=== block 1 ===
[config.mk]
export PLATFORM = sky130hd
export DESIGN_NAME = codec_cfg_seq
export DESIGN_NICKNAME = d
export VERILOG_FILES = /design/src/rtl/codec_cfg_seq.sv
export SDC_FILE = /design/constraint.sdc
export NUM_CORES = 1
export LEC_CHECK = 0
export CAP_MARGIN = 20
export CORE_MARGIN = 8
export CORE_UTILIZATION = 35
export DETAILED_ROUTE_END_ITERATION = 7
export HOLD_SLACK_MARGIN = 0.12
export RECOVER_POWER = 25
export SKIP_LAST_GASP = 1
export SYNTH_ARGS = -nofsm -noshare
export SYNTH_HDL_FRONTEND = slang
export SYNTH_SLANG_ARGS = --single-unit
[constraint.sdc]
create_clock -name clk -period 2.7 [get_ports clk]
set_input_delay 0.54 -clock clk [delete_from_list [all_inputs] [get_ports clk]]
set_output_delay 0.54 -clock clk [all_outputs]
set_load 0.03 [all_outputs]
[src/rtl/codec_cfg_seq.sv]
// codec_cfg_seq: walks a fixed WM8731 register table and hands each write to the
// I2C master as a 24-bit frame over valid/ready. It waits for the master's
// completion status, resends NACKed frames a bounded number of times, and
// spaces successive good frames by a fixed idle gap.
module codec_cfg_seq #(
  parameter logic [6:0]  DEV_ADDR   = 7'h1A,
  parameter int unsigned NUM_REGS   = 10,
  parameter int unsigned MAX_RETRY  = 3,
  parameter int unsigned GAP_CYCLES = 1024
) (
  input  logic        clk,
  input  logic        reset_n,
  input  logic        key,
  output logic        cmd_valid,
  input  logic        cmd_ready,
  output logic [23:0] cmd_word,
  input  logic        i2c_done,
  input  logic        i2c_nack,
  output logic        busy,
  output logic        cfg_done,
  output logic        cfg_err,
  output logic [3:0]  cfg_idx
);

  localparam int unsigned IDX_W   = 4;
  localparam int unsigned WORD_W  = 24;
  localparam int unsigned ENTRY_W = 16;
  localparam int unsigned RETRY_W = (MAX_RETRY < 1) ? 1 : $clog2(MAX_RETRY + 1);
  localparam int unsigned GAP_W   = (GAP_CYCLES < 1) ? 1 : $clog2(GAP_CYCLES + 1);

  localparam logic [IDX_W-1:0]   LAST_IDX  = IDX_W'(NUM_REGS - 1);
  localparam logic [RETRY_W-1:0] RETRY_MAX = RETRY_W'(MAX_RETRY);
  localparam logic [GAP_W-1:0]   GAP_LOAD  = GAP_W'(GAP_CYCLES);

  typedef enum logic [2:0] {
    S_IDLE      = 3'd0,
    S_SEND      = 3'd1,
    S_WAIT_DONE = 3'd2,
    S_GAP       = 3'd3,
    S_DONE      = 3'd4,
    S_ERROR     = 3'd5
  } state_e;

  // Register table: {reg_addr[6:0], reg_data[8:0]}. The activation write
  // (0x09,0x001) is forced into entry 9 for the default 10-entry sequence so
  // it is always the final frame.
  function automatic logic [ENTRY_W-1:0] table_entry(input logic [IDX_W-1:0] idx);
    logic [6:0] addr;
    logic [8:0] data;
    addr = 7'h09;
    data = 9'h001;
    case (idx)
      4'd0: begin addr = 7'h0F; data = 9'h000; end
      4'd1: begin addr = 7'h00; data = 9'h017; end
      4'd2: begin addr = 7'h01; data = 9'h017; end
      4'd3: begin addr = 7'h02; data = 9'h079; end
      4'd4: begin addr = 7'h03; data = 9'h079; end
      4'd5: begin addr = 7'h04; data = 9'h012; end
      4'd6: begin addr = 7'h05; data = 9'h000; end
      4'd7: begin addr = 7'h06; data = 9'h000; end
      4'd8: begin addr = 7'h07; data = 9'h002; end
      4'd9: begin
        if (NUM_REGS == 10) begin
          addr = 7'h09; data = 9'h001;
        end else begin
          addr = 7'h08; data = 9'h000;
        end
      end
      default: begin addr = 7'h09; data = 9'h001; end
    endcase
    return {addr, data};
  endfunction

  // Full I2C frame: write address byte followed by the register entry.
  function automatic logic [WORD_W-1:0] frame_word(input logic [IDX_W-1:0] idx);
    return {DEV_ADDR, 1'b0, table_entry(idx)};
  endfunction

  // Start-button synchroniser, edge history and registered start pulse.
  logic key_s1_q, key_s1_d;
  logic key_s2_q, key_s2_d;
  logic key_s3_q, key_s3_d;
  logic start_q,  start_d;

  // Sequencer state and registered outputs.
  state_e              state_q,     state_d;
  logic                cmd_valid_q, cmd_valid_d;
  logic [WORD_W-1:0]   cmd_word_q,  cmd_word_d;
  logic                busy_q,      busy_d;
  logic                cfg_done_q,  cfg_done_d;
  logic                cfg_err_q,   cfg_err_d;
  logic [IDX_W-1:0]    cfg_idx_q,   cfg_idx_d;
  logic [RETRY_W-1:0]  retry_q,     retry_d;
  logic [GAP_W-1:0]    gap_q,       gap_d;

  logic key_fall;
  logic accept;

  // Synchroniser shift and falling-edge detect on the active-low key.
  always_comb begin
    key_s1_d = key;
    key_s2_d = key_s1_q;
    key_s3_d = key_s2_q;
    key_fall = key_s3_q & ~key_s2_q;
    start_d  = key_fall;
  end

  assign accept = cmd_valid_q & cmd_ready;

  // Next-state and output decode for the frame sequencer.
  always_comb begin
    state_d     = state_q;
    cmd_valid_d = cmd_valid_q;
    cmd_word_d  = cmd_word_q;
    busy_d      = busy_q;
    cfg_done_d  = cfg_done_q;
    cfg_err_d   = cfg_err_q;
    cfg_idx_d   = cfg_idx_q;
    retry_d     = retry_q;
    gap_d       = gap_q;

    case (state_q)
      S_IDLE, S_DONE, S_ERROR: begin
        if (start_q) begin
          state_d     = S_SEND;
          cmd_valid_d = 1'b1;
          cmd_word_d  = frame_word('0);
          busy_d      = 1'b1;
          cfg_done_d  = 1'b0;
          cfg_err_d   = 1'b0;
          cfg_idx_d   = '0;
          retry_d     = '0;
        end
      end

      S_SEND: begin
        if (accept) begin
          cmd_valid_d = 1'b0;
          state_d     = S_WAIT_DONE;
        end
      end

      S_WAIT_DONE: begin
        if (i2c_done) begin
          if (!i2c_nack) begin
            retry_d = '0;
            if (cfg_idx_q == LAST_IDX) begin
              state_d    = S_DONE;
              cfg_done_d = 1'b1;
              busy_d     = 1'b0;
            end else begin
              state_d = S_GAP;
              gap_d   = GAP_LOAD;
            end
          end else if (retry_q < RETRY_MAX) begin
            // Resend the same word; cmd_word_q is left untouched.
            retry_d     = retry_q + RETRY_W'(1);
            state_d     = S_SEND;
            cmd_valid_d = 1'b1;
          end else begin
            state_d   = S_ERROR;
            cfg_err_d = 1'b1;
            busy_d    = 1'b0;
          end
        end
      end

      S_GAP: begin
        // Count down to zero so valid rises GAP_CYCLES+1 edges after done.
        if (gap_q == '0) begin
          state_d     = S_SEND;
          cfg_idx_d   = cfg_idx_q + IDX_W'(1);
          cmd_word_d  = frame_word(cfg_idx_q + IDX_W'(1));
          cmd_valid_d = 1'b1;
        end else begin
          gap_d = gap_q - GAP_W'(1);
        end
      end

      default: begin
        state_d     = S_IDLE;
        cmd_valid_d = 1'b0;
        busy_d      = 1'b0;
      end
    endcase
  end

  // All state and output flops, cleared asynchronously by reset_n.
  always_ff @(posedge clk or negedge reset_n) begin
    if (!reset_n) begin
      key_s1_q    <= 1'b1;
      key_s2_q    <= 1'b1;
      key_s3_q    <= 1'b1;
      start_q     <= 1'b0;
      state_q     <= S_IDLE;
      cmd_valid_q <= 1'b0;
      cmd_word_q  <= '0;
      busy_q      <= 1'b0;
      cfg_done_q  <= 1'b0;
      cfg_err_q   <= 1'b0;
      cfg_idx_q   <= '0;
      retry_q     <= '0;
      gap_q       <= '0;
    end else begin
      key_s1_q    <= key_s1_d;
      key_s2_q    <= key_s2_d;
      key_s3_q    <= key_s3_d;
      start_q     <= start_d;
      state_q     <= state_d;
      cmd_valid_q <= cmd_valid_d;
      cmd_word_q  <= cmd_word_d;
      busy_q      <= busy_d;
      cfg_done_q  <= cfg_done_d;
      cfg_err_q   <= cfg_err_d;
      cfg_idx_q   <= cfg_idx_d;
      retry_q     <= retry_d;
      gap_q       <= gap_d;
    end
  end

  assign cmd_valid = cmd_valid_q;
  assign cmd_word  = cmd_word_q;
  assign busy      = busy_q;
  assign cfg_done  = cfg_done_q;
  assign cfg_err   = cfg_err_q;
  assign cfg_idx   = cfg_idx_q;

endmodule

=== block 2 ===
## src/rtl/ipu_int_gen_pkg.sv

```systemverilog
// ----------------------------------------------------------------------------
// ipu_pkg
// Shared constants, FSM state encoding and helpers for the grid-button
// interrupt generator (ipu_int_gen) and its debounce sub-module.
// ----------------------------------------------------------------------------
package ipu_pkg;

  localparam int NUM_CELLS   = 9;
  localparam int COORD_W     = 4;
  localparam int QUEUE_DEPTH = 4;

  typedef enum logic [1:0] {
    IDLE    = 2'd0,
    REQ     = 2'd1,
    RELEASE = 2'd2
  } ipu_state_t;

  // Index of the lowest set bit; 0 when no bit is set.
  function automatic logic [COORD_W-1:0] lowest_index(input logic [NUM_CELLS-1:0] ev);
    logic [COORD_W-1:0] idx;
    idx = '0;
    for (int i = NUM_CELLS - 1; i >= 0; i--) begin
      if (ev[i]) idx = COORD_W'(i);
    end
    return idx;
  endfunction

endpackage

```

## src/rtl/ipu_int_gen_if.sv

```systemverilog
// ----------------------------------------------------------------------------
// ipu_int_gen_if
// Interrupt handshake between the grid interrupt generator and the processor.
//   int_ack    : acknowledge from the processor fetch stage (level or pulse)
//   ipu_int    : interrupt request
//   grid_coord : index 0..8 of the pressed cell
//   drop       : one-cycle pulse when a press event is discarded
// Modports: master = interrupt generator, slave = processor side.
// ----------------------------------------------------------------------------
interface ipu_int_gen_if;
  import ipu_pkg::*;

  logic               int_ack;
  logic               ipu_int;
  logic [COORD_W-1:0] grid_coord;
  logic               drop;

  modport master (
    input  int_ack,
    output ipu_int,
    output grid_coord,
    output drop
  );

  modport slave (
    output int_ack,
    input  ipu_int,
    input  grid_coord,
    input  drop
  );

endinterface

```

## src/rtl/ipu_int_gen_debounce.sv

```systemverilog
// ----------------------------------------------------------------------------
// ipu_debounce
// One button bit: 2-flop synchronizer followed by a counter debouncer.
// The stable level only follows the synchronized level once the two have
// differed for DEBOUNCE_CYCLES consecutive cycles; any agreeing cycle restarts
// the count.
// Ports:
//   clk, rst : clock, synchronous active-high reset
//   din      : raw asynchronous button level
//   stable   : debounced level
//   rise     : high on the first cycle stable reads 1 after a 0->1 change
// ----------------------------------------------------------------------------
module ipu_debounce #(
  parameter int DEBOUNCE_CYCLES = 500000
) (
  input  logic clk,
  input  logic rst,
  input  logic din,
  output logic stable,
  output logic rise
);

  localparam int CNT_W = (DEBOUNCE_CYCLES > 1) ? $clog2(DEBOUNCE_CYCLES) : 1;
  localparam logic [CNT_W-1:0] CNT_MAX = CNT_W'(DEBOUNCE_CYCLES - 1);

  logic             sync_q1;
  logic             sync_q2;
  logic [CNT_W-1:0] cnt;

  // The count reaching CNT_MAX on a mismatching cycle is the Nth consecutive
  // mismatch, so the level is accepted on that edge.
  always_ff @(posedge clk) begin
    if (rst) begin
      sync_q1 <= 1'b0;
      sync_q2 <= 1'b0;
      stable  <= 1'b0;
      rise    <= 1'b0;
      cnt     <= '0;
    end else begin
      sync_q1 <= din;
      sync_q2 <= sync_q1;
      rise    <= 1'b0;
      if (sync_q2 != stable) begin
        if (cnt == CNT_MAX) begin
          stable <= sync_q2;
          rise   <= sync_q2;
          cnt    <= '0;
        end else begin
          cnt <= cnt + CNT_W'(1);
        end
      end else begin
        cnt <= '0;
      end
    end
  end

endmodule

```

## src/rtl/ipu_int_gen.sv

```systemverilog
// ----------------------------------------------------------------------------
// ipu_int_gen
// Turns debounced presses on a 3x3 button grid into processor interrupts.
// A press loads grid_coord and raises ipu_int until the processor acks; the
// FSM then waits for ack to drop so a level ack is consumed only once.
// Simultaneous presses resolve to the lowest index; losers pulse drop.
// Ports:
//   clk, rst : clock, synchronous active-high reset
//   btn[8:0] : raw pushbuttons, bit i = cell i (row-major)
//   irq      : ipu_int_gen_if.master handshake (int_ack/ipu_int/grid_coord/drop)
// Optional: define IPU_QUEUE_EN to add a 4-entry FIFO that buffers presses
// arriving while a request is outstanding. Without it those presses are
// dropped.
// ----------------------------------------------------------------------------
module ipu_int_gen
  import ipu_pkg::*;
#(
  parameter int DEBOUNCE_CYCLES = 500000
) (
  input  logic                 clk,
  input  logic                 rst,
  input  logic [NUM_CELLS-1:0] btn,
  ipu_int_gen_if.master        irq
);

  ipu_state_t state, state_nxt;

  logic [NUM_CELLS-1:0] stable_lvl;
  logic [NUM_CELLS-1:0] rise_lvl;
  logic [NUM_CELLS-1:0] ev;
  logic                 any_ev;
  logic                 multi_ev;
  logic [COORD_W-1:0]   winner;

  logic                 load;
  logic [COORD_W-1:0]   load_val;
  logic                 discard;
  logic [COORD_W-1:0]   coord_q;
  logic                 drop_q;
  logic                 ipu_int_c;

  for (genvar i = 0; i < NUM_CELLS; i++) begin : g_cell
    ipu_debounce #(.DEBOUNCE_CYCLES(DEBOUNCE_CYCLES)) u_db (
      .clk   (clk),
      .rst   (rst),
      .din   (btn[i]),
      .stable(stable_lvl[i]),
      .rise  (rise_lvl[i])
    );
  end

  // A press is the rise qualified by the debounced level being high.
  always_comb begin
    ev       = rise_lvl & stable_lvl;
    any_ev   = |ev;
    multi_ev = |(ev & (ev - NUM_CELLS'(1)));
    winner   = lowest_index(ev);
  end

`ifdef IPU_QUEUE_EN
  localparam int PTR_W = $clog2(QUEUE_DEPTH);

  logic [COORD_W-1:0] q_mem [QUEUE_DEPTH];
  logic [PTR_W-1:0]   q_wr;
  logic [PTR_W-1:0]   q_rd;
  logic [PTR_W:0]     q_count;
  logic               q_empty;
  logic               q_full;
  logic               pop;
  logic               push_req;
  logic               push;

  // In IDLE the queue head wins over a fresh press, which is queued behind
  // it. A full queue still accepts a push when the same cycle pops.
  always_comb begin
    q_empty  = (q_count == '0);
    q_full   = (q_count == (PTR_W + 1)'(QUEUE_DEPTH));
    pop      = (state == IDLE) && !q_empty;
    push_req = any_ev && ((state != IDLE) || !q_empty);
    push     = push_req && (!q_full || pop);
    load     = (state == IDLE) && (any_ev || !q_empty);
    load_val = q_empty ? winner : q_mem[q_rd];
    discard  = multi_ev || (push_req && !push);
  end

  // FIFO storage and pointers; only the occupancy needs clearing on reset.
  always_ff @(posedge clk) begin
    if (rst) begin
      q_wr    <= '0;
      q_rd    <= '0;
      q_count <= '0;
    end else begin
      if (push) begin
        q_mem[q_wr] <= winner;
        q_wr        <= q_wr + PTR_W'(1);
      end
      if (pop) q_rd <= q_rd + PTR_W'(1);
      if (push && !pop)      q_count <= q_count + (PTR_W + 1)'(1);
      else if (pop && !push) q_count <= q_count - (PTR_W + 1)'(1);
    end
  end
`else
  // Only an idle FSM can take a press; anything else is discarded.
  always_comb begin
    load     = (state == IDLE) && any_ev;
    load_val = winner;
    discard  = multi_ev || (any_ev && (state != IDLE));
  end
`endif

  // State register.
  always_ff @(posedge clk) begin
    if (rst) state <= IDLE;
    else     state <= state_nxt;
  end

  // Next-state logic: RELEASE waits for ack to fall so a held ack counts once.
  always_comb begin
    state_nxt = state;
    case (state)
      IDLE:    if (load)         state_nxt = REQ;
      REQ:     if (irq.int_ack)  state_nxt = RELEASE;
      RELEASE: if (!irq.int_ack) state_nxt = IDLE;
      default:                   state_nxt = IDLE;
    endcase
  end

  // Output logic.
  always_comb begin
    ipu_int_c = (state == REQ);
  end

  // Coordinate loads only when a request is launched, so it holds through
  // REQ and keeps its last value afterwards.
  always_ff @(posedge clk) begin
    if (rst) begin
      coord_q <= '0;
      drop_q  <= 1'b0;
    end else begin
      if (load) coord_q <= load_val;
      drop_q <= discard;
    end
  end

  assign irq.ipu_int    = ipu_int_c;
  assign irq.grid_coord = coord_q;
  assign irq.drop       = drop_q;

endmodule

```

## src/flat_wrapper.sv

```systemverilog
// flat-port wrapper written by rule: the top's interface ports become plain ports
module ipu_int_gen_flat import ipu_pkg::*;
#(
  parameter int DEBOUNCE_CYCLES = 500000
)
  (clk, rst, btn, irq_int_ack, irq_ipu_int, irq_grid_coord, irq_drop);
  ipu_int_gen_if irq_i ();
  input  logic clk;
  input  logic rst;
  input  logic [NUM_CELLS-1:0] btn;
  input wire logic [$bits(irq_i.int_ack)-1:0] irq_int_ack;
  output wire logic [$bits(irq_i.ipu_int)-1:0] irq_ipu_int;
  output wire logic [$bits(irq_i.grid_coord)-1:0] irq_grid_coord;
  output wire logic [$bits(irq_i.drop)-1:0] irq_drop;
  assign irq_i.int_ack = irq_int_ack;
  assign irq_ipu_int = irq_i.ipu_int;
  assign irq_grid_coord = irq_i.grid_coord;
  assign irq_drop = irq_i.drop;
  ipu_int_gen #(.DEBOUNCE_CYCLES(DEBOUNCE_CYCLES)) u_core (.clk(clk), .rst(rst), .btn(btn), .irq(irq_i));
endmodule
```

## config.mk

```make
export PLATFORM = sky130hd
export DESIGN_NAME = ipu_int_gen_flat
export DESIGN_NICKNAME = d
export VERILOG_FILES = /design/src/rtl/ipu_int_gen_pkg.sv /design/src/rtl/ipu_int_gen_if.sv /design/src/rtl/ipu_int_gen_debounce.sv /design/src/rtl/ipu_int_gen.sv /design/src/flat_wrapper.sv
export SDC_FILE = /design/constraint.sdc
export NUM_CORES = 1
export LEC_CHECK = 0
export ABC_AREA = 0
export CORE_UTILIZATION = 65
export DETAILED_ROUTE_END_ITERATION = 12
export PLACE_DENSITY = 0.8
export SETUP_SLACK_MARGIN = 0.1
export SLEW_MARGIN = 0
export SYNTH_ARGS = -nofsm -noshare
export SYNTH_HDL_FRONTEND = slang
export SYNTH_SLANG_ARGS = --single-unit
```

## constraint.sdc

```tcl
create_clock -name clk -period 4.55 [get_ports clk]
set_input_delay 0.91 -clock clk [delete_from_list [all_inputs] [get_ports clk]]
set_output_delay 0.91 -clock clk [all_outputs]
set_load 0.05 [all_outputs]
```

block_2/zoom.png
Scale bar: 20 um. Window x 35 to 85, y 59 to 109 um. Cells in gray, sequential cells in the stronger gray; small squares are vias.
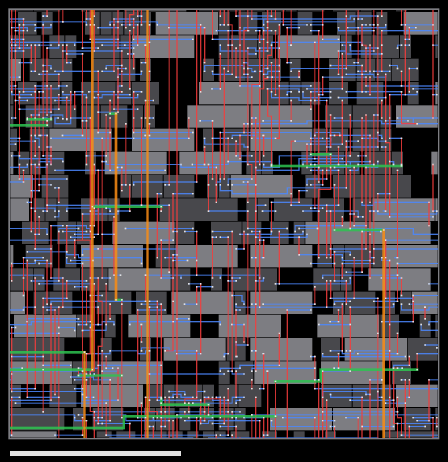
| color | layer |
|---|---|
| blue | met1 |
| red | met2 |
| orange | met4 |
| green | met3 |
sequential cells in the window: 41
cells with their middle in the window: 208
most frequent: nor2_1 (41), dfxtp_1 (41), nand3_1 (16)
netlist names of flops here include: u_core.g_cell.u_db.cnt (23), u_core.g_cell.u_db.rise (4), u_core.g_cell.u_db.stable (4)

==> run_summary.xml, block 2 <==
<?xml version="1.0" encoding="UTF-8"?>
<metrics>
  <group name="timing">
    <metric name="tightest_slew" unit="ns">0.784</metric>
    <metric name="finalSetupViolations" unit="">0</metric>
  </group>
  <group name="final_layout">
    <metric name="seq_share" unit="%">42.9</metric>
    <metric name="fill_cells" unit="">990</metric>
  </group>
  <group name="global_route">
    <metric name="grt_pass1_vias" unit="">6224</metric>
    <metric name="grt.total_usage" unit="%">22.2</metric>
    <metric name="grt_first_pass_wirelength" unit="um">27000</metric>
  </group>
  <group name="yosys">
    <metric name="post_synth_main_logic_family" unit="">simple AND/OR/NAND/NOR gates</metric>
    <metric name="mux_area_share" unit="%">0.997</metric>
    <metric name="netlist.top_cell.by_instances" unit="">sky130_fd_sc_hd__nor2_1</metric>
    <metric name="netlist-cell-type-count" unit="">56</metric>
    <metric name="top_area_share" unit="%">47.4</metric>
  </group>
  <group name="clock_network">
    <metric name="tritoncts_num_sinks" unit="">214</metric>
  </group>
  <group name="power">
    <metric name="p_leak" unit="nW">3.32</metric>
  </group>
  <group name="worst_hold_path">
    <metric name="min_path_cells" unit="">1</metric>
  </group>
  <group name="run_status">
    <metric name="run_status" unit="">complete, no violations</metric>
  </group>
</metrics>
-- block 2: sequential cells by signal, indices dropped and copies added, names as in the netlist --
| name | cells |
|---|---|
| u_core.g_cell.u_db.cnt | 171 |
| u_core.g_cell.u_db.rise | 9 |
| u_core.g_cell.u_db.stable | 9 |
| u_core.g_cell.u_db.sync_q1 | 9 |
| u_core.g_cell.u_db.sync_q2 | 9 |
| u_core.irq.grid_coord | 4 |
| u_core.state | 2 |
| u_core.irq.drop | 1 |
-- block 2: cells by family after synthesis --
| group | after synthesis |
|---|---|
| xor gates and xnor gates | 162 |
| adders and majority gates | 11 |
| and+or+nand+nor | 548 |
| muxes | 9 |
| buffers and inverters | 44 |
| AOI/OAI and AO/OA | 19 |
| DFF | 214 |
-- block 2: where the power goes --
| part | internal (W) | switching [W] |
|---|---|---|
| clock | 0.00108 | 0.000693 |
| sequential | 0.00188 | 0.00000612 |
| combinational | 0.0000183 | 0.0000243 |
| total | 0.00299 | 0.000723 |
-- block 2: per-stage QoR --
stage          cell area [um2]  utilization, %
6_report                  9990            74.5
5_1_grt                   9990            74.5
4_1_cts                   9990            74.5
3_5_place_dp              9270            69.2
3_3_place_gp              9270            69.2
2_1_floorplan             9040               -
block_1/registers.png
Scale bar: 20 um. Other sequential cells in the stronger gray, the rest of the logic in the fainter gray.
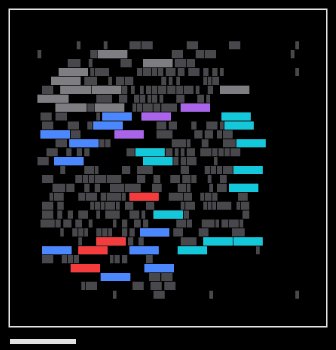
| color | netlist name | flops |
|---|---|---|
| cyan | gap_q | 11 |
| red | cfg_idx | 4 |
| blue | cmd_word | 10 |
| purple | state_q | 3 |
flip-flop and latch share of the layout cell area: 35.9%
power attributed to sequential cells: 0.000924 W
footprint of the flip-flops and latches: 955 um2
post-layout util: 42.2%

==> run_summary.xml, block 1 <==
<?xml version="1.0" encoding="UTF-8"?>
<metrics>
  <group name="run_status">
    <metric name="run_status" unit="">complete, but fails checks</metric>
    <metric name="failed_checks" unit="">capacitance limit, slew limit</metric>
  </group>
  <group name="global_route">
    <metric name="largest_net_degree_at_the_start_of_global_routing" unit="">39</metric>
  </group>
  <group name="critical_path">
    <metric name="worst-path-buf-inv" unit="">1</metric>
    <metric name="r2r_setup_slack" unit="ns">0.35</metric>
    <metric name="cpLargestDelayFamily" unit="">simple AND/OR/NAND/NOR gates</metric>
  </group>
  <group name="floorplanning">
    <metric name="floorplan.die.width" unit="um">96.4</metric>
  </group>
  <group name="final_layout">
    <metric name="fill_cells" unit="">652</metric>
  </group>
  <group name="clock_network">
    <metric name="number_of_hold_buffers_added_after_cts" unit="">0</metric>
  </group>
  <group name="power">
    <metric name="pwr-share-clk" unit="%">16.9</metric>
  </group>
  <group name="routing">
    <metric name="drc" unit="">0</metric>
  </group>
  <group name="run">
    <metric name="max_cap_viol_count" unit="">1</metric>
  </group>
  <group name="yosys">
    <metric name="avgSynthCellArea" unit="um2">9.06</metric>
    <metric name="synth-main-ff-cell" unit="">sky130_fd_sc_hd__dfrtp_1</metric>
  </group>
  <group name="timing">
    <metric name="finalSetupViolations" unit="">0</metric>
    <metric name="max_slew_violation_total_from_the_final_report" unit="">39</metric>
  </group>
  <group name="place">
    <metric name="place_congestion" unit="">0.809</metric>
  </group>
</metrics>
## block 1: cell families after synthesis
logic type	after synthesis
AOI/OAI and AO/OA	71
xor gates and xnor gates	3
adders and majority gates	9
buffers and inverters	34
DFF	38
muxes	6
other	1
and+or+nand+nor	88
## block 1: metal layers
metal | global-route usage [%] | vias to the layer above | wire, um
met1 | 15.2 | 895 | 2360
met5 | 0 | - | 0
met3 | 3.01 | 6 | 270
met4 | 3.78 | 0 | 61
met2 | 16.7 | 46 | 2240
li1 | - | 932 | -
## block 1: sequential cells by signal, summed over array words and instances, names as in the netlist
name,count
busy,1
key_s3_q,1
cmd_word,10
retry_q,2
gap_q,11
cfg_done,1
key_s2_q,1
cmd_valid,1
start_q,1
key_s1_q,1
cfg_err,1
state_q,3
cfg_idx,4
## block 1: layout make-up
type	count	area (um2)	area share (%)
Inverter	8	30.0	1.13
Clock inverter	2	12.5	0.470
Tap cell	77	96.3	3.62
Multi-Input combinational cell	187	1160	43.6
Timing Repair Buffer	35	324	12.2
Clock buffer	6	82.6	3.10
Sequential cell	38	955	35.9

=== block 3 ===
block_3/final_clocks.png
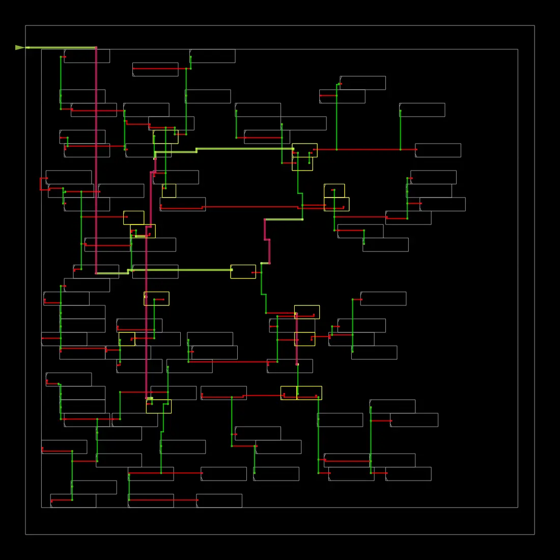

--- src/rtl/lime_pkg.sv ---
// lime_pkg: shared opcode/funct constants, branch condition encoding and
// default widths for the multi-cycle datapath slice.
`default_nettype none

package lime_pkg;

    localparam int DW_DEFAULT  = 16;
    localparam int RAW_DEFAULT = 3;

    localparam logic [2:0] OP_3R  = 3'b000;
    localparam logic [2:0] OP_2RI = 3'b001;
    localparam logic [2:0] OP_RI  = 3'b010;
    localparam logic [2:0] OP_L   = 3'b011;
    localparam logic [2:0] OP_UJ  = 3'b100;

    localparam logic [3:0] FN_LW   = 4'b1001;
    localparam logic [3:0] FN_SW   = 4'b1010;
    localparam logic [3:0] FN_JALR = 4'b1011;

    typedef enum logic [1:0] {
        BEQ = 2'b00,
        BNE = 2'b01,
        BLT = 2'b10,
        BGE = 2'b11
    } branch_type_t;

    // Opcodes above OP_UJ are unassigned.
    function automatic logic is_illegal_op(input logic [2:0] op);
        return (op > OP_UJ);
    endfunction

endpackage

`default_nettype wire

--- src/rtl/imm_gen.sv ---
// imm_gen: combinational immediate extractor selected by the instruction format.
`default_nettype none

module imm_gen
    import lime_pkg::*;
#(
    parameter int DW = DW_DEFAULT
) (
    input  logic [DW-1:0] ir,
    output logic [DW-1:0] imm
);

    logic [2:0] w_opcode;
    assign w_opcode = ir[2:0];

    always_comb begin
        imm = '0;
        case (w_opcode)
            OP_2RI:  imm = {{(DW-3){ir[15]}}, ir[15:13]};
            OP_RI:   imm = {{(DW-6){ir[15]}}, ir[15:10]};
            OP_L:    imm = {{(DW-9){1'b0}},   ir[15:7]};
            OP_UJ:   imm = {{(DW-10){ir[15]}}, ir[15:6]};
            default: imm = '0;
        endcase
    end

endmodule

`default_nettype wire

--- src/rtl/ir_decode_latch.sv ---
// ir_decode_latch: IR/MDR/A/B/ALUOut latches, IR field decode and branch-qualified
// PC write. Optional sticky illegal-opcode flag under ILLEGAL_OPCODE_TRAP_EN.
`default_nettype none

module ir_decode_latch
    import lime_pkg::*;
#(
    parameter int DW  = DW_DEFAULT,
    parameter int RAW = RAW_DEFAULT
) (
    input  logic           CLK,
    input  logic           Reset,
    input  logic [DW-1:0]  mem_rdata,
    input  logic [DW-1:0]  rf_rdata1,
    input  logic [DW-1:0]  rf_rdata2,
    input  logic [DW-1:0]  alu_result,
    input  logic           alu_zero,
    input  logic           alu_neg,
    input  logic           IRWrite,
    input  logic           MemR,
    input  logic           keepALUOut,
    input  logic           Branch,
    input  logic [1:0]     BranchType,
    input  logic           PCWrite,
    output logic [6:0]     input_control,
    output logic [RAW-1:0] rs1_addr,
    output logic [RAW-1:0] rs2_addr,
    output logic [RAW-1:0] rd_addr,
    output logic [DW-1:0]  imm_ext,
    output logic [DW-1:0]  ir_q,
    output logic [DW-1:0]  mdr_q,
    output logic [DW-1:0]  a_q,
    output logic [DW-1:0]  b_q,
    output logic [DW-1:0]  aluout_q,
    output logic           pc_we,
    output logic           illegal
);

    logic [DW-1:0] r_ir;
    logic [DW-1:0] r_mdr;
    logic [DW-1:0] r_a;
    logic [DW-1:0] r_b;
    logic [DW-1:0] r_aluout;
    logic [2:0]    w_opcode;
    logic          w_taken;

    always_ff @(posedge CLK or posedge Reset) begin
        if (Reset) begin
            r_ir     <= '0;
            r_mdr    <= '0;
            r_a      <= '0;
            r_b      <= '0;
            r_aluout <= '0;
        end else begin
            if (IRWrite)
                r_ir <= mem_rdata;
            if (MemR)
                r_mdr <= mem_rdata;
            r_a <= rf_rdata1;
            r_b <= rf_rdata2;
            if (!keepALUOut)
                r_aluout <= alu_result;
        end
    end

    assign ir_q     = r_ir;
    assign mdr_q    = r_mdr;
    assign a_q      = r_a;
    assign b_q      = r_b;
    assign aluout_q = r_aluout;

    assign w_opcode      = r_ir[2:0];
    assign input_control = r_ir[6:0];

    // Default field positions are the 3R layout; other formats override.
    always_comb begin
        rd_addr  = RAW'(r_ir[9:7]);
        rs1_addr = RAW'(r_ir[12:10]);
        rs2_addr = RAW'(r_ir[15:13]);
        case (w_opcode)
            OP_RI:   rs1_addr = RAW'(r_ir[9:7]);
            OP_L:    rd_addr  = '0;
            OP_UJ:   rd_addr  = RAW'(r_ir[5:3]);
            default: ;
        endcase
    end

    imm_gen #(
        .DW (DW)
    ) u_imm_gen (
        .ir  (r_ir),
        .imm (imm_ext)
    );

    always_comb begin
        w_taken = 1'b0;
        case (branch_type_t'(BranchType))
            BEQ: w_taken = alu_zero;
            BNE: w_taken = ~alu_zero;
            BLT: w_taken = alu_neg;
            BGE: w_taken = ~alu_neg;
            default: w_taken = 1'b0;
        endcase
    end

    assign pc_we = PCWrite & (~Branch | w_taken);

`ifdef ILLEGAL_OPCODE_TRAP_EN
    logic r_illegal;

    // Flags on the load edge itself so it becomes visible together with the new IR.
    always_ff @(posedge CLK or posedge Reset) begin
        if (Reset)
            r_illegal <= 1'b0;
        else if (IRWrite && is_illegal_op(mem_rdata[2:0]))
            r_illegal <= 1'b1;
    end

    assign illegal = r_illegal;
`else
    assign illegal = 1'b0;
`endif

endmodule

`default_nettype wire

--- config.mk ---
export PLATFORM = sky130hd
export DESIGN_NAME = ir_decode_latch
export DESIGN_NICKNAME = d
export VERILOG_FILES = /design/src/rtl/lime_pkg.sv /design/src/rtl/imm_gen.sv /design/src/rtl/ir_decode_latch.sv
export SDC_FILE = /design/constraint.sdc
export NUM_CORES = 1
export LEC_CHECK = 0
export ABC_AREA = 1
export CAP_MARGIN = 20
export CORE_MARGIN = 3
export CORE_UTILIZATION = 34
export CTS_CLUSTER_DIAMETER = 50
export CTS_CLUSTER_SIZE = 25
export DETAILED_ROUTE_END_ITERATION = 10
export PLACE_DENSITY = 0.82
export SYNTH_ARGS = -nofsm -noshare
export SYNTH_HDL_FRONTEND = slang
export SYNTH_SLANG_ARGS = --single-unit
--- constraint.sdc ---
create_clock -name CLK -period 2.7 [get_ports CLK]
set_input_delay 0.675 -clock CLK [delete_from_list [all_inputs] [get_ports CLK]]
set_output_delay 0.675 -clock CLK [all_outputs]
set_load 0.02 [all_outputs]
=== block 4 ===
[config.mk]
export PLATFORM = sky130hd
export DESIGN_NAME = ifq
export DESIGN_NICKNAME = d
export VERILOG_FILES = /design/src/rtl/ifq.sv
export SDC_FILE = /design/constraint.sdc
export NUM_CORES = 1
export LEC_CHECK = 0
export ABC_AREA = 1
export CAP_MARGIN = 5
export CORE_MARGIN = 5
export CORE_UTILIZATION = 55
export CTS_CLUSTER_SIZE = 25
export DETAILED_ROUTE_END_ITERATION = 7
export GPL_TIMING_DRIVEN = 1
export HOLD_SLACK_MARGIN = 0.02
export PLACE_DENSITY = 0.78
export SETUP_SLACK_MARGIN = 0.05
export SLEW_MARGIN = 20
export SYNTH_ARGS = -nofsm -noshare
export SYNTH_HDL_FRONTEND = slang
export SYNTH_SLANG_ARGS = --single-unit
[constraint.sdc]
create_clock -name clk -period 8.23 [get_ports clk]
set_clock_uncertainty 0.2 [all_clocks]
set_input_delay 2.0575 -clock clk [delete_from_list [all_inputs] [get_ports clk]]
set_output_delay 2.0575 -clock clk [all_outputs]
set_load 0.02 [all_outputs]
[src/rtl/ifq.sv]
// Instruction fetch queue: credit-limited sequential fetch into an in-order {pc, inst} FIFO
// that feeds decode, with redirect flush and drop-counting of stale in-flight responses.
module ifq #(
    parameter int                     DEPTH       = 4,
    parameter int                     IM_ADDR_LEN = 32,
    parameter int                     IM_DATA_LEN = 32,
    parameter logic [IM_ADDR_LEN-1:0] RESET_PC    = '0
) (
    input  logic                   clk,
    input  logic                   rstn,
    input  logic                   redirect,
    input  logic [IM_ADDR_LEN-1:0] redirect_pc,
    output logic                   imem_req,
    output logic [IM_ADDR_LEN-1:0] imem_addr,
    input  logic                   imem_gnt,
    input  logic                   imem_rvalid,
    input  logic [IM_DATA_LEN-1:0] imem_rdata,
    output logic [IM_DATA_LEN-1:0] inst,
    output logic                   inst_valid,
    output logic [IM_ADDR_LEN-1:0] pc,
    input  logic                   id_ready
);
    localparam int PW = (DEPTH > 1) ? $clog2(DEPTH) : 1;
    localparam int CW = $clog2(DEPTH + 1);
    localparam logic [CW-1:0]          FULL_CNT = DEPTH[CW-1:0];
    localparam logic [CW:0]            FULL_LVL = DEPTH[CW:0];
    localparam logic [IM_ADDR_LEN-1:0] STEP     = IM_ADDR_LEN'(4);

    logic [IM_ADDR_LEN-1:0] fetch_pc;
    logic [IM_ADDR_LEN-1:0] resp_pc;
    logic [IM_ADDR_LEN-1:0] redirect_base;
    logic [IM_ADDR_LEN-1:0] pc_mem   [DEPTH];
    logic [IM_DATA_LEN-1:0] inst_mem [DEPTH];
    logic [PW-1:0]          rd_ptr;
    logic [PW-1:0]          wr_ptr;
    logic [CW-1:0]          count;
    logic [CW-1:0]          outst;
    logic [CW-1:0]          discard;
    logic [CW:0]            committed;
    logic                   credit;
    logic                   grant;
    logic                   push;
    logic                   drop;
    logic                   pop;
    logic                   redirect_pc_unused;

    assign redirect_base      = {redirect_pc[IM_ADDR_LEN-1:2], 2'b00};
    assign redirect_pc_unused = |redirect_pc[1:0];

    // Credit looks only at registered occupancy, so a same-cycle pop or response frees nothing yet.
    assign committed = {1'b0, count} + {1'b0, outst};
    assign credit    = committed < FULL_LVL;

    assign imem_req   = rstn & credit & ~redirect;
    assign imem_addr  = fetch_pc;
    assign grant      = imem_req & imem_gnt;
    assign push       = imem_rvalid & ~redirect & (discard == '0);
    assign drop       = imem_rvalid & ~redirect & (discard != '0);
    assign inst_valid = (count != '0);
    assign pop        = inst_valid & id_ready & ~redirect;
    assign inst       = inst_mem[rd_ptr];
    assign pc         = pc_mem[rd_ptr];

    always_ff @(posedge clk or negedge rstn) begin
        if (!rstn) begin
            fetch_pc <= RESET_PC;
            resp_pc  <= RESET_PC;
            rd_ptr   <= '0;
            wr_ptr   <= '0;
            count    <= '0;
            outst    <= '0;
            discard  <= '0;
            for (int i = 0; i < DEPTH; i++) begin
                pc_mem[i]   <= RESET_PC;
                inst_mem[i] <= '0;
            end
        end else if (redirect) begin
            fetch_pc <= redirect_base;
            resp_pc  <= redirect_base;
            rd_ptr   <= '0;
            wr_ptr   <= '0;
            count    <= '0;
            // outst already includes responses still pending discard, so every survivor is stale.
            outst    <= outst - CW'(imem_rvalid);
            discard  <= outst - CW'(imem_rvalid);
        end else begin
            if (grant) begin
                fetch_pc <= fetch_pc + STEP;
            end
            outst <= outst + CW'(grant) - CW'(imem_rvalid);
            if (drop) begin
                discard <= discard - CW'(1);
            end
            if (push) begin
                pc_mem[wr_ptr]   <= resp_pc;
                inst_mem[wr_ptr] <= imem_rdata;
                wr_ptr           <= wr_ptr + PW'(1);
                resp_pc          <= resp_pc + STEP;
            end
            if (pop) begin
                rd_ptr <= rd_ptr + PW'(1);
            end
            count <= count + CW'(push) - CW'(pop);
        end
    end

    a_rvalid_has_owner: assert property (@(posedge clk) disable iff (!rstn)
        imem_rvalid |-> (outst != '0));

    a_no_push_when_full: assert property (@(posedge clk) disable iff (!rstn)
        (imem_rvalid && !redirect && discard == '0) |-> (count != FULL_CNT));

endmodule

=== block 5 ===
==> config.mk <==
export PLATFORM = sky130hd
export DESIGN_NAME = multicycle_controller
export DESIGN_NICKNAME = d
export VERILOG_FILES = /design/src/rtl/multicycle_controller.sv
export SDC_FILE = /design/constraint.sdc
export NUM_CORES = 1
export LEC_CHECK = 0
export CORE_UTILIZATION = 35
export CTS_BUF_LIST = sky130_fd_sc_hd__clkbuf_16
export DETAILED_ROUTE_END_ITERATION = 12
export PLACE_DENSITY = 0.87
export REMOVE_ABC_BUFFERS = 1
export SLEW_MARGIN = 30
export SYNTH_ARGS = -nofsm -noshare
export SYNTH_HDL_FRONTEND = slang
export SYNTH_SLANG_ARGS = --single-unit
==> constraint.sdc <==
create_clock -name clk -period 1.8 [get_ports clk]
set_input_delay 0.54 -clock clk [delete_from_list [all_inputs] [get_ports clk]]
set_output_delay 0.54 -clock clk [all_outputs]
set_load 0.01 [all_outputs]
==> src/rtl/multicycle_controller.sv <==
// Control FSM for a multicycle RISC-V datapath (lw, sw, R, I-ALU, beq, jal).
// One state register; every output is decoded combinationally from state and the IR fields.
module multicycle_controller #(
  parameter bit ENABLE_TRAP = 1'b1
) (
  input  logic       clk,
  input  logic       reset,
  input  logic [6:0] op,
  input  logic [2:0] funct3,
  input  logic       funct7b5,
  input  logic       zero,
  output logic       PCWrite,
  output logic       AdrSrc,
  output logic       MemWrite,
  output logic       IRWrite,
  output logic [1:0] ResultSrc,
  output logic [1:0] ALUSrcA,
  output logic [1:0] ALUSrcB,
  output logic [2:0] ALUControl,
  output logic [1:0] ImmSrc,
  output logic       RegWrite,
  output logic       illegal,
  output logic [3:0] state
);

  localparam logic [3:0] S_FETCH    = 4'd0;
  localparam logic [3:0] S_DECODE   = 4'd1;
  localparam logic [3:0] S_MEMADR   = 4'd2;
  localparam logic [3:0] S_MEMREAD  = 4'd3;
  localparam logic [3:0] S_MEMWB    = 4'd4;
  localparam logic [3:0] S_MEMWRITE = 4'd5;
  localparam logic [3:0] S_EXECUTER = 4'd6;
  localparam logic [3:0] S_EXECUTEI = 4'd7;
  localparam logic [3:0] S_ALUWB    = 4'd8;
  localparam logic [3:0] S_BEQ      = 4'd9;
  localparam logic [3:0] S_JAL      = 4'd10;
  localparam logic [3:0] S_ILLEGAL  = 4'd11;

  localparam logic [6:0] OP_LW   = 7'b0000011;
  localparam logic [6:0] OP_SW   = 7'b0100011;
  localparam logic [6:0] OP_R    = 7'b0110011;
  localparam logic [6:0] OP_I    = 7'b0010011;
  localparam logic [6:0] OP_BEQ  = 7'b1100011;
  localparam logic [6:0] OP_JAL  = 7'b1101111;

  logic [3:0] state_r;
  logic [3:0] state_nxt;
  logic [1:0] alu_op;
  logic       branch;
  logic       pc_update;
  logic       reg_write_s;
  logic       mem_write_s;
  logic       ir_write_s;

  always_ff @(posedge clk) begin
    if (reset) state_r <= S_FETCH;
    else       state_r <= state_nxt;
  end

  assign state = state_r;

  always_comb begin
    state_nxt = S_FETCH;
    case (state_r)
      S_FETCH:  state_nxt = S_DECODE;
      S_DECODE: begin
        case (op)
          OP_LW, OP_SW: state_nxt = S_MEMADR;
          OP_R:         state_nxt = S_EXECUTER;
          OP_I:         state_nxt = S_EXECUTEI;
          OP_BEQ:       state_nxt = S_BEQ;
          OP_JAL:       state_nxt = S_JAL;
          default:      state_nxt = ENABLE_TRAP ? S_ILLEGAL : S_FETCH;
        endcase
      end
      S_MEMADR:   state_nxt = (op == OP_LW) ? S_MEMREAD : S_MEMWRITE;
      S_MEMREAD:  state_nxt = S_MEMWB;
      S_EXECUTER: state_nxt = S_ALUWB;
      S_EXECUTEI: state_nxt = S_ALUWB;
      S_JAL:      state_nxt = S_ALUWB;
      S_ILLEGAL:  state_nxt = S_ILLEGAL;
      default:    state_nxt = S_FETCH;
    endcase
  end

  always_comb begin
    AdrSrc      = 1'b0;
    ResultSrc   = 2'b00;
    ALUSrcA     = 2'b00;
    ALUSrcB     = 2'b00;
    alu_op      = 2'b00;
    branch      = 1'b0;
    pc_update   = 1'b0;
    reg_write_s = 1'b0;
    mem_write_s = 1'b0;
    ir_write_s  = 1'b0;
    illegal     = 1'b0;
    case (state_r)
      S_FETCH: begin
        ir_write_s = 1'b1;
        ALUSrcB    = 2'b10;
        ResultSrc  = 2'b10;
        pc_update  = 1'b1;
      end
      S_DECODE: begin
        ALUSrcA = 2'b01;
        ALUSrcB = 2'b01;
      end
      S_MEMADR: begin
        ALUSrcA = 2'b10;
        ALUSrcB = 2'b01;
      end
      S_MEMREAD: AdrSrc = 1'b1;
      S_MEMWB: begin
        ResultSrc   = 2'b01;
        reg_write_s = 1'b1;
      end
      S_MEMWRITE: begin
        AdrSrc      = 1'b1;
        mem_write_s = 1'b1;
      end
      S_EXECUTER: begin
        ALUSrcA = 2'b10;
        alu_op  = 2'b10;
      end
      S_EXECUTEI: begin
        ALUSrcA = 2'b10;
        ALUSrcB = 2'b01;
        alu_op  = 2'b10;
      end
      S_ALUWB: reg_write_s = 1'b1;
      S_BEQ: begin
        ALUSrcA = 2'b10;
        alu_op  = 2'b01;
        branch  = 1'b1;
      end
      S_JAL: begin
        ALUSrcA   = 2'b01;
        ALUSrcB   = 2'b10;
        pc_update = 1'b1;
      end
      S_ILLEGAL: illegal = 1'b1;
      default: ;
    endcase
  end

  // Reset masks every architectural write regardless of where the FSM was.
  assign PCWrite  = ~reset & (pc_update | (branch & zero));
  assign IRWrite  = ~reset & ir_write_s;
  assign MemWrite = ~reset & mem_write_s;
  assign RegWrite = ~reset & reg_write_s;

  always_comb begin
    ALUControl = 3'b000;
    case (alu_op)
      2'b01: ALUControl = 3'b001;
      2'b10: begin
        case (funct3)
          3'b000:  ALUControl = (funct7b5 & op[5]) ? 3'b001 : 3'b000;
          3'b010:  ALUControl = 3'b101;
          3'b110:  ALUControl = 3'b011;
          3'b111:  ALUControl = 3'b010;
          default: ALUControl = 3'b000;
        endcase
      end
      default: ALUControl = 3'b000;
    endcase
  end

  always_comb begin
    case (op)
      OP_SW:   ImmSrc = 2'b01;
      OP_BEQ:  ImmSrc = 2'b10;
      OP_JAL:  ImmSrc = 2'b11;
      default: ImmSrc = 2'b00;
    endcase
  end

endmodule

=== block 6 ===
==> config.mk <==
export PLATFORM = sky130hd
export DESIGN_NAME = array_read_arbiter
export DESIGN_NICKNAME = d
export VERILOG_FILES = /design/src/rtl/array_read_arbiter.sv
export SDC_FILE = /design/constraint.sdc
export NUM_CORES = 1
export LEC_CHECK = 0
export CAP_MARGIN = 5
export CORE_MARGIN = 1
export CORE_UTILIZATION = 46
export CTS_CLUSTER_DIAMETER = 80
export DETAILED_ROUTE_END_ITERATION = 10
export HOLD_SLACK_MARGIN = 0.1
export MAX_ROUTING_LAYER = met4
export PLACE_DENSITY = 0.82
export SLEW_MARGIN = 20
export SYNTH_ARGS = -nofsm -noshare
export SYNTH_HDL_FRONTEND = slang
export SYNTH_SLANG_ARGS = --single-unit
export TNS_END_PERCENT = 50
==> constraint.sdc <==
create_clock -name clk -period 3.7 [get_ports clk]
set_input_delay 0.74 -clock clk [delete_from_list [all_inputs] [get_ports clk]]
set_output_delay 0.74 -clock clk [all_outputs]
set_load 0.1 [all_outputs]
==> src/rtl/array_read_arbiter.sv <==
// Round-robin arbiter sharing one array read port among N requesters.
// One read outstanding at a time; each response is returned to the requester that issued it.
module array_read_arbiter #(
   parameter int unsigned N  = 3,
   parameter int unsigned AW = 8,
   parameter int unsigned DW = 8
) (
   input  logic            clk,
   input  logic            nrst,
   input  logic [N-1:0]    req_valid,
   output logic [N-1:0]    req_ready,
   input  logic [N*AW-1:0] req_addr,
   output logic [N-1:0]    resp_valid,
   input  logic [N-1:0]    resp_ready,
   output logic [DW-1:0]   resp_data,
   output logic [AW-1:0]   arr_addr,
   output logic            arr_addr_valid,
   input  logic            arr_addr_ready,
   input  logic [DW-1:0]   arr_data,
   input  logic            arr_data_valid
);

   localparam int unsigned GW = $clog2(N);

   typedef enum logic [1:0] {IDLE, ISSUE, WAIT, RESP} state_t;

   state_t          r_state;
   state_t          w_next;
   logic [GW-1:0]   r_last;
   logic [GW-1:0]   r_gnt;
   logic [GW-1:0]   w_sel;
   logic            w_found;
   logic [AW-1:0]   r_addr;
   logic [DW-1:0]   r_data;

   // Scan from r_last+1 upward with wrap; N need not be a power of two.
   always_comb begin : arb
      int unsigned idx;
      w_found = 1'b0;
      w_sel   = '0;
      idx     = 0;
      for (int unsigned i = 1; i <= N; i++) begin
         idx = i + 32'(r_last);
         if (idx >= N) idx = idx - N;
         if (!w_found && req_valid[idx[GW-1:0]]) begin
            w_found = 1'b1;
            w_sel   = idx[GW-1:0];
         end
      end
   end

   always_comb begin
      w_next         = r_state;
      req_ready      = '0;
      resp_valid     = '0;
      resp_data      = '0;
      arr_addr       = '0;
      arr_addr_valid = 1'b0;
      case (r_state)
         IDLE: begin
            if (w_found) begin
               req_ready[w_sel] = 1'b1;
               w_next           = ISSUE;
            end
         end
         ISSUE: begin
            arr_addr_valid = 1'b1;
            arr_addr       = r_addr;
            if (arr_addr_ready) w_next = WAIT;
         end
         WAIT: begin
            if (arr_data_valid) w_next = RESP;
         end
         RESP: begin
            resp_valid[r_gnt] = 1'b1;
            resp_data         = r_data;
            if (resp_ready[r_gnt]) w_next = IDLE;
         end
         default: w_next = IDLE;
      endcase
   end

   always_ff @(posedge clk or negedge nrst) begin
      if (!nrst) r_state <= IDLE;
      else       r_state <= w_next;
   end

   always_ff @(posedge clk or negedge nrst) begin
      if (!nrst) begin
         r_last <= GW'(N - 1);
         r_gnt  <= '0;
         r_addr <= '0;
         r_data <= '0;
      end else begin
         if (r_state == IDLE && w_found) begin
            r_addr <= req_addr[w_sel*AW +: AW];
            r_gnt  <= w_sel;
            r_last <= w_sel;
         end
         if (r_state == WAIT && arr_data_valid) r_data <= arr_data;
      end
   end

endmodule


==> notes/layouts.md <==
Pictures saved along the way, in no particular order.

Clock nets.
panel A
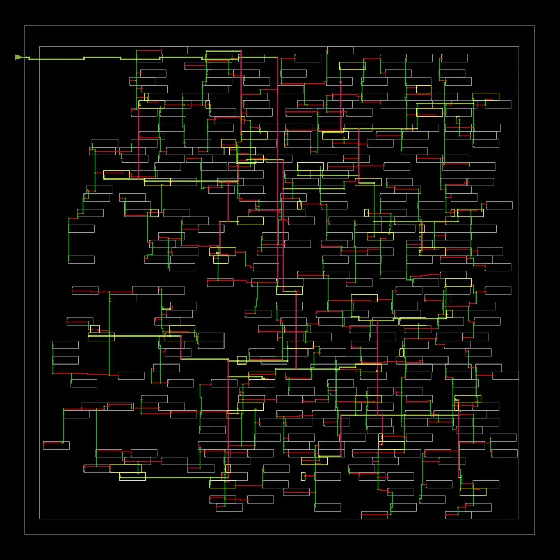
panel B
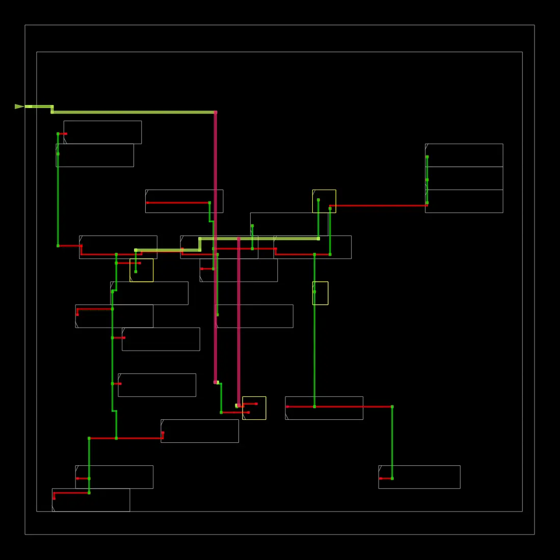
panel C
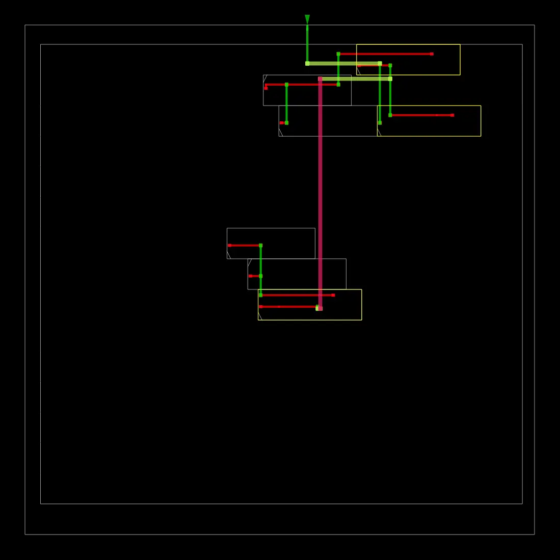
panel B -> block 6
panel A -> block 4
panel C -> block 5

block_5/clock_map.png
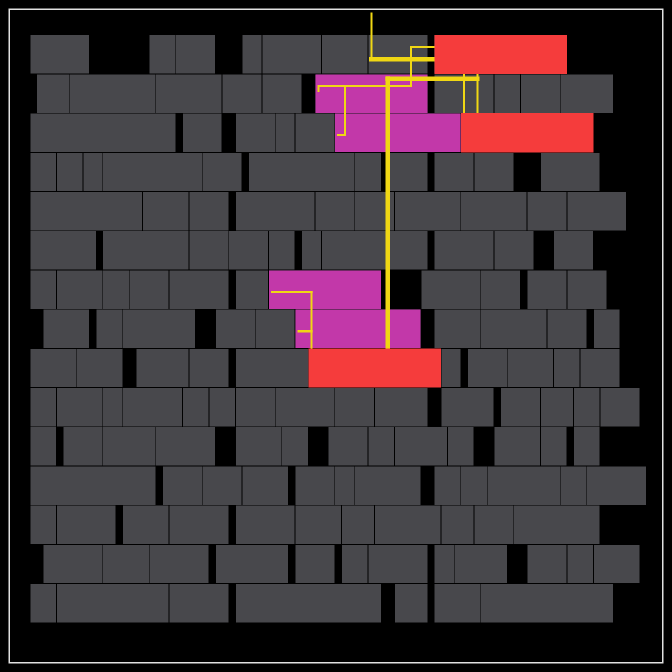
[red] cells driving clock nets | count: 3
[magenta] flip-flops | count: 4
[yellow] clock wires | length: 95.8 um
routed clock nets: 4
worst clock skew: 0.00161 ns
Insertion Delay late pin: 0.23 ns

==> run_summary.xml, block 5 <==
<?xml version="1.0" encoding="UTF-8"?>
<metrics>
  <group name="run_status">
    <metric name="run_status" unit="">complete, but fails checks</metric>
    <metric name="failed_checks" unit="">setup timing</metric>
  </group>
  <group name="final_layout">
    <metric name="antenna_diode_count" unit="">0</metric>
    <metric name="post_layout_nonfiller_instances" unit="">183</metric>
  </group>
  <group name="yosys">
    <metric name="yosys_warnings" unit="">0</metric>
    <metric name="synthesis.area" unit="um2">654</metric>
    <metric name="top_area_share" unit="%">12.2</metric>
    <metric name="yosys-stat-cells" unit="">82</metric>
  </group>
  <group name="run">
    <metric name="max_cap_viol_count" unit="">0</metric>
  </group>
  <group name="floorplanning">
    <metric name="fp_util" unit="%">37.5</metric>
    <metric name="num_io_pins" unit="">35</metric>
    <metric name="num_rows" unit="">15</metric>
  </group>
  <group name="timing">
    <metric name="timing.slew.headroom" unit="%">76.5</metric>
    <metric name="finalSetupViolations" unit="">12</metric>
    <metric name="final.hold.worst_slack" unit="ns">0.706</metric>
    <metric name="setup_ws" unit="ns">-0.403</metric>
  </group>
  <group name="global_route">
    <metric name="grt_first_pass_wirelength" unit="um">4240</metric>
    <metric name="grt_pass1_vias" unit="">923</metric>
  </group>
  <group name="place">
    <metric name="detailedPlacementHpwl" unit="um">1650</metric>
  </group>
  <group name="critical_path">
    <metric name="worstPathRequired" unit="ns">1.26</metric>
    <metric name="timing.critical_path.to" unit="">ALUControl[0]</metric>
  </group>
  <group name="clock_network">
    <metric name="clock_path_buffers" unit="">2</metric>
  </group>
</metrics>
[block 5: cell type report]
type / count / area share, %
Sequential cell: 4 / 5.75
Inverter: 5 / 1.20
Timing Repair Buffer: 80 / 42.1
Tap cell: 25 / 2.00
Multi-Input combinational cell: 66 / 44.2
Clock buffer: 3 / 4.79
[block 5: per-layer routing]
layer	vias up	wire, um	global-route usage [%]
met3	12	255	5.20
met2	69	1760	53.0
met4	0	104	10.3
met1	492	1390	33.4
met5	-	0	0
li1	460	-	-
[block 5: critical path, stage by stage (launching register included)]
cell	delay [ns]
sky130_fd_sc_hd__dfxtp_4	0.37
sky130_fd_sc_hd__and4bb_2	0.28
sky130_fd_sc_hd__inv_2	0.09
sky130_fd_sc_hd__ha_4	0.14
sky130_fd_sc_hd__nor2b_4	0.13
sky130_fd_sc_hd__o21ai_2	0.06
sky130_fd_sc_hd__a21oi_1	0.17
sky130_fd_sc_hd__buf_2	0.18
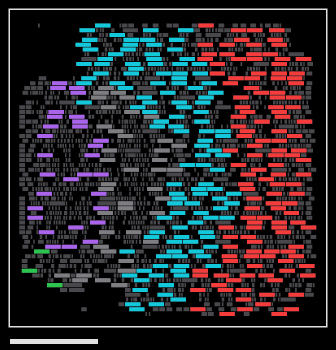
block_4/registers.png
Scale bar: 50 um. Other sequential cells in the stronger gray, the rest of the logic in the fainter gray.
| color | netlist name | flops |
|---|---|---|
| red | inst_mem | 128 |
| purple | imem_addr | 30 |
| cyan | pc_mem | 120 |
| green | discard | 3 |
flip-flop and latch share of the layout cell area: 43.8%
footprint of the flip-flops and latches: 8040 um2
post-layout util: 65.7%

block_4/zoom.png
Scale bar: 20 um. Window x 64 to 114, y 100 to 150 um. Cells in gray, sequential cells in the stronger gray; small squares are vias.
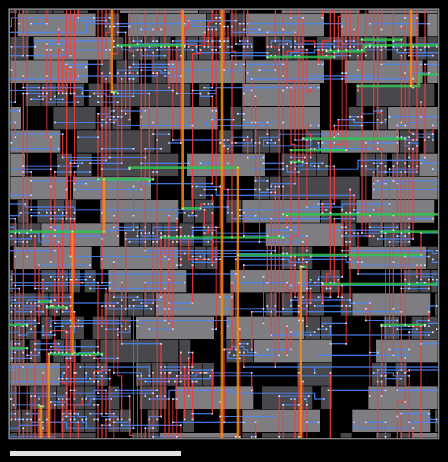
| color | layer |
|---|---|
| orange | met4 |
| blue | met1 |
| green | met3 |
| red | met2 |
cells with their middle in the window: 206
sequential cells in the window: 40
netlist names of flops here include: pc_mem (34), resp_pc (5)
most frequent: nand2_1 (53), dfrtp_1 (40), nor2_1 (25)

==> run_summary.xml, block 4 <==
<?xml version="1.0" encoding="UTF-8"?>
<metrics>
  <group name="run_status">
    <metric name="run_status" unit="">complete, no violations</metric>
  </group>
  <group name="worst_hold_path">
    <metric name="min_path_cells" unit="">2</metric>
    <metric name="worstHoldStart" unit="">pc_mem[46]</metric>
  </group>
  <group name="yosys">
    <metric name="yosys-stat-cells" unit="">1971</metric>
    <metric name="synth-seq-cells" unit="">321</metric>
    <metric name="yosys.area_share.aoi" unit="%">16.4</metric>
  </group>
  <group name="final_layout">
    <metric name="mostFrequentLayoutCells" unit="">sky130_fd_sc_hd__nand2_1, sky130_fd_sc_hd__dfrtp_1, sky130_fd_sc_hd__nor2_1, sky130_fd_sc_hd__o21ai_0, sky130_fd_sc_hd__o21ai_1</metric>
    <metric name="commonest_non_fill_non_tap_cell_in_the_layout" unit="">sky130_fd_sc_hd__nand2_1</metric>
  </group>
  <group name="critical_path">
    <metric name="timing.critical_path.to" unit="">imem_req</metric>
    <metric name="crit_path_cell_trace" unit="">buf_8 &gt; nand3_1 &gt; nor2_1 &gt; clkdlybuf4s50_1</metric>
    <metric name="crit_start" unit="">rstn</metric>
  </group>
  <group name="routing">
    <metric name="wl_met2" unit="um">18500</metric>
    <metric name="wl_met1" unit="um">17900</metric>
  </group>
  <group name="timing">
    <metric name="timing.final.crit_period" unit="ns">6.03</metric>
  </group>
</metrics>
block 4: worst reg2reg max path, delay by kind of cell, from the launching register on:
kind	cells	cell delay [ns]
compound gates	1	0.07
fa+ha+maj	1	0.17
buf+inv	3	1.15
flops	1	0.37
simple gates	5	1.19
block 4: stage by stage:
step	cell area [um2]	hold slack, ns	std cells
5_1_grt	18300	0.290	2472
3_3_place_gp	17300	0.261	2414
2_1_floorplan	15700	0.248	1974
4_1_cts	18300	0.281	2472
3_5_place_dp	17300	0.267	2414
6_report	18300	0.278	2472
block 4: layout make-up:
cell class / count / area, um2
clock buffers: 50 / 972
clock inverters: 8 / 100
fillers: 2333 / 9590
inverters: 133 / 500
multi-input cells: 1407 / 6540
flip-flops and latches: 321 / 8040
well taps: 378 / 473
repair buffers: 175 / 1730
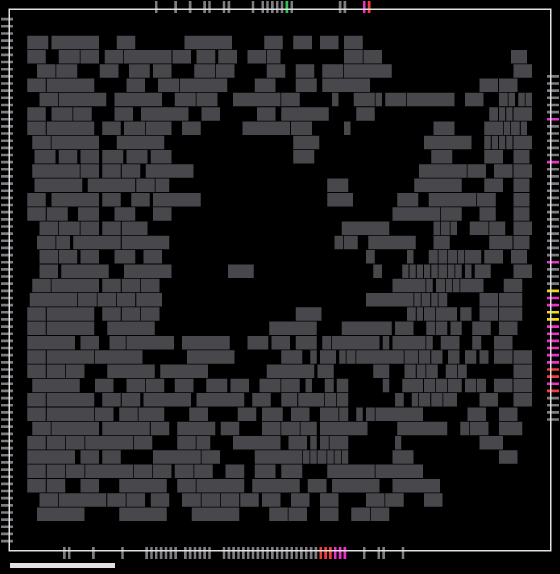
block_3/pins.png
Scale bar: 20 um. Pins as bars across the die edge, other pins in gray.
| color | port | pins | direction | edge |
|---|---|---|---|---|
| green | IRWrite | 1 | input | top |
| red | input_control | 7 | output | 3 right, 3 bottom, 1 top |
| yellow | rs1_addr | 3 | output | right |
| magenta | ir_q | 16 | output | 12 right, 3 bottom, 1 top |
all pins by edge: 74 left, 49 right, 47 bottom, 19 top
count of input and output buffers: 187
Vert. Die Dim: 103 um
Die Width: 103 um

About block_3/final_clocks.png:
total clock buffers created by CTS: 9
sink count of the clock tree: 80
count of sequential standard cells: 80

==> run_summary.xml, block 3 <==
<?xml version="1.0" encoding="UTF-8"?>
<metrics>
  <group name="final_layout">
    <metric name="clock_buffers" unit="">9</metric>
    <metric name="final_design_area_excluding_fillers" unit="um2">5250</metric>
    <metric name="area.sequential" unit="um2">2000</metric>
    <metric name="seq_share" unit="%">38.2</metric>
  </group>
  <group name="routing">
    <metric name="detail_route.first_pass.iterations" unit="">4</metric>
    <metric name="drt_iter0_markers" unit="">80</metric>
    <metric name="postRouteWirelength" unit="um">9230</metric>
    <metric name="drc" unit="">0</metric>
  </group>
  <group name="timing">
    <metric name="setup_ws" unit="ns">0.0526</metric>
  </group>
  <group name="critical_path">
    <metric name="crit_path_max_fanout" unit="">15</metric>
    <metric name="cpLargestDelayFamily" unit="">buffers and inverters</metric>
    <metric name="worst-path-buf-inv" unit="">2</metric>
  </group>
  <group name="floorplanning">
    <metric name="tap-cell-count" unit="">108</metric>
    <metric name="core-area" unit="um2">8890</metric>
  </group>
  <group name="clock_network">
    <metric name="cts_tree" unit="">done</metric>
  </group>
  <group name="run_status">
    <metric name="run_status" unit="">complete, no violations</metric>
  </group>
  <group name="yosys">
    <metric name="netlist-cell-type-count" unit="">23</metric>
  </group>
</metrics>
-- block 3: layer usage --
metal,global-route usage [%],up-vias,part of all wire [%]
met5,0,-,0
met2,31.1,158,51
li1,-,1186,-
met3,9.13,12,13
met4,6.36,0,1.3
met1,18.6,1226,35
-- block 3: flip-flops by register name (all words and copies together), names as in the netlist --
signal and cells:
b_q 16, aluout_q 16, a_q 16, mdr_q 16
ir_q 16
-- block 3: per-stage QoR --
stage	TNS (ns)	utilization (%)	hold slack, ns
2_1_floorplan	0	-	0.635
3_3_place_gp	-0.0507	56.9	0.487
3_5_place_dp	-0.115	56.9	0.494
4_1_cts	0	58.9	0.516
5_1_grt	0	59.1	0.528
6_report	0	59.1	0.512
-- block 3: cells in the mapped netlist, drive strengths merged --
cell / number / area share, %
conb: 1 / 0.12
dfrtp: 80 / 63
nor2: 4 / 0.71
o21ai: 19 / 3.1
clkbuf: 1 / 0.12
a21oi: 3 / 0.47
buf: 27 / 6.1
o22ai: 3 / 0.59
mux2: 36 / 13
inv: 22 / 2.8
nand2: 27 / 3.6
nand4: 13 / 2.6
nand3: 16 / 4.1
block_6/pins.png
Scale bar: 20 um. Pins as bars across the die edge, other pins in gray.
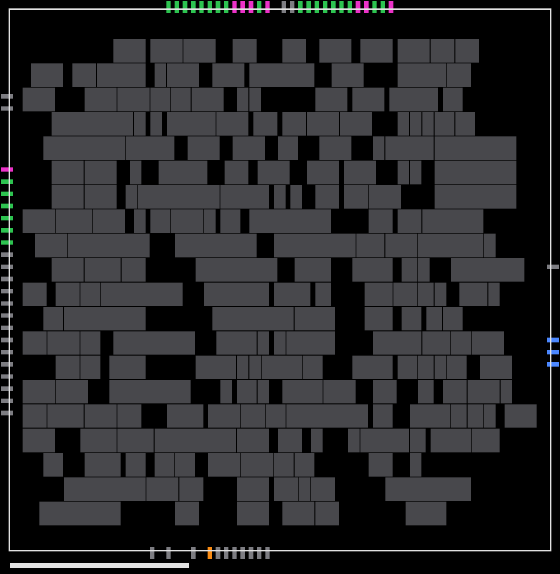
| color | port | pins | direction | edge |
|---|---|---|---|---|
| green | req_addr | 24 | input | 18 top, 6 left |
| orange | arr_addr_ready | 1 | input | bottom |
| magenta | arr_addr | 8 | output | 7 top, 1 left |
| blue | req_valid | 3 | input | right |
count of input and output buffers: 64
Vert. Die Dim: 60.3 um
Die Width: 60.3 um

==> run_summary.xml, block 6 <==
<?xml version="1.0" encoding="UTF-8"?>
<metrics>
  <group name="yosys">
    <metric name="synth_top_cell_by_area" unit="">sky130_fd_sc_hd__dfrtp_1</metric>
    <metric name="yosys_warnings" unit="">0</metric>
    <metric name="top_area_share" unit="%">32.0</metric>
  </group>
  <group name="routing">
    <metric name="dr_total_vias" unit="">1359</metric>
    <metric name="drc" unit="">0</metric>
    <metric name="detail_route.first_pass.iterations" unit="">4</metric>
  </group>
  <group name="clock_network">
    <metric name="cts_tree" unit="">done</metric>
  </group>
  <group name="final_layout">
    <metric name="layout.non_clock_buffers" unit="">67</metric>
    <metric name="multi_input_comb_cells" unit="">106</metric>
  </group>
  <group name="timing">
    <metric name="timing.setup.tns" unit="ns">0</metric>
    <metric name="timing.final.crit_period" unit="ns">3.42</metric>
    <metric name="max_slew_violation_total_from_the_final_report" unit="">0</metric>
  </group>
  <group name="worst_hold_path">
    <metric name="hold_path_class" unit="">reg2reg</metric>
  </group>
  <group name="run_status">
    <metric name="run_status" unit="">complete, no violations</metric>
  </group>
  <group name="critical_path">
    <metric name="cpLargestDelayFamily" unit="">AND-OR/OR-AND gates</metric>
    <metric name="slowest_delay" unit="ns">0.58</metric>
  </group>
  <group name="floorplanning">
    <metric name="tap-cell-count" unit="">44</metric>
  </group>
  <group name="global_route">
    <metric name="largest_net_degree_at_the_start_of_global_routing" unit="">22</metric>
  </group>
</metrics>
[block 6: routing by layer]
metal / GRT usage [%] / vias up / part of all wire [%]
met5: - / - / 0
met4: 11.6 / 0 / 1.8
met3: 5.19 / 6 / 4.2
met2: 39.9 / 38 / 52
met1: 27.3 / 655 / 42
li1: - / 660 / -
[block 6: metrics by stage]
stage | util [%] | worst slack [ns] | cell area (um2)
3_5_place_dp | 71.1 | 0.496 | 2220
6_report | 72.0 | 0.279 | 2250
4_1_cts | 72.0 | 0.123 | 2250
2_1_floorplan | - | -0.0274 | 1570
5_1_grt | 72.0 | 0.0975 | 2250
3_3_place_gp | 71.1 | 0.571 | 2220
[block 6: what timing repair did]
| item | CTS | global route |
|---|---|---|
| endpoints found under the setup margin | 0 | 2 |
| hold buffers | 0 | 0 |
| gates resized | 0 | 1 |
| setup buffers | 0 | 0 |
[block 6: sequential cells by signal, indices dropped and copies added (netlist names)]
register / count
r_state: 2
r_addr: 8
r_data: 8
r_gnt: 1
r_last: 2

=== block 7 ===
block_7/pins.png
Scale bar: 20 um. Pins as bars across the die edge, other pins in gray.
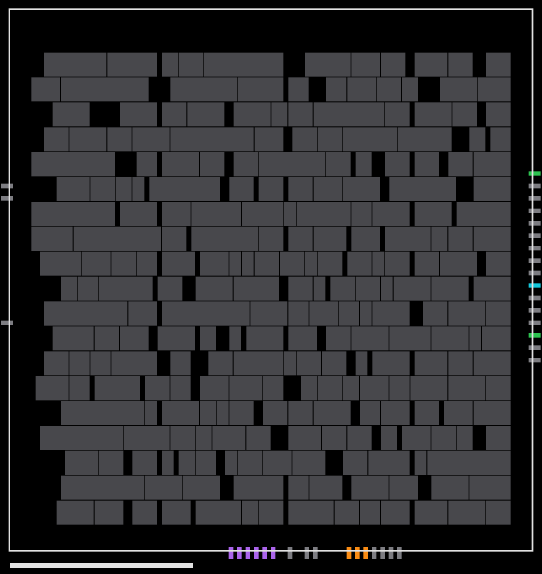

**config.mk**
```make
export PLATFORM = sky130hd
export DESIGN_NAME = multicycle_controller
export DESIGN_NICKNAME = d
export VERILOG_FILES = /design/src/rtl/ctrl_pkg.sv /design/src/rtl/alu_op_decoder.sv /design/src/rtl/multicycle_controller.sv
export SDC_FILE = /design/constraint.sdc
export NUM_CORES = 1
export LEC_CHECK = 0
export CAP_MARGIN = 20
export CORE_AREA = 2 2 55 57
export DETAILED_ROUTE_END_ITERATION = 12
export DIE_AREA = 0 0 57 59
export PLACE_DENSITY = 0.72
export RECOVER_POWER = 25
export REMOVE_ABC_BUFFERS = 1
export SYNTH_ARGS = -nofsm -noshare
export SYNTH_HDL_FRONTEND = slang
export SYNTH_HIERARCHICAL = 1
export SYNTH_SLANG_ARGS = --single-unit
```
**constraint.sdc**
```tcl
create_clock -name clk -period 1.6 [get_ports clk]
set_input_delay 0.32 -clock clk [delete_from_list [all_inputs] [get_ports clk]]
set_output_delay 0.32 -clock clk [all_outputs]
set_load 0.02 [all_outputs]
```
**src/rtl/ctrl_pkg.sv**
```systemverilog
// Shared types and encodings for the multi-cycle MIPS control FSM.
// ALU op codes here must match the downstream ALU.
package ctrl_pkg;

  typedef enum logic [3:0] {
    S_RST,
    S_FETCH,
    S_DECODE,
    S_MEM_ADDR,
    S_MEM_RD,
    S_MEM_WB,
    S_MEM_WR,
    S_R_EX,
    S_R_WB,
    S_I_EX,
    S_I_WB,
    S_BRANCH,
    S_JUMP,
    S_HALT
  } state_e;

  typedef enum logic [1:0] {
    AC_ADD,
    AC_SUB,
    AC_RTYPE,
    AC_ITYPE
  } alu_cls_e;

  localparam logic [2:0] ALU_ADD = 3'd0;
  localparam logic [2:0] ALU_SUB = 3'd1;
  localparam logic [2:0] ALU_AND = 3'd2;
  localparam logic [2:0] ALU_OR  = 3'd3;
  localparam logic [2:0] ALU_LT  = 3'd4;

  localparam logic [5:0] OP_RTYPE = 6'h00;
  localparam logic [5:0] OP_J     = 6'h02;
  localparam logic [5:0] OP_BEQ   = 6'h04;
  localparam logic [5:0] OP_BNE   = 6'h05;
  localparam logic [5:0] OP_ADDI  = 6'h08;
  localparam logic [5:0] OP_SLTI  = 6'h0A;
  localparam logic [5:0] OP_ANDI  = 6'h0C;
  localparam logic [5:0] OP_ORI   = 6'h0D;
  localparam logic [5:0] OP_LW    = 6'h23;
  localparam logic [5:0] OP_SW    = 6'h2B;

  localparam logic [5:0] FN_ADD = 6'h20;
  localparam logic [5:0] FN_SUB = 6'h22;
  localparam logic [5:0] FN_AND = 6'h24;
  localparam logic [5:0] FN_OR  = 6'h25;
  localparam logic [5:0] FN_SLT = 6'h2A;

endpackage

```
**src/rtl/alu_op_decoder.sv**
```systemverilog
// Maps the current state class plus opcode/funct to an ALU op,
// and flags whether the instruction is one we can execute.
module alu_op_decoder
  import ctrl_pkg::*;
(
  input  alu_cls_e    i_cls,
  input  logic [5:0]  i_opcode,
  input  logic [5:0]  i_funct,
  output logic [2:0]  o_alu_control,
  output logic        o_legal
);

  logic [2:0] w_r_alu;
  logic       w_r_ok;
  logic [2:0] w_i_alu;
  logic       w_i_ok;

  always_comb begin
    w_r_alu = ALU_ADD;
    w_r_ok  = 1'b1;
    case (i_funct)
      FN_ADD:  w_r_alu = ALU_ADD;
      FN_SUB:  w_r_alu = ALU_SUB;
      FN_AND:  w_r_alu = ALU_AND;
      FN_OR:   w_r_alu = ALU_OR;
      FN_SLT:  w_r_alu = ALU_LT;
      default: w_r_ok  = 1'b0;
    endcase
  end

  always_comb begin
    w_i_alu = ALU_ADD;
    w_i_ok  = 1'b1;
    case (i_opcode)
      OP_ADDI: w_i_alu = ALU_ADD;
      OP_ANDI: w_i_alu = ALU_AND;
      OP_ORI:  w_i_alu = ALU_OR;
      OP_SLTI: w_i_alu = ALU_LT;
      default: w_i_ok  = 1'b0;
    endcase
  end

  always_comb begin
    o_legal = w_i_ok;
    case (i_opcode)
      OP_RTYPE: o_legal = w_r_ok;
      OP_LW, OP_SW, OP_BEQ, OP_BNE, OP_J:
        o_legal = 1'b1;
      default: ;
    endcase
  end

  always_comb begin
    o_alu_control = ALU_ADD;
    unique case (i_cls)
      AC_ADD:   o_alu_control = ALU_ADD;
      AC_SUB:   o_alu_control = ALU_SUB;
      AC_RTYPE: o_alu_control = w_r_alu;
      AC_ITYPE: o_alu_control = w_i_alu;
    endcase
  end

endmodule

```
**src/rtl/multicycle_controller.sv**
```systemverilog
// Control FSM for the multi-cycle MIPS datapath with a
// ready/timeout memory handshake and a sticky bus error.
module multicycle_controller
  import ctrl_pkg::*;
#(
  parameter  int MEM_TIMEOUT = 16,
  localparam int TW = $clog2(MEM_TIMEOUT + 1)
) (
  input  logic       clk,
  input  logic       rst_n,
  input  logic [5:0] opcode,
  input  logic [5:0] funct,
  input  logic       zero,
  input  logic       mem_ready,
  output logic       pc_en,
  output logic [1:0] pc_src,
  output logic       i_or_d,
  output logic       mem_read,
  output logic       mem_write,
  output logic       ir_write,
  output logic       reg_dst,
  output logic       mem_to_reg,
  output logic       reg_write,
  output logic       alu_src_a,
  output logic [1:0] alu_src_b,
  output logic [2:0] alu_control,
  output logic       instr_done,
  output logic       illegal,
  output logic       bus_err
);

  state_e        r_state;
  logic [TW-1:0] r_cnt;
  logic          r_bus_err;

  alu_cls_e   w_cls;
  logic       w_legal;
  logic       w_wait;
  logic       w_last;
  logic       w_is_mem;
  logic       w_is_r;
  logic       w_is_br;
  logic       w_is_j;
  logic       w_is_i;

  assign w_wait = (r_state == S_FETCH)
               || (r_state == S_MEM_RD)
               || (r_state == S_MEM_WR);
  assign w_last = (r_cnt == TW'(MEM_TIMEOUT - 1));

  assign w_is_mem = (opcode == OP_LW) || (opcode == OP_SW);
  assign w_is_r   = (opcode == OP_RTYPE);
  assign w_is_br  = (opcode == OP_BEQ) || (opcode == OP_BNE);
  assign w_is_j   = (opcode == OP_J);
  assign w_is_i   = w_legal
                 && !(w_is_mem || w_is_r || w_is_br || w_is_j);

  always_comb begin
    w_cls = AC_ADD;
    case (r_state)
      S_R_EX:   w_cls = AC_RTYPE;
      S_I_EX:   w_cls = AC_ITYPE;
      S_BRANCH: w_cls = AC_SUB;
      default:  w_cls = AC_ADD;
    endcase
  end

  alu_op_decoder u_alu_dec (
    .i_cls         (w_cls),
    .i_opcode      (opcode),
    .i_funct       (funct),
    .o_alu_control (alu_control),
    .o_legal       (w_legal)
  );

  always_ff @(posedge clk or negedge rst_n) begin
    if (!rst_n) begin
      r_state   <= S_RST;
      r_cnt     <= '0;
      r_bus_err <= 1'b0;
    end else begin
      if (!w_wait) r_cnt <= '0;
      unique case (r_state)
        S_RST: r_state <= S_FETCH;
        S_FETCH, S_MEM_RD, S_MEM_WR: begin
          if (mem_ready) begin
            r_cnt <= '0;
            unique case (r_state)
              S_FETCH:  r_state <= S_DECODE;
              S_MEM_RD: r_state <= S_MEM_WB;
              default:  r_state <= S_FETCH;
            endcase
          end else if (w_last) begin
            r_state   <= S_HALT;
            r_bus_err <= 1'b1;
          end else begin
            r_cnt <= r_cnt + 1'b1;
          end
        end
        S_DECODE: begin
          unique case (1'b1)
            !w_legal:           r_state <= S_FETCH;
            w_legal && w_is_mem: r_state <= S_MEM_ADDR;
            w_legal && w_is_r:   r_state <= S_R_EX;
            w_legal && w_is_br:  r_state <= S_BRANCH;
            w_legal && w_is_j:   r_state <= S_JUMP;
            w_is_i:              r_state <= S_I_EX;
            default:             r_state <= S_FETCH;
          endcase
        end
        S_MEM_ADDR:
          r_state <= (opcode == OP_LW) ? S_MEM_RD : S_MEM_WR;
        S_R_EX:   r_state <= S_R_WB;
        S_I_EX:   r_state <= S_I_WB;
        S_HALT:   r_state <= S_HALT;
        default:  r_state <= S_FETCH;
      endcase
    end
  end

  assign bus_err = r_bus_err;

  // Moore decode; only pc_en and handshake strobes look at inputs.
  always_comb begin
    pc_en      = 1'b0;
    pc_src     = 2'd0;
    i_or_d     = 1'b0;
    mem_read   = 1'b0;
    mem_write  = 1'b0;
    ir_write   = 1'b0;
    reg_dst    = 1'b0;
    mem_to_reg = 1'b0;
    reg_write  = 1'b0;
    alu_src_a  = 1'b0;
    alu_src_b  = 2'd0;
    instr_done = 1'b0;
    illegal    = 1'b0;
    unique case (r_state)
      S_FETCH: begin
        mem_read  = 1'b1;
        alu_src_b = 2'd1;
        ir_write  = mem_ready;
        pc_en     = mem_ready;
      end
      S_DECODE: begin
        alu_src_b = 2'd3;
        illegal   = !w_legal;
      end
      S_MEM_ADDR, S_I_EX: begin
        alu_src_a = 1'b1;
        alu_src_b = 2'd2;
      end
      S_MEM_RD: begin
        mem_read = 1'b1;
        i_or_d   = 1'b1;
      end
      S_MEM_WB: begin
        reg_write  = 1'b1;
        mem_to_reg = 1'b1;
        instr_done = 1'b1;
      end
      S_MEM_WR: begin
        mem_write  = 1'b1;
        i_or_d     = 1'b1;
        instr_done = mem_ready;
      end
      S_R_EX: alu_src_a = 1'b1;
      S_R_WB: begin
        reg_write  = 1'b1;
        reg_dst    = 1'b1;
        instr_done = 1'b1;
      end
      S_I_WB: begin
        reg_write  = 1'b1;
        instr_done = 1'b1;
      end
      S_BRANCH: begin
        alu_src_a  = 1'b1;
        pc_src     = 2'd1;
        pc_en      = (opcode == OP_BEQ) ? zero : !zero;
        instr_done = 1'b1;
      end
      S_JUMP: begin
        pc_src     = 2'd2;
        pc_en      = 1'b1;
        instr_done = 1'b1;
      end
      S_RST, S_HALT: ;
      default: ;
    endcase
  end

endmodule

```
=== block 8 ===
**config.mk**
```make
export PLATFORM = sky130hd
export DESIGN_NAME = text_pixel_serializer
export DESIGN_NICKNAME = d
export VERILOG_FILES = /design/src/rtl/text_pixel_serializer.sv
export SDC_FILE = /design/constraint.sdc
export NUM_CORES = 1
export LEC_CHECK = 0
export ABC_AREA = 1
export ABC_CLOCK_PERIOD_IN_PS = 1200
export CELL_PAD_IN_SITES_DETAIL_PLACEMENT = 1
export CELL_PAD_IN_SITES_GLOBAL_PLACEMENT = 1
export CORE_ASPECT_RATIO = 0.9
export CORE_UTILIZATION = 26
export DETAILED_ROUTE_END_ITERATION = 6
export PLACE_DENSITY = 0.81
export SETUP_SLACK_MARGIN = 0.3
export SLEW_MARGIN = 20
export SYNTH_ARGS = -nofsm -noshare
export SYNTH_HDL_FRONTEND = slang
export SYNTH_SLANG_ARGS = --single-unit
```
**constraint.sdc**
```tcl
create_clock -name clk -period 1.2 [get_ports clk]
set_input_delay 0.24 -clock clk [delete_from_list [all_inputs] [get_ports clk]]
set_output_delay 0.24 -clock clk [all_outputs]
set_load 0.01 [all_outputs]
```
**src/rtl/text_pixel_serializer.sv**
```systemverilog
// text_pixel_serializer
//   Pixel back-end for the text display path. Once per 8-pixel character
//   cell it latches one glyph row and the cell attributes. It then shifts
//   the row out MSB-first, one pixel every 4 clk. Each pixel bit picks the
//   foreground or background palette entry. Attribute blink can hide the
//   foreground. The result is driven as a registered RGB332 colour.
//
// Ports
//   clk            system clock, 4 clk per pixel
//   reset          synchronous, active-high
//   SubPixelCount  clk phase within the current pixel (0..3)
//   PixelCount     current pixel column (0..799)
//   LineCount      current line (0..524)
//   ASCIIColChar   attribute word: [15] blink, [14:12] bg, [11:8] fg, [7:0] code
//   GlyphWord      font word: [15:8] even-line row, [7:0] odd-line row
//   Red/Green/Blue registered RGB332 colour, 0 outside the active area
//   PixelValid     registered; high while the displayed pixel is in the active area
//
// Output qualification: there is no handshake. Red/Green/Blue are meaningful
// only in cycles where PixelValid is 1, and they are forced to 0 otherwise.
module text_pixel_serializer #(
  parameter int H_ACTIVE     = 640,
  parameter int V_ACTIVE     = 480,
  parameter int BLINK_FRAMES = 30
) (
  input  logic        clk,
  input  logic        reset,
  input  logic [1:0]  SubPixelCount,
  input  logic [9:0]  PixelCount,
  input  logic [9:0]  LineCount,
  input  logic [15:0] ASCIIColChar,
  input  logic [15:0] GlyphWord,
  output logic [2:0]  Red,
  output logic [2:0]  Green,
  output logic [1:0]  Blue,
  output logic        PixelValid
);

  localparam logic [7:0] BLINK_LAST = 8'(BLINK_FRAMES - 1);
  localparam logic [9:0] H_LIMIT    = 10'(H_ACTIVE);
  localparam logic [9:0] V_LIMIT    = 10'(V_ACTIVE);

  logic [7:0] shreg;
  logic [3:0] fg;
  logic [2:0] bg;
  logic       blink_en;
  logic [7:0] frame_cnt;
  logic       blink_phase;

  logic       ld;
  logic       sh;
  logic       act;
  logic       frame_start;
  logic [7:0] glyph_row;
  logic [3:0] col_idx;
  logic [7:0] rgb;

  // The last clk of pixel 7 of every cell loads the next cell, so the next
  // pixel slot (column 0 of that cell) already sees the new MSB.
  assign ld          = (SubPixelCount == 2'd3) && (PixelCount[2:0] == 3'd7);
  assign sh          = (SubPixelCount == 2'd3) && !ld;
  assign act         = (PixelCount < H_LIMIT) && (LineCount < V_LIMIT);
  assign frame_start = (PixelCount == 10'd0) && (LineCount == 10'd0) &&
                       (SubPixelCount == 2'd0);
  assign glyph_row   = LineCount[0] ? GlyphWord[7:0] : GlyphWord[15:8];

  // Colour index for the pixel currently at the shift register MSB. During
  // the hidden blink half-period the foreground is replaced by the
  // background, so the whole cell shows the background.
  always_comb begin
    col_idx = {1'b0, bg};
    if (shreg[7] && !(blink_en && blink_phase)) begin
      col_idx = fg;
    end
  end

  always_comb begin
    rgb = 8'h00;
    case (col_idx)
      4'd0:    rgb = 8'h00;
      4'd1:    rgb = 8'h02;
      4'd2:    rgb = 8'h14;
      4'd3:    rgb = 8'h16;
      4'd4:    rgb = 8'hA0;
      4'd5:    rgb = 8'hA2;
      4'd6:    rgb = 8'hA8;
      4'd7:    rgb = 8'hB6;
      4'd8:    rgb = 8'h49;
      4'd9:    rgb = 8'h4B;
      4'd10:   rgb = 8'h5D;
      4'd11:   rgb = 8'h5F;
      4'd12:   rgb = 8'hE9;
      4'd13:   rgb = 8'hEB;
      4'd14:   rgb = 8'hFD;
      default: rgb = 8'hFF;
    endcase
  end

  // Glyph shifter and cell attribute latches. A load takes priority over a
  // shift, so no bit of the old cell leaks into the new one.
  always_ff @(posedge clk) begin
    if (reset) begin
      shreg    <= 8'h00;
      fg       <= 4'h0;
      bg       <= 3'h0;
      blink_en <= 1'b0;
    end else if (ld) begin
      shreg    <= glyph_row;
      fg       <= ASCIIColChar[11:8];
      bg       <= ASCIIColChar[14:12];
      blink_en <= ASCIIColChar[15];
    end else if (sh) begin
      shreg    <= {shreg[6:0], 1'b0};
    end
  end

  // Frame counter for attribute blink. The phase flips every BLINK_FRAMES
  // frames, so a full blink period is 2*BLINK_FRAMES frames.
  always_ff @(posedge clk) begin
    if (reset) begin
      frame_cnt   <= 8'h00;
      blink_phase <= 1'b0;
    end else if (frame_start) begin
      if (frame_cnt == BLINK_LAST) begin
        frame_cnt   <= 8'h00;
        blink_phase <= !blink_phase;
      end else begin
        frame_cnt   <= frame_cnt + 8'h01;
      end
    end
  end

  // Registered colour output with one clk of latency from the counters.
  always_ff @(posedge clk) begin
    if (reset) begin
      Red        <= 3'h0;
      Green      <= 3'h0;
      Blue       <= 2'h0;
      PixelValid <= 1'b0;
    end else begin
      {Red, Green, Blue} <= act ? rgb : 8'h00;
      PixelValid         <= act;
    end
  end

endmodule
```
=== block 9 ===
**src/rtl/adsr_envelope.sv**
```systemverilog
// adsr_envelope: per-voice ADSR amplitude envelope.
// Steps an 8-bit level once per sample-rate strobe while tracking a note gate,
// and scales the 4-bit voice sample by that level for the PWM DAC.
//
// Ports:
//   clock      system clock
//   reset      asynchronous, active-high
//   ena        sample-rate strobe, one clock wide
//   gate       note held (1) / released (0), sampled on ena cycles
//   sample_in  unsigned 4-bit raw voice sample
//   sample_out unsigned 4-bit scaled sample, (sample_in * level) >> 8
//   level      current envelope level
//   state      IDLE=0, ATTACK=1, DECAY=2, SUSTAIN=3, RELEASE=4
//   busy       high whenever state != IDLE
module adsr_envelope #(
  parameter int unsigned ATTACK_STEP   = 8,
  parameter int unsigned DECAY_STEP    = 2,
  parameter int unsigned SUSTAIN_LEVEL = 160,
  parameter int unsigned RELEASE_STEP  = 1
) (
  input  logic       clock,
  input  logic       reset,
  input  logic       ena,
  input  logic       gate,
  input  logic [3:0] sample_in,
  output logic [3:0] sample_out,
  output logic [7:0] level,
  output logic [2:0] state,
  output logic       busy
);

  localparam int unsigned LEVEL_W  = 8;
  localparam int unsigned SAMPLE_W = 4;
  localparam int unsigned PROD_W   = LEVEL_W + SAMPLE_W;

  localparam logic [2:0] S_IDLE    = 3'd0;
  localparam logic [2:0] S_ATTACK  = 3'd1;
  localparam logic [2:0] S_DECAY   = 3'd2;
  localparam logic [2:0] S_SUSTAIN = 3'd3;
  localparam logic [2:0] S_RELEASE = 3'd4;

  localparam logic [LEVEL_W:0]   ATK_STEP9 = (LEVEL_W+1)'(ATTACK_STEP);
  localparam logic [LEVEL_W:0]   LEVEL_MAX = (LEVEL_W+1)'(255);
  localparam logic signed [9:0]  DEC_STEPS = 10'(DECAY_STEP);
  localparam logic signed [9:0]  SUS_S     = 10'(SUSTAIN_LEVEL);
  localparam logic [LEVEL_W-1:0] SUS_LVL   = LEVEL_W'(SUSTAIN_LEVEL);
  localparam logic [LEVEL_W-1:0] REL_STEP  = LEVEL_W'(RELEASE_STEP);

  logic                     gate_q;
  logic [2:0]               state_n;
  logic [LEVEL_W-1:0]       level_n;
  logic [LEVEL_W:0]         attack_sum;
  logic signed [9:0]        decay_diff;
  logic [PROD_W-1:0]        product;

  // State, level and gate history registers; sample_out is refreshed every clock.
  always_ff @(posedge clock or posedge reset) begin
    if (reset) begin
      state      <= S_IDLE;
      level      <= '0;
      gate_q     <= 1'b0;
      busy       <= 1'b0;
      sample_out <= '0;
    end else begin
      state      <= state_n;
      level      <= level_n;
      busy       <= (state_n != S_IDLE);
      sample_out <= product[PROD_W-1:LEVEL_W];
      if (ena) begin
        gate_q <= gate;
      end
    end
  end

  // 8x4 unsigned product; only the top nibble reaches the DAC.
  assign product = PROD_W'(level) * PROD_W'(sample_in);

  // Arithmetic kept one bit wider (attack) or signed (decay) so clamps see true overflow.
  assign attack_sum = {1'b0, level} + ATK_STEP9;
  assign decay_diff = $signed({2'b00, level}) - DEC_STEPS;

  // Next-state / next-level logic; everything holds outside strobe cycles.
  always_comb begin
    state_n = state;
    level_n = level;
    if (ena) begin
      if (gate && !gate_q) begin
        // Retrigger resumes attack from the current level.
        state_n = S_ATTACK;
      end else if (!gate && (state == S_ATTACK || state == S_DECAY ||
                             state == S_SUSTAIN)) begin
        state_n = S_RELEASE;
      end else begin
        case (state)
          S_IDLE: begin
            level_n = '0;
          end
          S_ATTACK: begin
            if (attack_sum >= LEVEL_MAX) begin
              level_n = LEVEL_MAX[LEVEL_W-1:0];
              state_n = S_DECAY;
            end else begin
              level_n = attack_sum[LEVEL_W-1:0];
            end
          end
          S_DECAY: begin
            if (level <= SUS_LVL) begin
              state_n = S_SUSTAIN;
            end else if (decay_diff <= SUS_S) begin
              level_n = SUS_LVL;
              state_n = S_SUSTAIN;
            end else begin
              level_n = decay_diff[LEVEL_W-1:0];
            end
          end
          S_SUSTAIN: begin
            level_n = level;
          end
          S_RELEASE: begin
            if (level <= REL_STEP) begin
              level_n = '0;
              state_n = S_IDLE;
            end else begin
              level_n = level - REL_STEP;
            end
          end
          default: begin
            level_n = '0;
            state_n = S_IDLE;
          end
        endcase
      end
    end
  end

endmodule

```
**config.mk**
```make
export PLATFORM = sky130hd
export DESIGN_NAME = adsr_envelope
export DESIGN_NICKNAME = d
export VERILOG_FILES = /design/src/rtl/adsr_envelope.sv
export SDC_FILE = /design/constraint.sdc
export NUM_CORES = 1
export LEC_CHECK = 0
export CAP_MARGIN = 40
export CORE_ASPECT_RATIO = 0.6
export CORE_MARGIN = 10
export CORE_UTILIZATION = 58
export DETAILED_ROUTE_END_ITERATION = 6
export GPL_ROUTABILITY_DRIVEN = 0
export PLACE_DENSITY = 0.94
export SKIP_LAST_GASP = 1
export SLEW_MARGIN = 25
export SYNTH_ARGS = -nofsm -noshare
export SYNTH_HDL_FRONTEND = slang
export SYNTH_SLANG_ARGS = --single-unit
```
**constraint.sdc**
```tcl
create_clock -name clock -period 4.2 [get_ports clock]
set_clock_uncertainty 0.05 [all_clocks]
set_input_delay 1.05 -clock clock [delete_from_list [all_inputs] [get_ports clock]]
set_output_delay 1.05 -clock clock [all_outputs]
set_load 0.05 [all_outputs]
```
=== block 10 ===
--- src/rtl/uctl_bank_arbiter.sv ---
// uctl_bank_arbiter
// Shares the single-port buffer SRAM between four bank sequencers.
// An idle cycle picks one requester round-robin. The winner then owns the
// memory for a burst of up to 2^BURST_W beats at incrementing addresses.
// Read data is steered back to the owner one cycle after each read beat.
//
// Handshake: uctl_bankReq[i] is a level request held for the whole burst.
// Each cycle uctl_bankAck[i] is high, one beat is issued to memory and the
// requester must present its next write word on the following cycle.
// Dropping the request while granted ends the burst without issuing a beat.
// uctl_bankRdVld[i] is a one-cycle pulse that qualifies uctl_bankRdData.
//
// The FSM is one bit, IDLE or BURST, and uctl_arbBusy is that state bit.
module uctl_bank_arbiter #(
  parameter int ADDR_W  = 16,
  parameter int DATA_W  = 32,
  parameter int BURST_W = 4
) (
  input  logic                   uctl_coreClk,
  input  logic                   uctl_coreRst_n,
  input  logic [3:0]             uctl_bankReq,
  input  logic [3:0]             uctl_bankRw,
  input  logic [4*BURST_W-1:0]   uctl_bankLen,
  input  logic [4*ADDR_W-1:0]    uctl_bankAddr,
  input  logic [4*DATA_W-1:0]    uctl_bankWrData,
  output logic [3:0]             uctl_bankGnt,
  output logic [3:0]             uctl_bankAck,
  output logic [3:0]             uctl_bankRdVld,
  output logic [DATA_W-1:0]      uctl_bankRdData,
  output logic                   uctl_memCe,
  output logic                   uctl_memRw,
  output logic [ADDR_W-1:0]      uctl_memAddr,
  output logic [DATA_W-1:0]      uctl_memWrData,
  input  logic [DATA_W-1:0]      uctl_memRdData,
  output logic                   uctl_arbBusy
);

  typedef enum logic {
    IDLE  = 1'b0,
    BURST = 1'b1
  } state_t;

  state_t               state_q;
  state_t               state_d;

  logic [3:0]           gnt_q;       // one-hot owner of the current burst
  logic [3:0]           last_gnt_q;  // one-hot owner of the previous burst
  logic [ADDR_W-1:0]    base_q;      // burst start address
  logic [BURST_W-1:0]   len_q;       // beats-1 of the current burst
  logic                 rw_q;        // burst direction, 1 = read
  logic [BURST_W-1:0]   beat_cnt_q;  // beats already issued in this burst
  logic [3:0]           rd_pipe_q;   // owner of a read beat issued last cycle

  logic                 any_req;
  logic [1:0]           last_idx;
  logic [1:0]           cand_idx;
  logic                 pick_found;
  logic [1:0]           pick_idx;
  logic [3:0]           pick_oh;
  logic [1:0]           win_idx;
  logic                 win_req;
  logic                 issue;
  logic                 last_beat;

  // Binary index of a one-hot 4-bit vector; zero vector maps to 0.
  function automatic logic [1:0] onehot_idx(input logic [3:0] oh);
    logic [1:0] idx;
    idx = 2'd0;
    case (oh)
      4'b0010: idx = 2'd1;
      4'b0100: idx = 2'd2;
      4'b1000: idx = 2'd3;
      default: idx = 2'd0;
    endcase
    return idx;
  endfunction

  assign any_req  = |uctl_bankReq;
  assign last_idx = onehot_idx(last_gnt_q);
  assign win_idx  = onehot_idx(gnt_q);

  // Round-robin pick: search upward starting one past the previous owner.
  always_comb begin
    pick_found = 1'b0;
    pick_idx   = 2'd0;
    pick_oh    = 4'b0000;
    cand_idx   = 2'd0;
    for (int k = 0; k < 4; k++) begin
      cand_idx = last_idx + 2'(k + 1);
      if (!pick_found && uctl_bankReq[cand_idx]) begin
        pick_found = 1'b1;
        pick_idx   = cand_idx;
      end
    end
    if (pick_found) begin
      pick_oh[pick_idx] = 1'b1;
    end
  end

  // A beat goes out only while the owner keeps its request up.
  assign win_req   = |(uctl_bankReq & gnt_q);
  assign issue     = (state_q == BURST) && win_req;
  assign last_beat = issue && (beat_cnt_q == len_q);

  // FSM state register.
  always_ff @(posedge uctl_coreClk or negedge uctl_coreRst_n) begin
    if (!uctl_coreRst_n) begin
      state_q <= IDLE;
    end else begin
      state_q <= state_d;
    end
  end

  // FSM next state: grant from IDLE, leave BURST on last beat or abort.
  always_comb begin
    state_d = state_q;
    case (state_q)
      IDLE: begin
        if (any_req) begin
          state_d = BURST;
        end
      end
      BURST: begin
        if (!win_req || last_beat) begin
          state_d = IDLE;
        end
      end
      default: state_d = IDLE;
    endcase
  end

  // Burst context: captured once in the grant cycle, only the beat count moves.
  always_ff @(posedge uctl_coreClk or negedge uctl_coreRst_n) begin
    if (!uctl_coreRst_n) begin
      gnt_q      <= 4'b0000;
      last_gnt_q <= 4'b1000;
      base_q     <= '0;
      len_q      <= '0;
      rw_q       <= 1'b0;
      beat_cnt_q <= '0;
    end else if (state_q == IDLE) begin
      if (any_req) begin
        gnt_q      <= pick_oh;
        last_gnt_q <= pick_oh;
        base_q     <= uctl_bankAddr[pick_idx*ADDR_W +: ADDR_W];
        len_q      <= uctl_bankLen[pick_idx*BURST_W +: BURST_W];
        rw_q       <= uctl_bankRw[pick_idx];
        beat_cnt_q <= '0;
      end
    end else if (issue) begin
      beat_cnt_q <= beat_cnt_q + 1'b1;
    end
  end

  // Read return steering: remember who issued a read beat this cycle.
  always_ff @(posedge uctl_coreClk or negedge uctl_coreRst_n) begin
    if (!uctl_coreRst_n) begin
      rd_pipe_q <= 4'b0000;
    end else if (issue && rw_q) begin
      rd_pipe_q <= gnt_q;
    end else begin
      rd_pipe_q <= 4'b0000;
    end
  end

  // Memory and requester outputs, forced to zero unless a beat is issued.
  always_comb begin
    uctl_memCe     = 1'b0;
    uctl_memRw     = 1'b0;
    uctl_memAddr   = '0;
    uctl_memWrData = '0;
    uctl_bankAck   = 4'b0000;
    if (issue) begin
      uctl_memCe     = 1'b1;
      uctl_memRw     = rw_q;
      uctl_memAddr   = base_q + ADDR_W'(beat_cnt_q);
      uctl_memWrData = uctl_bankWrData[win_idx*DATA_W +: DATA_W];
      uctl_bankAck   = gnt_q;
    end
  end

  assign uctl_bankGnt    = (state_q == BURST) ? gnt_q : 4'b0000;
  assign uctl_arbBusy    = (state_q == BURST);
  assign uctl_bankRdVld  = rd_pipe_q;
  assign uctl_bankRdData = uctl_memRdData;

endmodule

--- config.mk ---
export PLATFORM = sky130hd
export DESIGN_NAME = uctl_bank_arbiter
export DESIGN_NICKNAME = d
export VERILOG_FILES = /design/src/rtl/uctl_bank_arbiter.sv
export SDC_FILE = /design/constraint.sdc
export NUM_CORES = 1
export LEC_CHECK = 0
export ABC_AREA = 1
export CAP_MARGIN = 20
export CORE_AREA = 2 2 133 135
export CTS_BUF_LIST = sky130_fd_sc_hd__clkbuf_8
export DETAILED_ROUTE_END_ITERATION = 10
export DIE_AREA = 0 0 135 137
export PLACE_DENSITY = 0.66
export SLEW_MARGIN = 20
export SYNTH_ARGS = -nofsm -noshare
export SYNTH_HDL_FRONTEND = slang
export SYNTH_SLANG_ARGS = --single-unit
--- constraint.sdc ---
create_clock -name uctl_coreClk -period 4.08 [get_ports uctl_coreClk]
set_input_delay 0.612 -clock uctl_coreClk [delete_from_list [all_inputs] [get_ports uctl_coreClk]]
set_output_delay 0.612 -clock uctl_coreClk [all_outputs]
set_load 0.03 [all_outputs]
block_8/met1.png
Scale bar: 20 um.
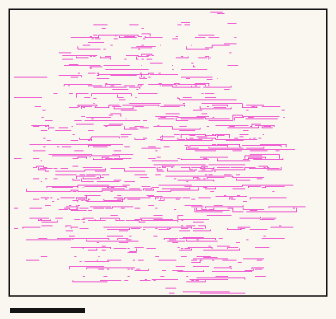
longest straight run: 29.0 um
nets with wire on the layer: 341
wire length on this layer: 2,360 um
share of all routed wire: 42%
main direction: horizontal
met1 routing resource usage after global routing: 18.9%
Routed Wire Length: 5540 um
total vias in the final route: 1,837

==> run_summary.xml, block 8 <==
<?xml version="1.0" encoding="UTF-8"?>
<metrics>
  <group name="timing">
    <metric name="finalSetupViolations" unit="">8</metric>
    <metric name="setup_ws" unit="ns">-0.0774</metric>
  </group>
  <group name="final_layout">
    <metric name="final_design_area_excluding_fillers" unit="um2">2760</metric>
    <metric name="clock_buffers" unit="">6</metric>
  </group>
  <group name="yosys">
    <metric name="mux_area_share" unit="%">0.708</metric>
    <metric name="yosys.area_share.aoi" unit="%">16.2</metric>
    <metric name="yosys-stat-area" unit="um2">1590</metric>
    <metric name="synth-seq-cells" unit="">31</metric>
    <metric name="syn_nets" unit="">290</metric>
    <metric name="yosys-stat-cells" unit="">232</metric>
  </group>
  <group name="clock_network">
    <metric name="clock_tree.htree_level_count" unit="">2</metric>
  </group>
  <group name="critical_path">
    <metric name="r2r-end" unit="">frame_cnt[3]</metric>
  </group>
  <group name="floorplanning">
    <metric name="die_area" unit="um2">6440</metric>
  </group>
  <group name="global_route">
    <metric name="grt_first_pass_wirelength" unit="um">8780</metric>
  </group>
  <group name="run_status">
    <metric name="failed_checks" unit="">DRC, setup timing</metric>
    <metric name="run_status" unit="">complete, but fails checks</metric>
  </group>
  <group name="routing">
    <metric name="drc" unit="">2</metric>
  </group>
  <group name="power">
    <metric name="powerDensity" unit="nW/um2">793</metric>
  </group>
</metrics>
==> block 8: power groups by stage <==
stage                     Combinational (W)  Sequential, W  Clock (W)
after floorplan                    0.000102        0.00108          0
after global placement             0.000305        0.00108          0
after detailed placement           0.000313        0.00108          0
after CTS                          0.000304        0.00105   0.000819
after global routing               0.000349        0.00105   0.000862
final                              0.000319        0.00105   0.000818
==> block 8: worst min-delay path: stages <==
cell	delay, ns
sky130_fd_sc_hd__clkbuf_2	0.10
sky130_fd_sc_hd__nand2_2	0.09
sky130_fd_sc_hd__nand2_1	0.08
sky130_fd_sc_hd__a31oi_1	0.08
==> block 8: timing repair <==
action / 4_1_cts / 5_1_grt
gates resized: 115 / 52
setup endpoints to repair: 40 / 40
buffers inserted: 10 / 5
gates cloned: 1 / 0
pin swaps: 35 / 26
==> block 8: sequential cells by signal (all words and copies together) (netlist names) <==
register,count
Blue,1
Green,2
PixelValid,1
Red,2
bg,3
blink_en,1
blink_phase,1
fg,4
frame_cnt,8
shreg,8
==> block 8: cells by family (layout without fill, tap and decap cells) <==
logic type,Yosys count,after routing
buf+inv,33,120
fa+ha+maj,2,2
xor+xnor,3,3
simple gates,115,116
mux,1,1
flops,31,31
compound gates,47,47
block_9/final_clocks.png
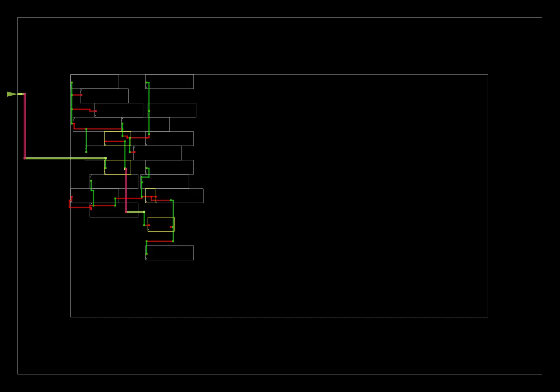
count of sequential standard cells: 17
sink count of the clock tree: 17
Insertion Delay late pin: 0.24 ns
total clock buffers created by CTS: 3
total clock network power: 0.000116 W

==> run_summary.xml, block 9 <==
<?xml version="1.0" encoding="UTF-8"?>
<metrics>
  <group name="critical_path">
    <metric name="worst-path-buf-inv" unit="">3</metric>
    <metric name="crit_start" unit="">sample_in[1]</metric>
    <metric name="timing.critical_path.to" unit="">sample_out[3]</metric>
    <metric name="cp.arrival" unit="ns">4.24</metric>
    <metric name="crit-reg2reg-launch" unit="">level[4]</metric>
    <metric name="crit_path_cell_trace" unit="">clkdlybuf4s50_1 &gt; buf_4 &gt; nand2_1 &gt; fa_1 &gt; inv_1 &gt; fa_1 &gt; ha_1 &gt; nor2_1 &gt; o221ai_2 &gt; a211oi_2 &gt; o21bai_1 &gt; a21oi_2 &gt; xnor2_1</metric>
  </group>
  <group name="yosys">
    <metric name="netlist-cell-type-count" unit="">61</metric>
    <metric name="syn_nets" unit="">306</metric>
    <metric name="enable_flop_cells" unit="">0</metric>
    <metric name="seq_area_frac_synth" unit="%">19.1</metric>
    <metric name="mux_area_share" unit="%">0.506</metric>
  </group>
  <group name="timing">
    <metric name="timing.setup.tns" unit="ns">0</metric>
    <metric name="timing.final.crit_period" unit="ns">4.13</metric>
    <metric name="setup_ws" unit="ns">0.0726</metric>
  </group>
  <group name="clock_network">
    <metric name="cts_tree" unit="">done</metric>
  </group>
  <group name="final_layout">
    <metric name="area_delta_synth_final" unit="%">17.1</metric>
    <metric name="layout_top_registers" unit="">level (8), sample_out (4), state (3)</metric>
    <metric name="final_core_utilization" unit="%">70.9</metric>
  </group>
  <group name="run_status">
    <metric name="run_status" unit="">complete, no violations</metric>
  </group>
  <group name="place">
    <metric name="buffer_ports.inserted" unit="">23</metric>
  </group>
  <group name="routing">
    <metric name="route.antenna.remaining_nets" unit="">0</metric>
    <metric name="routed_via_density" unit="">6.56</metric>
  </group>
</metrics>
block 9: through the flow:
stage          cells  instance area [um2]
2_1_floorplan    262                 2230
3_3_place_gp     328                 2530
3_5_place_dp     329                 2530
4_1_cts          333                 2580
5_1_grt          334                 2610
6_report         335                 2610
block 9: layout make-up:
cell class | instances | area (um2)
Clock buffer | 3 | 41.3
Inverter | 24 | 90.1
Sequential cell | 17 | 425
Tap cell | 47 | 58.8
Antenna cell | 1 | 2.50
Clock inverter | 1 | 5.00
Timing Repair Buffer | 37 | 335
Fill cell | 257 | 1070
Multi-Input combinational cell | 205 | 1650
block 9: power breakdown:
group | total, W | internal, W | switching (W) | leakage (nW)
logic | 0.00101 | 0.000373 | 0.000638 | 0.963
registers | 0.000280 | 0.000203 | 0.0000770 | 0.226
clock network | 0.000116 | 0.0000656 | 0.0000506 | 0.0255
total | 0.00141 | 0.000641 | 0.000766 | 1.21
block 9: routing by layer:
metal	up-vias	share of wire [%]	wire [um]	track usage [%]
met5	-	0	0	0
met2	166	42	2760	29.4
met4	0	2.0	130	4.91
li1	994	-	-	-
met1	1017	42	2730	27.0
met3	20	14	899	4.32
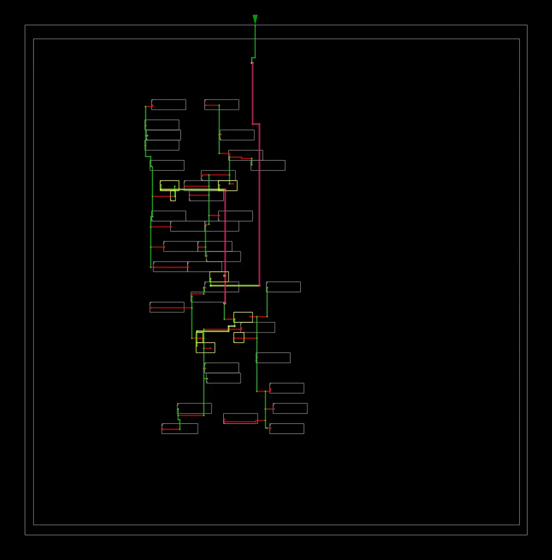
block_10/final_clocks.png
Clock buffer cells: 5
Insertion Delay late pin: 0.28 ns
worst clock skew: 0.00367 ns
sink count of the clock tree: 35
total clock buffers created by CTS: 5

==> run_summary.xml, block 10 <==
<?xml version="1.0" encoding="UTF-8"?>
<metrics>
  <group name="timing">
    <metric name="final.hold.worst_slack" unit="ns">0.402</metric>
    <metric name="fmax" unit="GHz">0.267</metric>
  </group>
  <group name="critical_path">
    <metric name="worstSetupPathType" unit="">reg2out</metric>
    <metric name="crit_path_top_delay_cell" unit="">sky130_fd_sc_hd__clkdlybuf4s50_1</metric>
    <metric name="slowest_delay" unit="ns">0.70</metric>
    <metric name="crit_path_max_fanout" unit="">6</metric>
  </group>
  <group name="global_route">
    <metric name="grt_remaining_overflow" unit="">0</metric>
    <metric name="global_route.usage.met2" unit="%">31.9</metric>
    <metric name="met3_track_demand_over_resource_in_global_routing" unit="%">5.07</metric>
  </group>
  <group name="yosys">
    <metric name="synthesis.area" unit="um2">4390</metric>
  </group>
  <group name="power">
    <metric name="power_switching_share" unit="%">59.4</metric>
    <metric name="pwr-share-clk" unit="%">4.7</metric>
    <metric name="pwr.group.clock" unit="W">0.000239</metric>
  </group>
  <group name="clock_network">
    <metric name="post-cts-setup-buffers" unit="">0</metric>
    <metric name="postCtsResizedCells" unit="">0</metric>
    <metric name="cts_tree" unit="">done</metric>
  </group>
  <group name="routing">
    <metric name="detail_route.first_pass.iterations" unit="">4</metric>
  </group>
  <group name="run_status">
    <metric name="run_status" unit="">complete, no violations</metric>
  </group>
  <group name="final_layout">
    <metric name="seq_share" unit="%">12.3</metric>
  </group>
</metrics>
-- block 10: cells by family after synthesis --
kind of cell / count (synthesis) / share of synthesized area [%]
buf+inv: 113 / 13.7
simple gates: 449 / 43.0
fa+ha+maj: 6 / 1.88
xor+xnor: 6 / 1.20
compound gates: 157 / 20.2
flops: 35 / 20.0
-- block 10: cells in the mapped netlist (all sizes together) (2+ instances only) --
| master | count | area share [%] |
|---|---|---|
| clkinv | 2 | 0.17 |
| buf | 53 | 8.6 |
| nand2 | 263 | 23 |
| nand4 | 3 | 0.57 |
| o21bai | 32 | 5.5 |
| xnor2 | 2 | 0.40 |
| nor3 | 12 | 1.5 |
| and3 | 3 | 0.43 |
| nor2 | 94 | 8.2 |
| ha | 5 | 1.4 |
| inv | 34 | 2.9 |
| a21oi | 48 | 5.6 |
| clkbuf | 24 | 2.1 |
| dfrtp | 34 | 19 |
| nor4 | 2 | 0.29 |
| o21ai | 72 | 8.2 |
| xor2 | 4 | 0.80 |
| nand3 | 71 | 8.6 |
-- block 10: layer usage --
metal	part of all wire, %	wire (um)
met1	43	7880
met2	46	8510
met3	9.2	1690
met4	1.6	290
met5	0	0
block_7/wire_density.png
Scale bar: 20 um. 11 x 12 tiles, from dark blue (low) to red (high), scaled to the fullest tile. Values are wire area over tile area, all layers added.
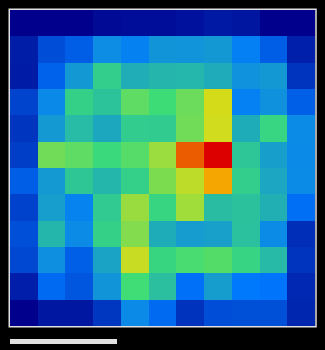
tiles over half the peak: 17%
densest ninth of the die: middle
nearly empty tiles: 4.5%
mean over tiles: 0.35
fullest tile: 1.1
Routed Wire Length: 6830 um
routed length per instance: 24.5 um
Total GRT Usage: 31.2%
total vias in the final route: 1,801

block_7/registers.png
Scale bar: 20 um. Other sequential cells in the stronger gray, the rest of the logic in the fainter gray.
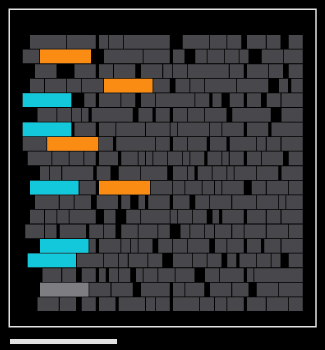
| color | netlist name | flops |
|---|---|---|
| orange | r_state | 4 |
| cyan | r_cnt | 5 |
not colored: 1
footprint of the flip-flops and latches: 254 um2
power attributed to sequential cells: 0.000398 W
flip-flop and latch share of the layout cell area: 10.4%

Notes on block_7/pins.png above:
| color | port | pins | direction | edge |
|---|---|---|---|---|
| green | alu_src_b | 2 | output | right |
| purple | opcode | 6 | input | bottom |
| cyan | instr_done | 1 | output | right |
| orange | alu_control | 3 | output | bottom |
all pins by edge: 16 bottom, 16 right, 3 left
Vert. Die Dim: 59 um
count of input and output buffers: 34
Die Width: 57 um

==> run_summary.xml, block 7 <==
<?xml version="1.0" encoding="UTF-8"?>
<metrics>
  <group name="run_status">
    <metric name="run_status" unit="">complete, but fails checks</metric>
    <metric name="failed_checks" unit="">setup timing</metric>
  </group>
  <group name="clock_network">
    <metric name="clock.latency.late_pin" unit="ns">0.28</metric>
    <metric name="clock_path_buffers" unit="">2</metric>
  </group>
  <group name="critical_path">
    <metric name="timing.critical_path.to" unit="">pc_en</metric>
    <metric name="crit_path_max_fanout" unit="">4</metric>
    <metric name="r2r-end" unit="">r_state[2]</metric>
  </group>
  <group name="floorplanning">
    <metric name="fp_util" unit="%">39.1</metric>
    <metric name="tap-cell-count" unit="">31</metric>
  </group>
  <group name="power">
    <metric name="top_power_group" unit="">combinational logic</metric>
    <metric name="pwr.group.combinational" unit="W">0.00335</metric>
    <metric name="pwr-share-clk" unit="%">6.0</metric>
  </group>
  <group name="timing">
    <metric name="setup_ws" unit="ns">-0.602</metric>
    <metric name="fmax" unit="GHz">0.454</metric>
    <metric name="finalSetupViolations" unit="">28</metric>
  </group>
  <group name="yosys">
    <metric name="avgSynthCellArea" unit="um2">7.51</metric>
    <metric name="enable_flop_cells" unit="">0</metric>
    <metric name="yosys-stat-cells" unit="">141</metric>
  </group>
  <group name="place">
    <metric name="setup_slack_at_placement" unit="ns">-0.992</metric>
    <metric name="placed_area" unit="um2">1740</metric>
  </group>
  <group name="routing">
    <metric name="wl_met1" unit="um">2590</metric>
  </group>
</metrics>
[block 7: Yosys cell counts (2+ instances only)]
cell type	n
sky130_fd_sc_hd__nand2_1	9
sky130_fd_sc_hd__clkbuf_1	2
sky130_fd_sc_hd__a211oi_1	2
sky130_fd_sc_hd__inv_1	4
sky130_fd_sc_hd__o21ai_0	5
sky130_fd_sc_hd__nor3_1	7
sky130_fd_sc_hd__a31oi_1	3
sky130_fd_sc_hd__a21oi_1	6
sky130_fd_sc_hd__xor2_1	2
sky130_fd_sc_hd__and3b_1	2
sky130_fd_sc_hd__dfrtp_1	10
sky130_fd_sc_hd__o22ai_1	3
sky130_fd_sc_hd__nand4b_1	4
sky130_fd_sc_hd__or3_1	2
sky130_fd_sc_hd__nor2_1	16
sky130_fd_sc_hd__nand3_1	7
sky130_fd_sc_hd__mux2i_1	2
sky130_fd_sc_hd__nand2b_1	4
sky130_fd_sc_hd__nor4_1	3
sky130_fd_sc_hd__buf_2	6
sky130_fd_sc_hd__xnor2_1	3
sky130_fd_sc_hd__nor2b_1	9
sky130_fd_sc_hd__and3_1	4
sky130_fd_sc_hd__o21ai_1	2
[block 7: flip-flops by register name, summed over array words and instances (netlist names)]
register,count
bus_err,1
r_state,4
r_cnt,5

=== block 11 ===
block_11/pins.png
Scale bar: 50 um. Pins as bars across the die edge, other pins in gray.
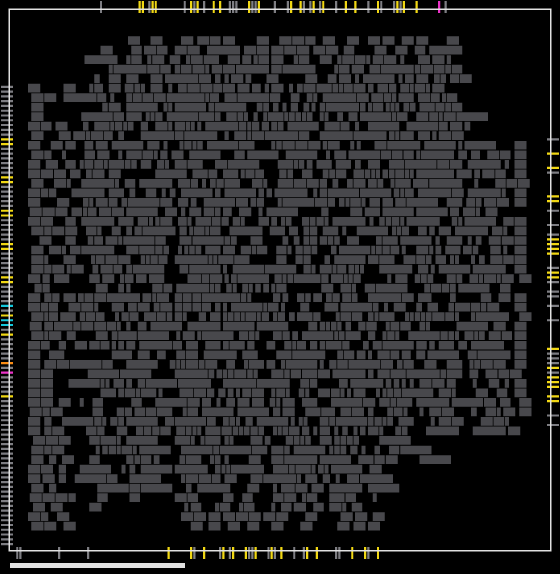
--- src/rtl/riscv_timer.sv ---
// rtl/riscv_timer.sv - RISC-V machine timer (mtime/mtimecmp) on the memory-stage load/store path.
// Optional halt input enabled by defining RISCV_TIMER_HALT_EN.
module riscv_timer #(
  parameter int unsigned PRESCALE      = 1,
  parameter logic [63:0] MTIME_ADDR    = 64'h0000_0000_0200_BFF8,
  parameter logic [63:0] MTIMECMP_ADDR = 64'h0000_0000_0200_4000
) (
  input  logic        i_riscv_timer_clk,
  input  logic        i_riscv_timer_rst,
  input  logic [63:0] i_riscv_timer_addr,
  input  logic [63:0] i_riscv_timer_wdata,
  input  logic        i_riscv_timer_wren,
  input  logic        i_riscv_timer_rden,
  input  logic [1:0]  i_riscv_timer_storesrc,
  input  logic [2:0]  i_riscv_timer_memext,
`ifdef RISCV_TIMER_HALT_EN
  input  logic        i_riscv_timer_halt,
`endif
  output logic [63:0] o_riscv_timer_rdata,
  output logic        o_riscv_timer_rden,
  output logic        o_riscv_timer_irq
);

  localparam logic [15:0] PRESC_MAX = 16'(PRESCALE - 1);

  logic [15:0] presc_q, presc_d;
  logic [63:0] mtime_q, mtime_d, mtimecmp_q, mtimecmp_d;
  logic [63:0] mtime_inc, sel_reg;
  logic [31:0] sel_word;
  logic        hit_mtime, hit_cmp, hit, halt, tick;
  logic        store_full, store_word;
  logic [1:0]  unused_addr_lsbs;

  assign unused_addr_lsbs = i_riscv_timer_addr[1:0];

`ifdef RISCV_TIMER_HALT_EN
  assign halt = i_riscv_timer_halt;
`else
  assign halt = 1'b0;
`endif

  assign hit_mtime = (i_riscv_timer_addr[63:3] == MTIME_ADDR[63:3]);
  assign hit_cmp   = (i_riscv_timer_addr[63:3] == MTIMECMP_ADDR[63:3]);
  assign hit       = hit_mtime | hit_cmp;

  assign o_riscv_timer_rden = i_riscv_timer_rden & hit;

  // Loads see the pre-edge register values, so a same-cycle store is invisible here.
  assign sel_reg  = hit_mtime ? mtime_q : mtimecmp_q;
  assign sel_word = i_riscv_timer_addr[2] ? sel_reg[63:32] : sel_reg[31:0];

  always_comb begin
    o_riscv_timer_rdata = 64'h0;
    if (hit) begin
      case (i_riscv_timer_memext)
        3'b011:  o_riscv_timer_rdata = sel_reg;
        3'b010:  o_riscv_timer_rdata = {{32{sel_word[31]}}, sel_word};
        3'b110:  o_riscv_timer_rdata = {32'h0, sel_word};
        default: o_riscv_timer_rdata = 64'h0;
      endcase
    end
  end

  assign tick      = !halt && (presc_q == PRESC_MAX);
  assign presc_d   = halt ? presc_q : (tick ? 16'h0 : presc_q + 16'd1);
  assign mtime_inc = tick ? mtime_q + 64'd1 : mtime_q;

  assign store_full = i_riscv_timer_wren && (i_riscv_timer_storesrc == 2'b11);
  assign store_word = i_riscv_timer_wren && (i_riscv_timer_storesrc == 2'b10);

  // A store to mtime wins over the increment; the untouched word keeps its pre-increment value.
  always_comb begin
    mtime_d    = mtime_inc;
    mtimecmp_d = mtimecmp_q;
    if (hit_mtime && store_full)
      mtime_d = i_riscv_timer_wdata;
    else if (hit_mtime && store_word)
      mtime_d = i_riscv_timer_addr[2] ? {i_riscv_timer_wdata[31:0], mtime_q[31:0]}
                                      : {mtime_q[63:32], i_riscv_timer_wdata[31:0]};
    if (hit_cmp && store_full)
      mtimecmp_d = i_riscv_timer_wdata;
    else if (hit_cmp && store_word)
      mtimecmp_d = i_riscv_timer_addr[2] ? {i_riscv_timer_wdata[31:0], mtimecmp_q[31:0]}
                                         : {mtimecmp_q[63:32], i_riscv_timer_wdata[31:0]};
  end

  always_ff @(posedge i_riscv_timer_clk or posedge i_riscv_timer_rst) begin
    if (i_riscv_timer_rst) begin
      presc_q           <= 16'h0;
      mtime_q           <= 64'h0;
      mtimecmp_q        <= 64'hFFFF_FFFF_FFFF_FFFF;
      o_riscv_timer_irq <= 1'b0;
    end else begin
      presc_q           <= presc_d;
      mtime_q           <= mtime_d;
      mtimecmp_q        <= mtimecmp_d;
      o_riscv_timer_irq <= (mtime_d >= mtimecmp_d);
    end
  end

endmodule
--- config.mk ---
export PLATFORM = sky130hd
export DESIGN_NAME = riscv_timer
export DESIGN_NICKNAME = d
export VERILOG_FILES = /design/src/rtl/riscv_timer.sv
export SDC_FILE = /design/constraint.sdc
export NUM_CORES = 1
export LEC_CHECK = 0
export CAP_MARGIN = 5
export CORE_MARGIN = 5
export CORE_UTILIZATION = 55
export CTS_CLUSTER_DIAMETER = 150
export DETAILED_ROUTE_END_ITERATION = 12
export GPL_ROUTABILITY_DRIVEN = 1
export PLACE_DENSITY = 0.83
export REMOVE_ABC_BUFFERS = 1
export SLEW_MARGIN = 0
export SYNTH_ARGS = -nofsm -noshare
export SYNTH_HDL_FRONTEND = slang
export SYNTH_SLANG_ARGS = --single-unit
export TNS_END_PERCENT = 10
--- constraint.sdc ---
create_clock -name i_riscv_timer_clk -period 9.6 [get_ports i_riscv_timer_clk]
set_input_delay 1.92 -clock i_riscv_timer_clk [delete_from_list [all_inputs] [get_ports i_riscv_timer_clk]]
set_output_delay 1.92 -clock i_riscv_timer_clk [all_outputs]
set_load 0.02 [all_outputs]
==> run_summary.xml <==
<?xml version="1.0" encoding="UTF-8"?>
<metrics>
  <group name="run_status">
    <metric name="run_status" unit="">complete, no violations</metric>
  </group>
  <group name="place">
    <metric name="placed_area" unit="um2">13600</metric>
    <metric name="place_congestion" unit="">0.972</metric>
  </group>
  <group name="floorplanning">
    <metric name="fp_util" unit="%">56.2</metric>
    <metric name="num_rows" unit="">52</metric>
  </group>
  <group name="yosys">
    <metric name="yosys.area_share.aoi" unit="%">20.0</metric>
    <metric name="seq_area_frac_synth" unit="%">32.4</metric>
    <metric name="top_area_share" unit="%">17.7</metric>
    <metric name="mux_area_share" unit="%">13.4</metric>
    <metric name="post_synth_fa_ha_maj_area_fraction" unit="%">7.33</metric>
    <metric name="synthesized_netlist_cell_count" unit="">1297</metric>
    <metric name="post_synth_main_logic_family" unit="">AND-OR/OR-AND gates</metric>
    <metric name="yosys-stat-cells" unit="">1297</metric>
    <metric name="synth_top_cell_by_area" unit="">sky130_fd_sc_hd__dfrtp_1</metric>
    <metric name="synth-seq-cells" unit="">145</metric>
  </group>
  <group name="global_route">
    <metric name="initial_antenna_violation_count" unit="">0</metric>
    <metric name="grt_first_pass_wirelength" unit="um">58800</metric>
    <metric name="global_route.usage.met2" unit="%">49.4</metric>
    <metric name="largest_net_degree_at_the_start_of_global_routing" unit="">79</metric>
  </group>
  <group name="clock_network">
    <metric name="tritoncts_num_sinks" unit="">145</metric>
    <metric name="cts.reportedPaths.clkPinSlew" unit="ns">0.07</metric>
    <metric name="post-cts-setup-buffers" unit="">0</metric>
    <metric name="clock.latency.late_pin" unit="ns">0.43</metric>
    <metric name="root_buffer" unit="">sky130_fd_sc_hd__clkbuf_16</metric>
  </group>
  <group name="final_layout">
    <metric name="post_layout_nonfiller_instances" unit="">1746</metric>
    <metric name="final_design_area_excluding_fillers" unit="um2">14200</metric>
    <metric name="antenna_diode_count" unit="">0</metric>
  </group>
  <group name="routing">
    <metric name="top_layer" unit="">met4</metric>
    <metric name="drt_iter0_markers" unit="">1255</metric>
    <metric name="routed_via_density" unit="">6.47</metric>
  </group>
  <group name="power">
    <metric name="top_power_group" unit="">clock</metric>
    <metric name="sequential_fraction_of_design_power" unit="%">42.9</metric>
    <metric name="power.share.combinational" unit="%">8.1</metric>
    <metric name="total_switching_power" unit="W">0.000344</metric>
    <metric name="pwr.group.combinational" unit="W">0.000116</metric>
    <metric name="p_leak" unit="nW">5.72</metric>
    <metric name="power_switching_share" unit="%">24.1</metric>
    <metric name="powerDensity" unit="nW/um2">100</metric>
    <metric name="irDropWorstVdd" unit="uV">120</metric>
  </group>
  <group name="timing">
    <metric name="clock_skew" unit="ns">0.00986</metric>
    <metric name="final.period_utilization" unit="%">81.8</metric>
  </group>
  <group name="worst_hold_path">
    <metric name="hold_path_class" unit="">reg2reg</metric>
  </group>
  <group name="run">
    <metric name="max_cap_viol_count" unit="">0</metric>
  </group>
</metrics>
About block_11/pins.png:
| color | port | pins | direction | edge |
|---|---|---|---|---|
| magenta | i_riscv_timer_storesrc | 2 | input | 1 top, 1 left |
| yellow | o_riscv_timer_rdata | 64 | output | 20 top, 17 right, 14 bottom, 13 left |
| cyan | i_riscv_timer_memext | 3 | input | left |
| orange | i_riscv_timer_rden | 1 | input | left |
all pins by edge: 97 left, 42 top, 34 right, 30 bottom
Vert. Die Dim: 154 um
count of input and output buffers: 200
Die Width: 154 um

==> final cells by class <==
cell class	count	area, um2
tap	270	338
fill	1580	6150
multi-input combinational	1034	7240
clock inverter	15	185
clock buffer	17	425
inverter	45	174
sequential	145	3710
timing repair buffer	220	2140
==> cells in the final DEF, fill, tap and decap left out, drive strengths merged, types with 39 or more instances in the layout <==
master	netlist	layout
dfstp	64	64
mux2i	151	151
a21oi	111	111
dfrtp	81	81
clkdlybuf4s50	0	198
nand4	41	41
inv	45	48
nand2	64	64
o21ai	80	80
nor2	171	171
ha	67	67
a21o	39	39
==> path summary, 6_finish.rpt <==
kind / startpoint / endpoint / slack (ns) / cells after the start
hold / removal: presc_q[15] / presc_q[15] / 0.47 / 1
setup / recovery: i_riscv_timer_addr[13] / o_riscv_timer_rdata[7] / 1.75 / 10
max in group asynchronous: i_riscv_timer_rst / mtime_q[54] / 6.16 / 3
min in group asynchronous: i_riscv_timer_rst / presc_q[11] / 1.95 / 2
hold reg to reg: presc_q[15] / presc_q[15] / 0.47 / 1
setup reg to reg: presc_q[0] / o_riscv_timer_irq / 4.48 / 15


==> layout pictures side by side <==
Routed metal per tile.
picture 1
Scale bar: 20 um. 21 x 21 tiles, from dark blue (low) to red (high), scaled to the fullest tile. Values are wire area over tile area, all layers added.
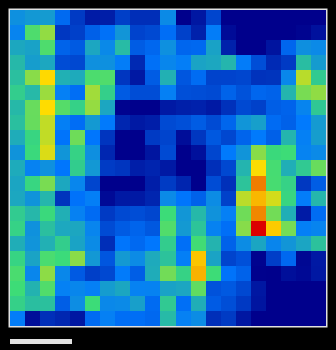
picture 2
Scale bar: 20 um. 20 x 14 tiles, from dark blue (low) to red (high), scaled to the fullest tile. Values are wire area over tile area, all layers added.
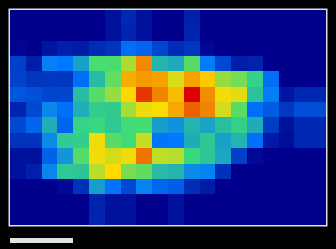
picture 3
Scale bar: 20 um. 12 x 12 tiles, from dark blue (low) to red (high), scaled to the fullest tile. Values are wire area over tile area, all layers added.
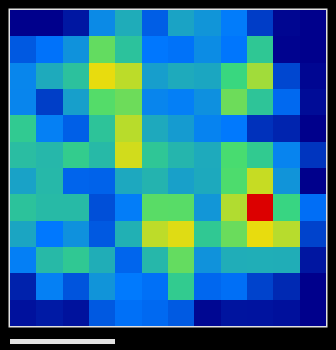
picture 4
Scale bar: 10 um. 9 x 9 tiles, from dark blue (low) to red (high), scaled to the fullest tile. Values are wire area over tile area, all layers added.
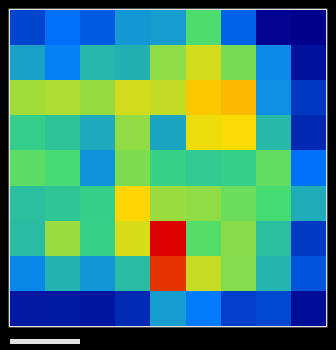
picture 4 -> block 5
picture 3 -> block 6
picture 2 -> block 9
picture 1 -> block 3
- largest die: picture 1
- smallest die: picture 4


==> gallery <==
Met1 routing.
image #1
Scale bar: 20 um.
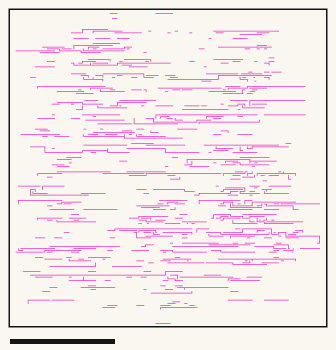
image #2
Scale bar: 50 um.
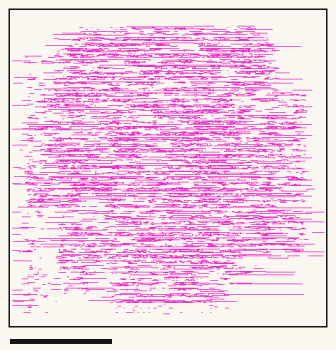
image #3
Scale bar: 20 um.
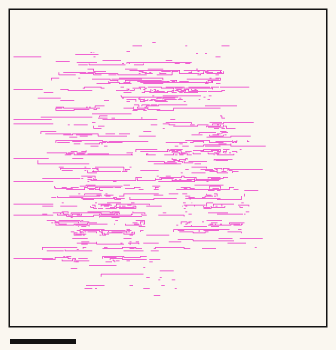
image #4
Scale bar: 20 um.
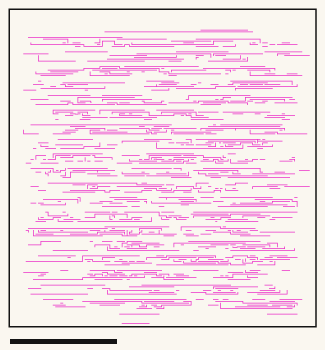
image #5
Scale bar: 20 um.
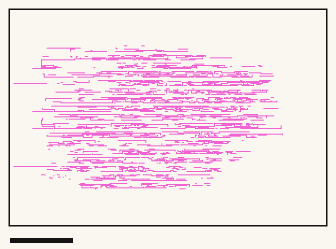
image #6
Scale bar: 50 um.
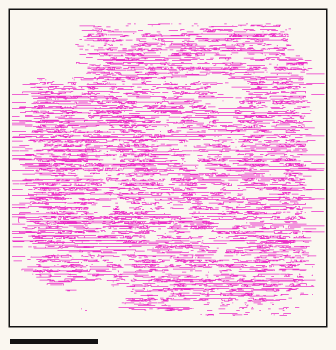
image #1: block 6
image #6: block 4
image #2: block 11
image #4: block 7
image #5: block 9
image #3: block 1
- largest die: image #6

Power and IR drop assume default switching activity.
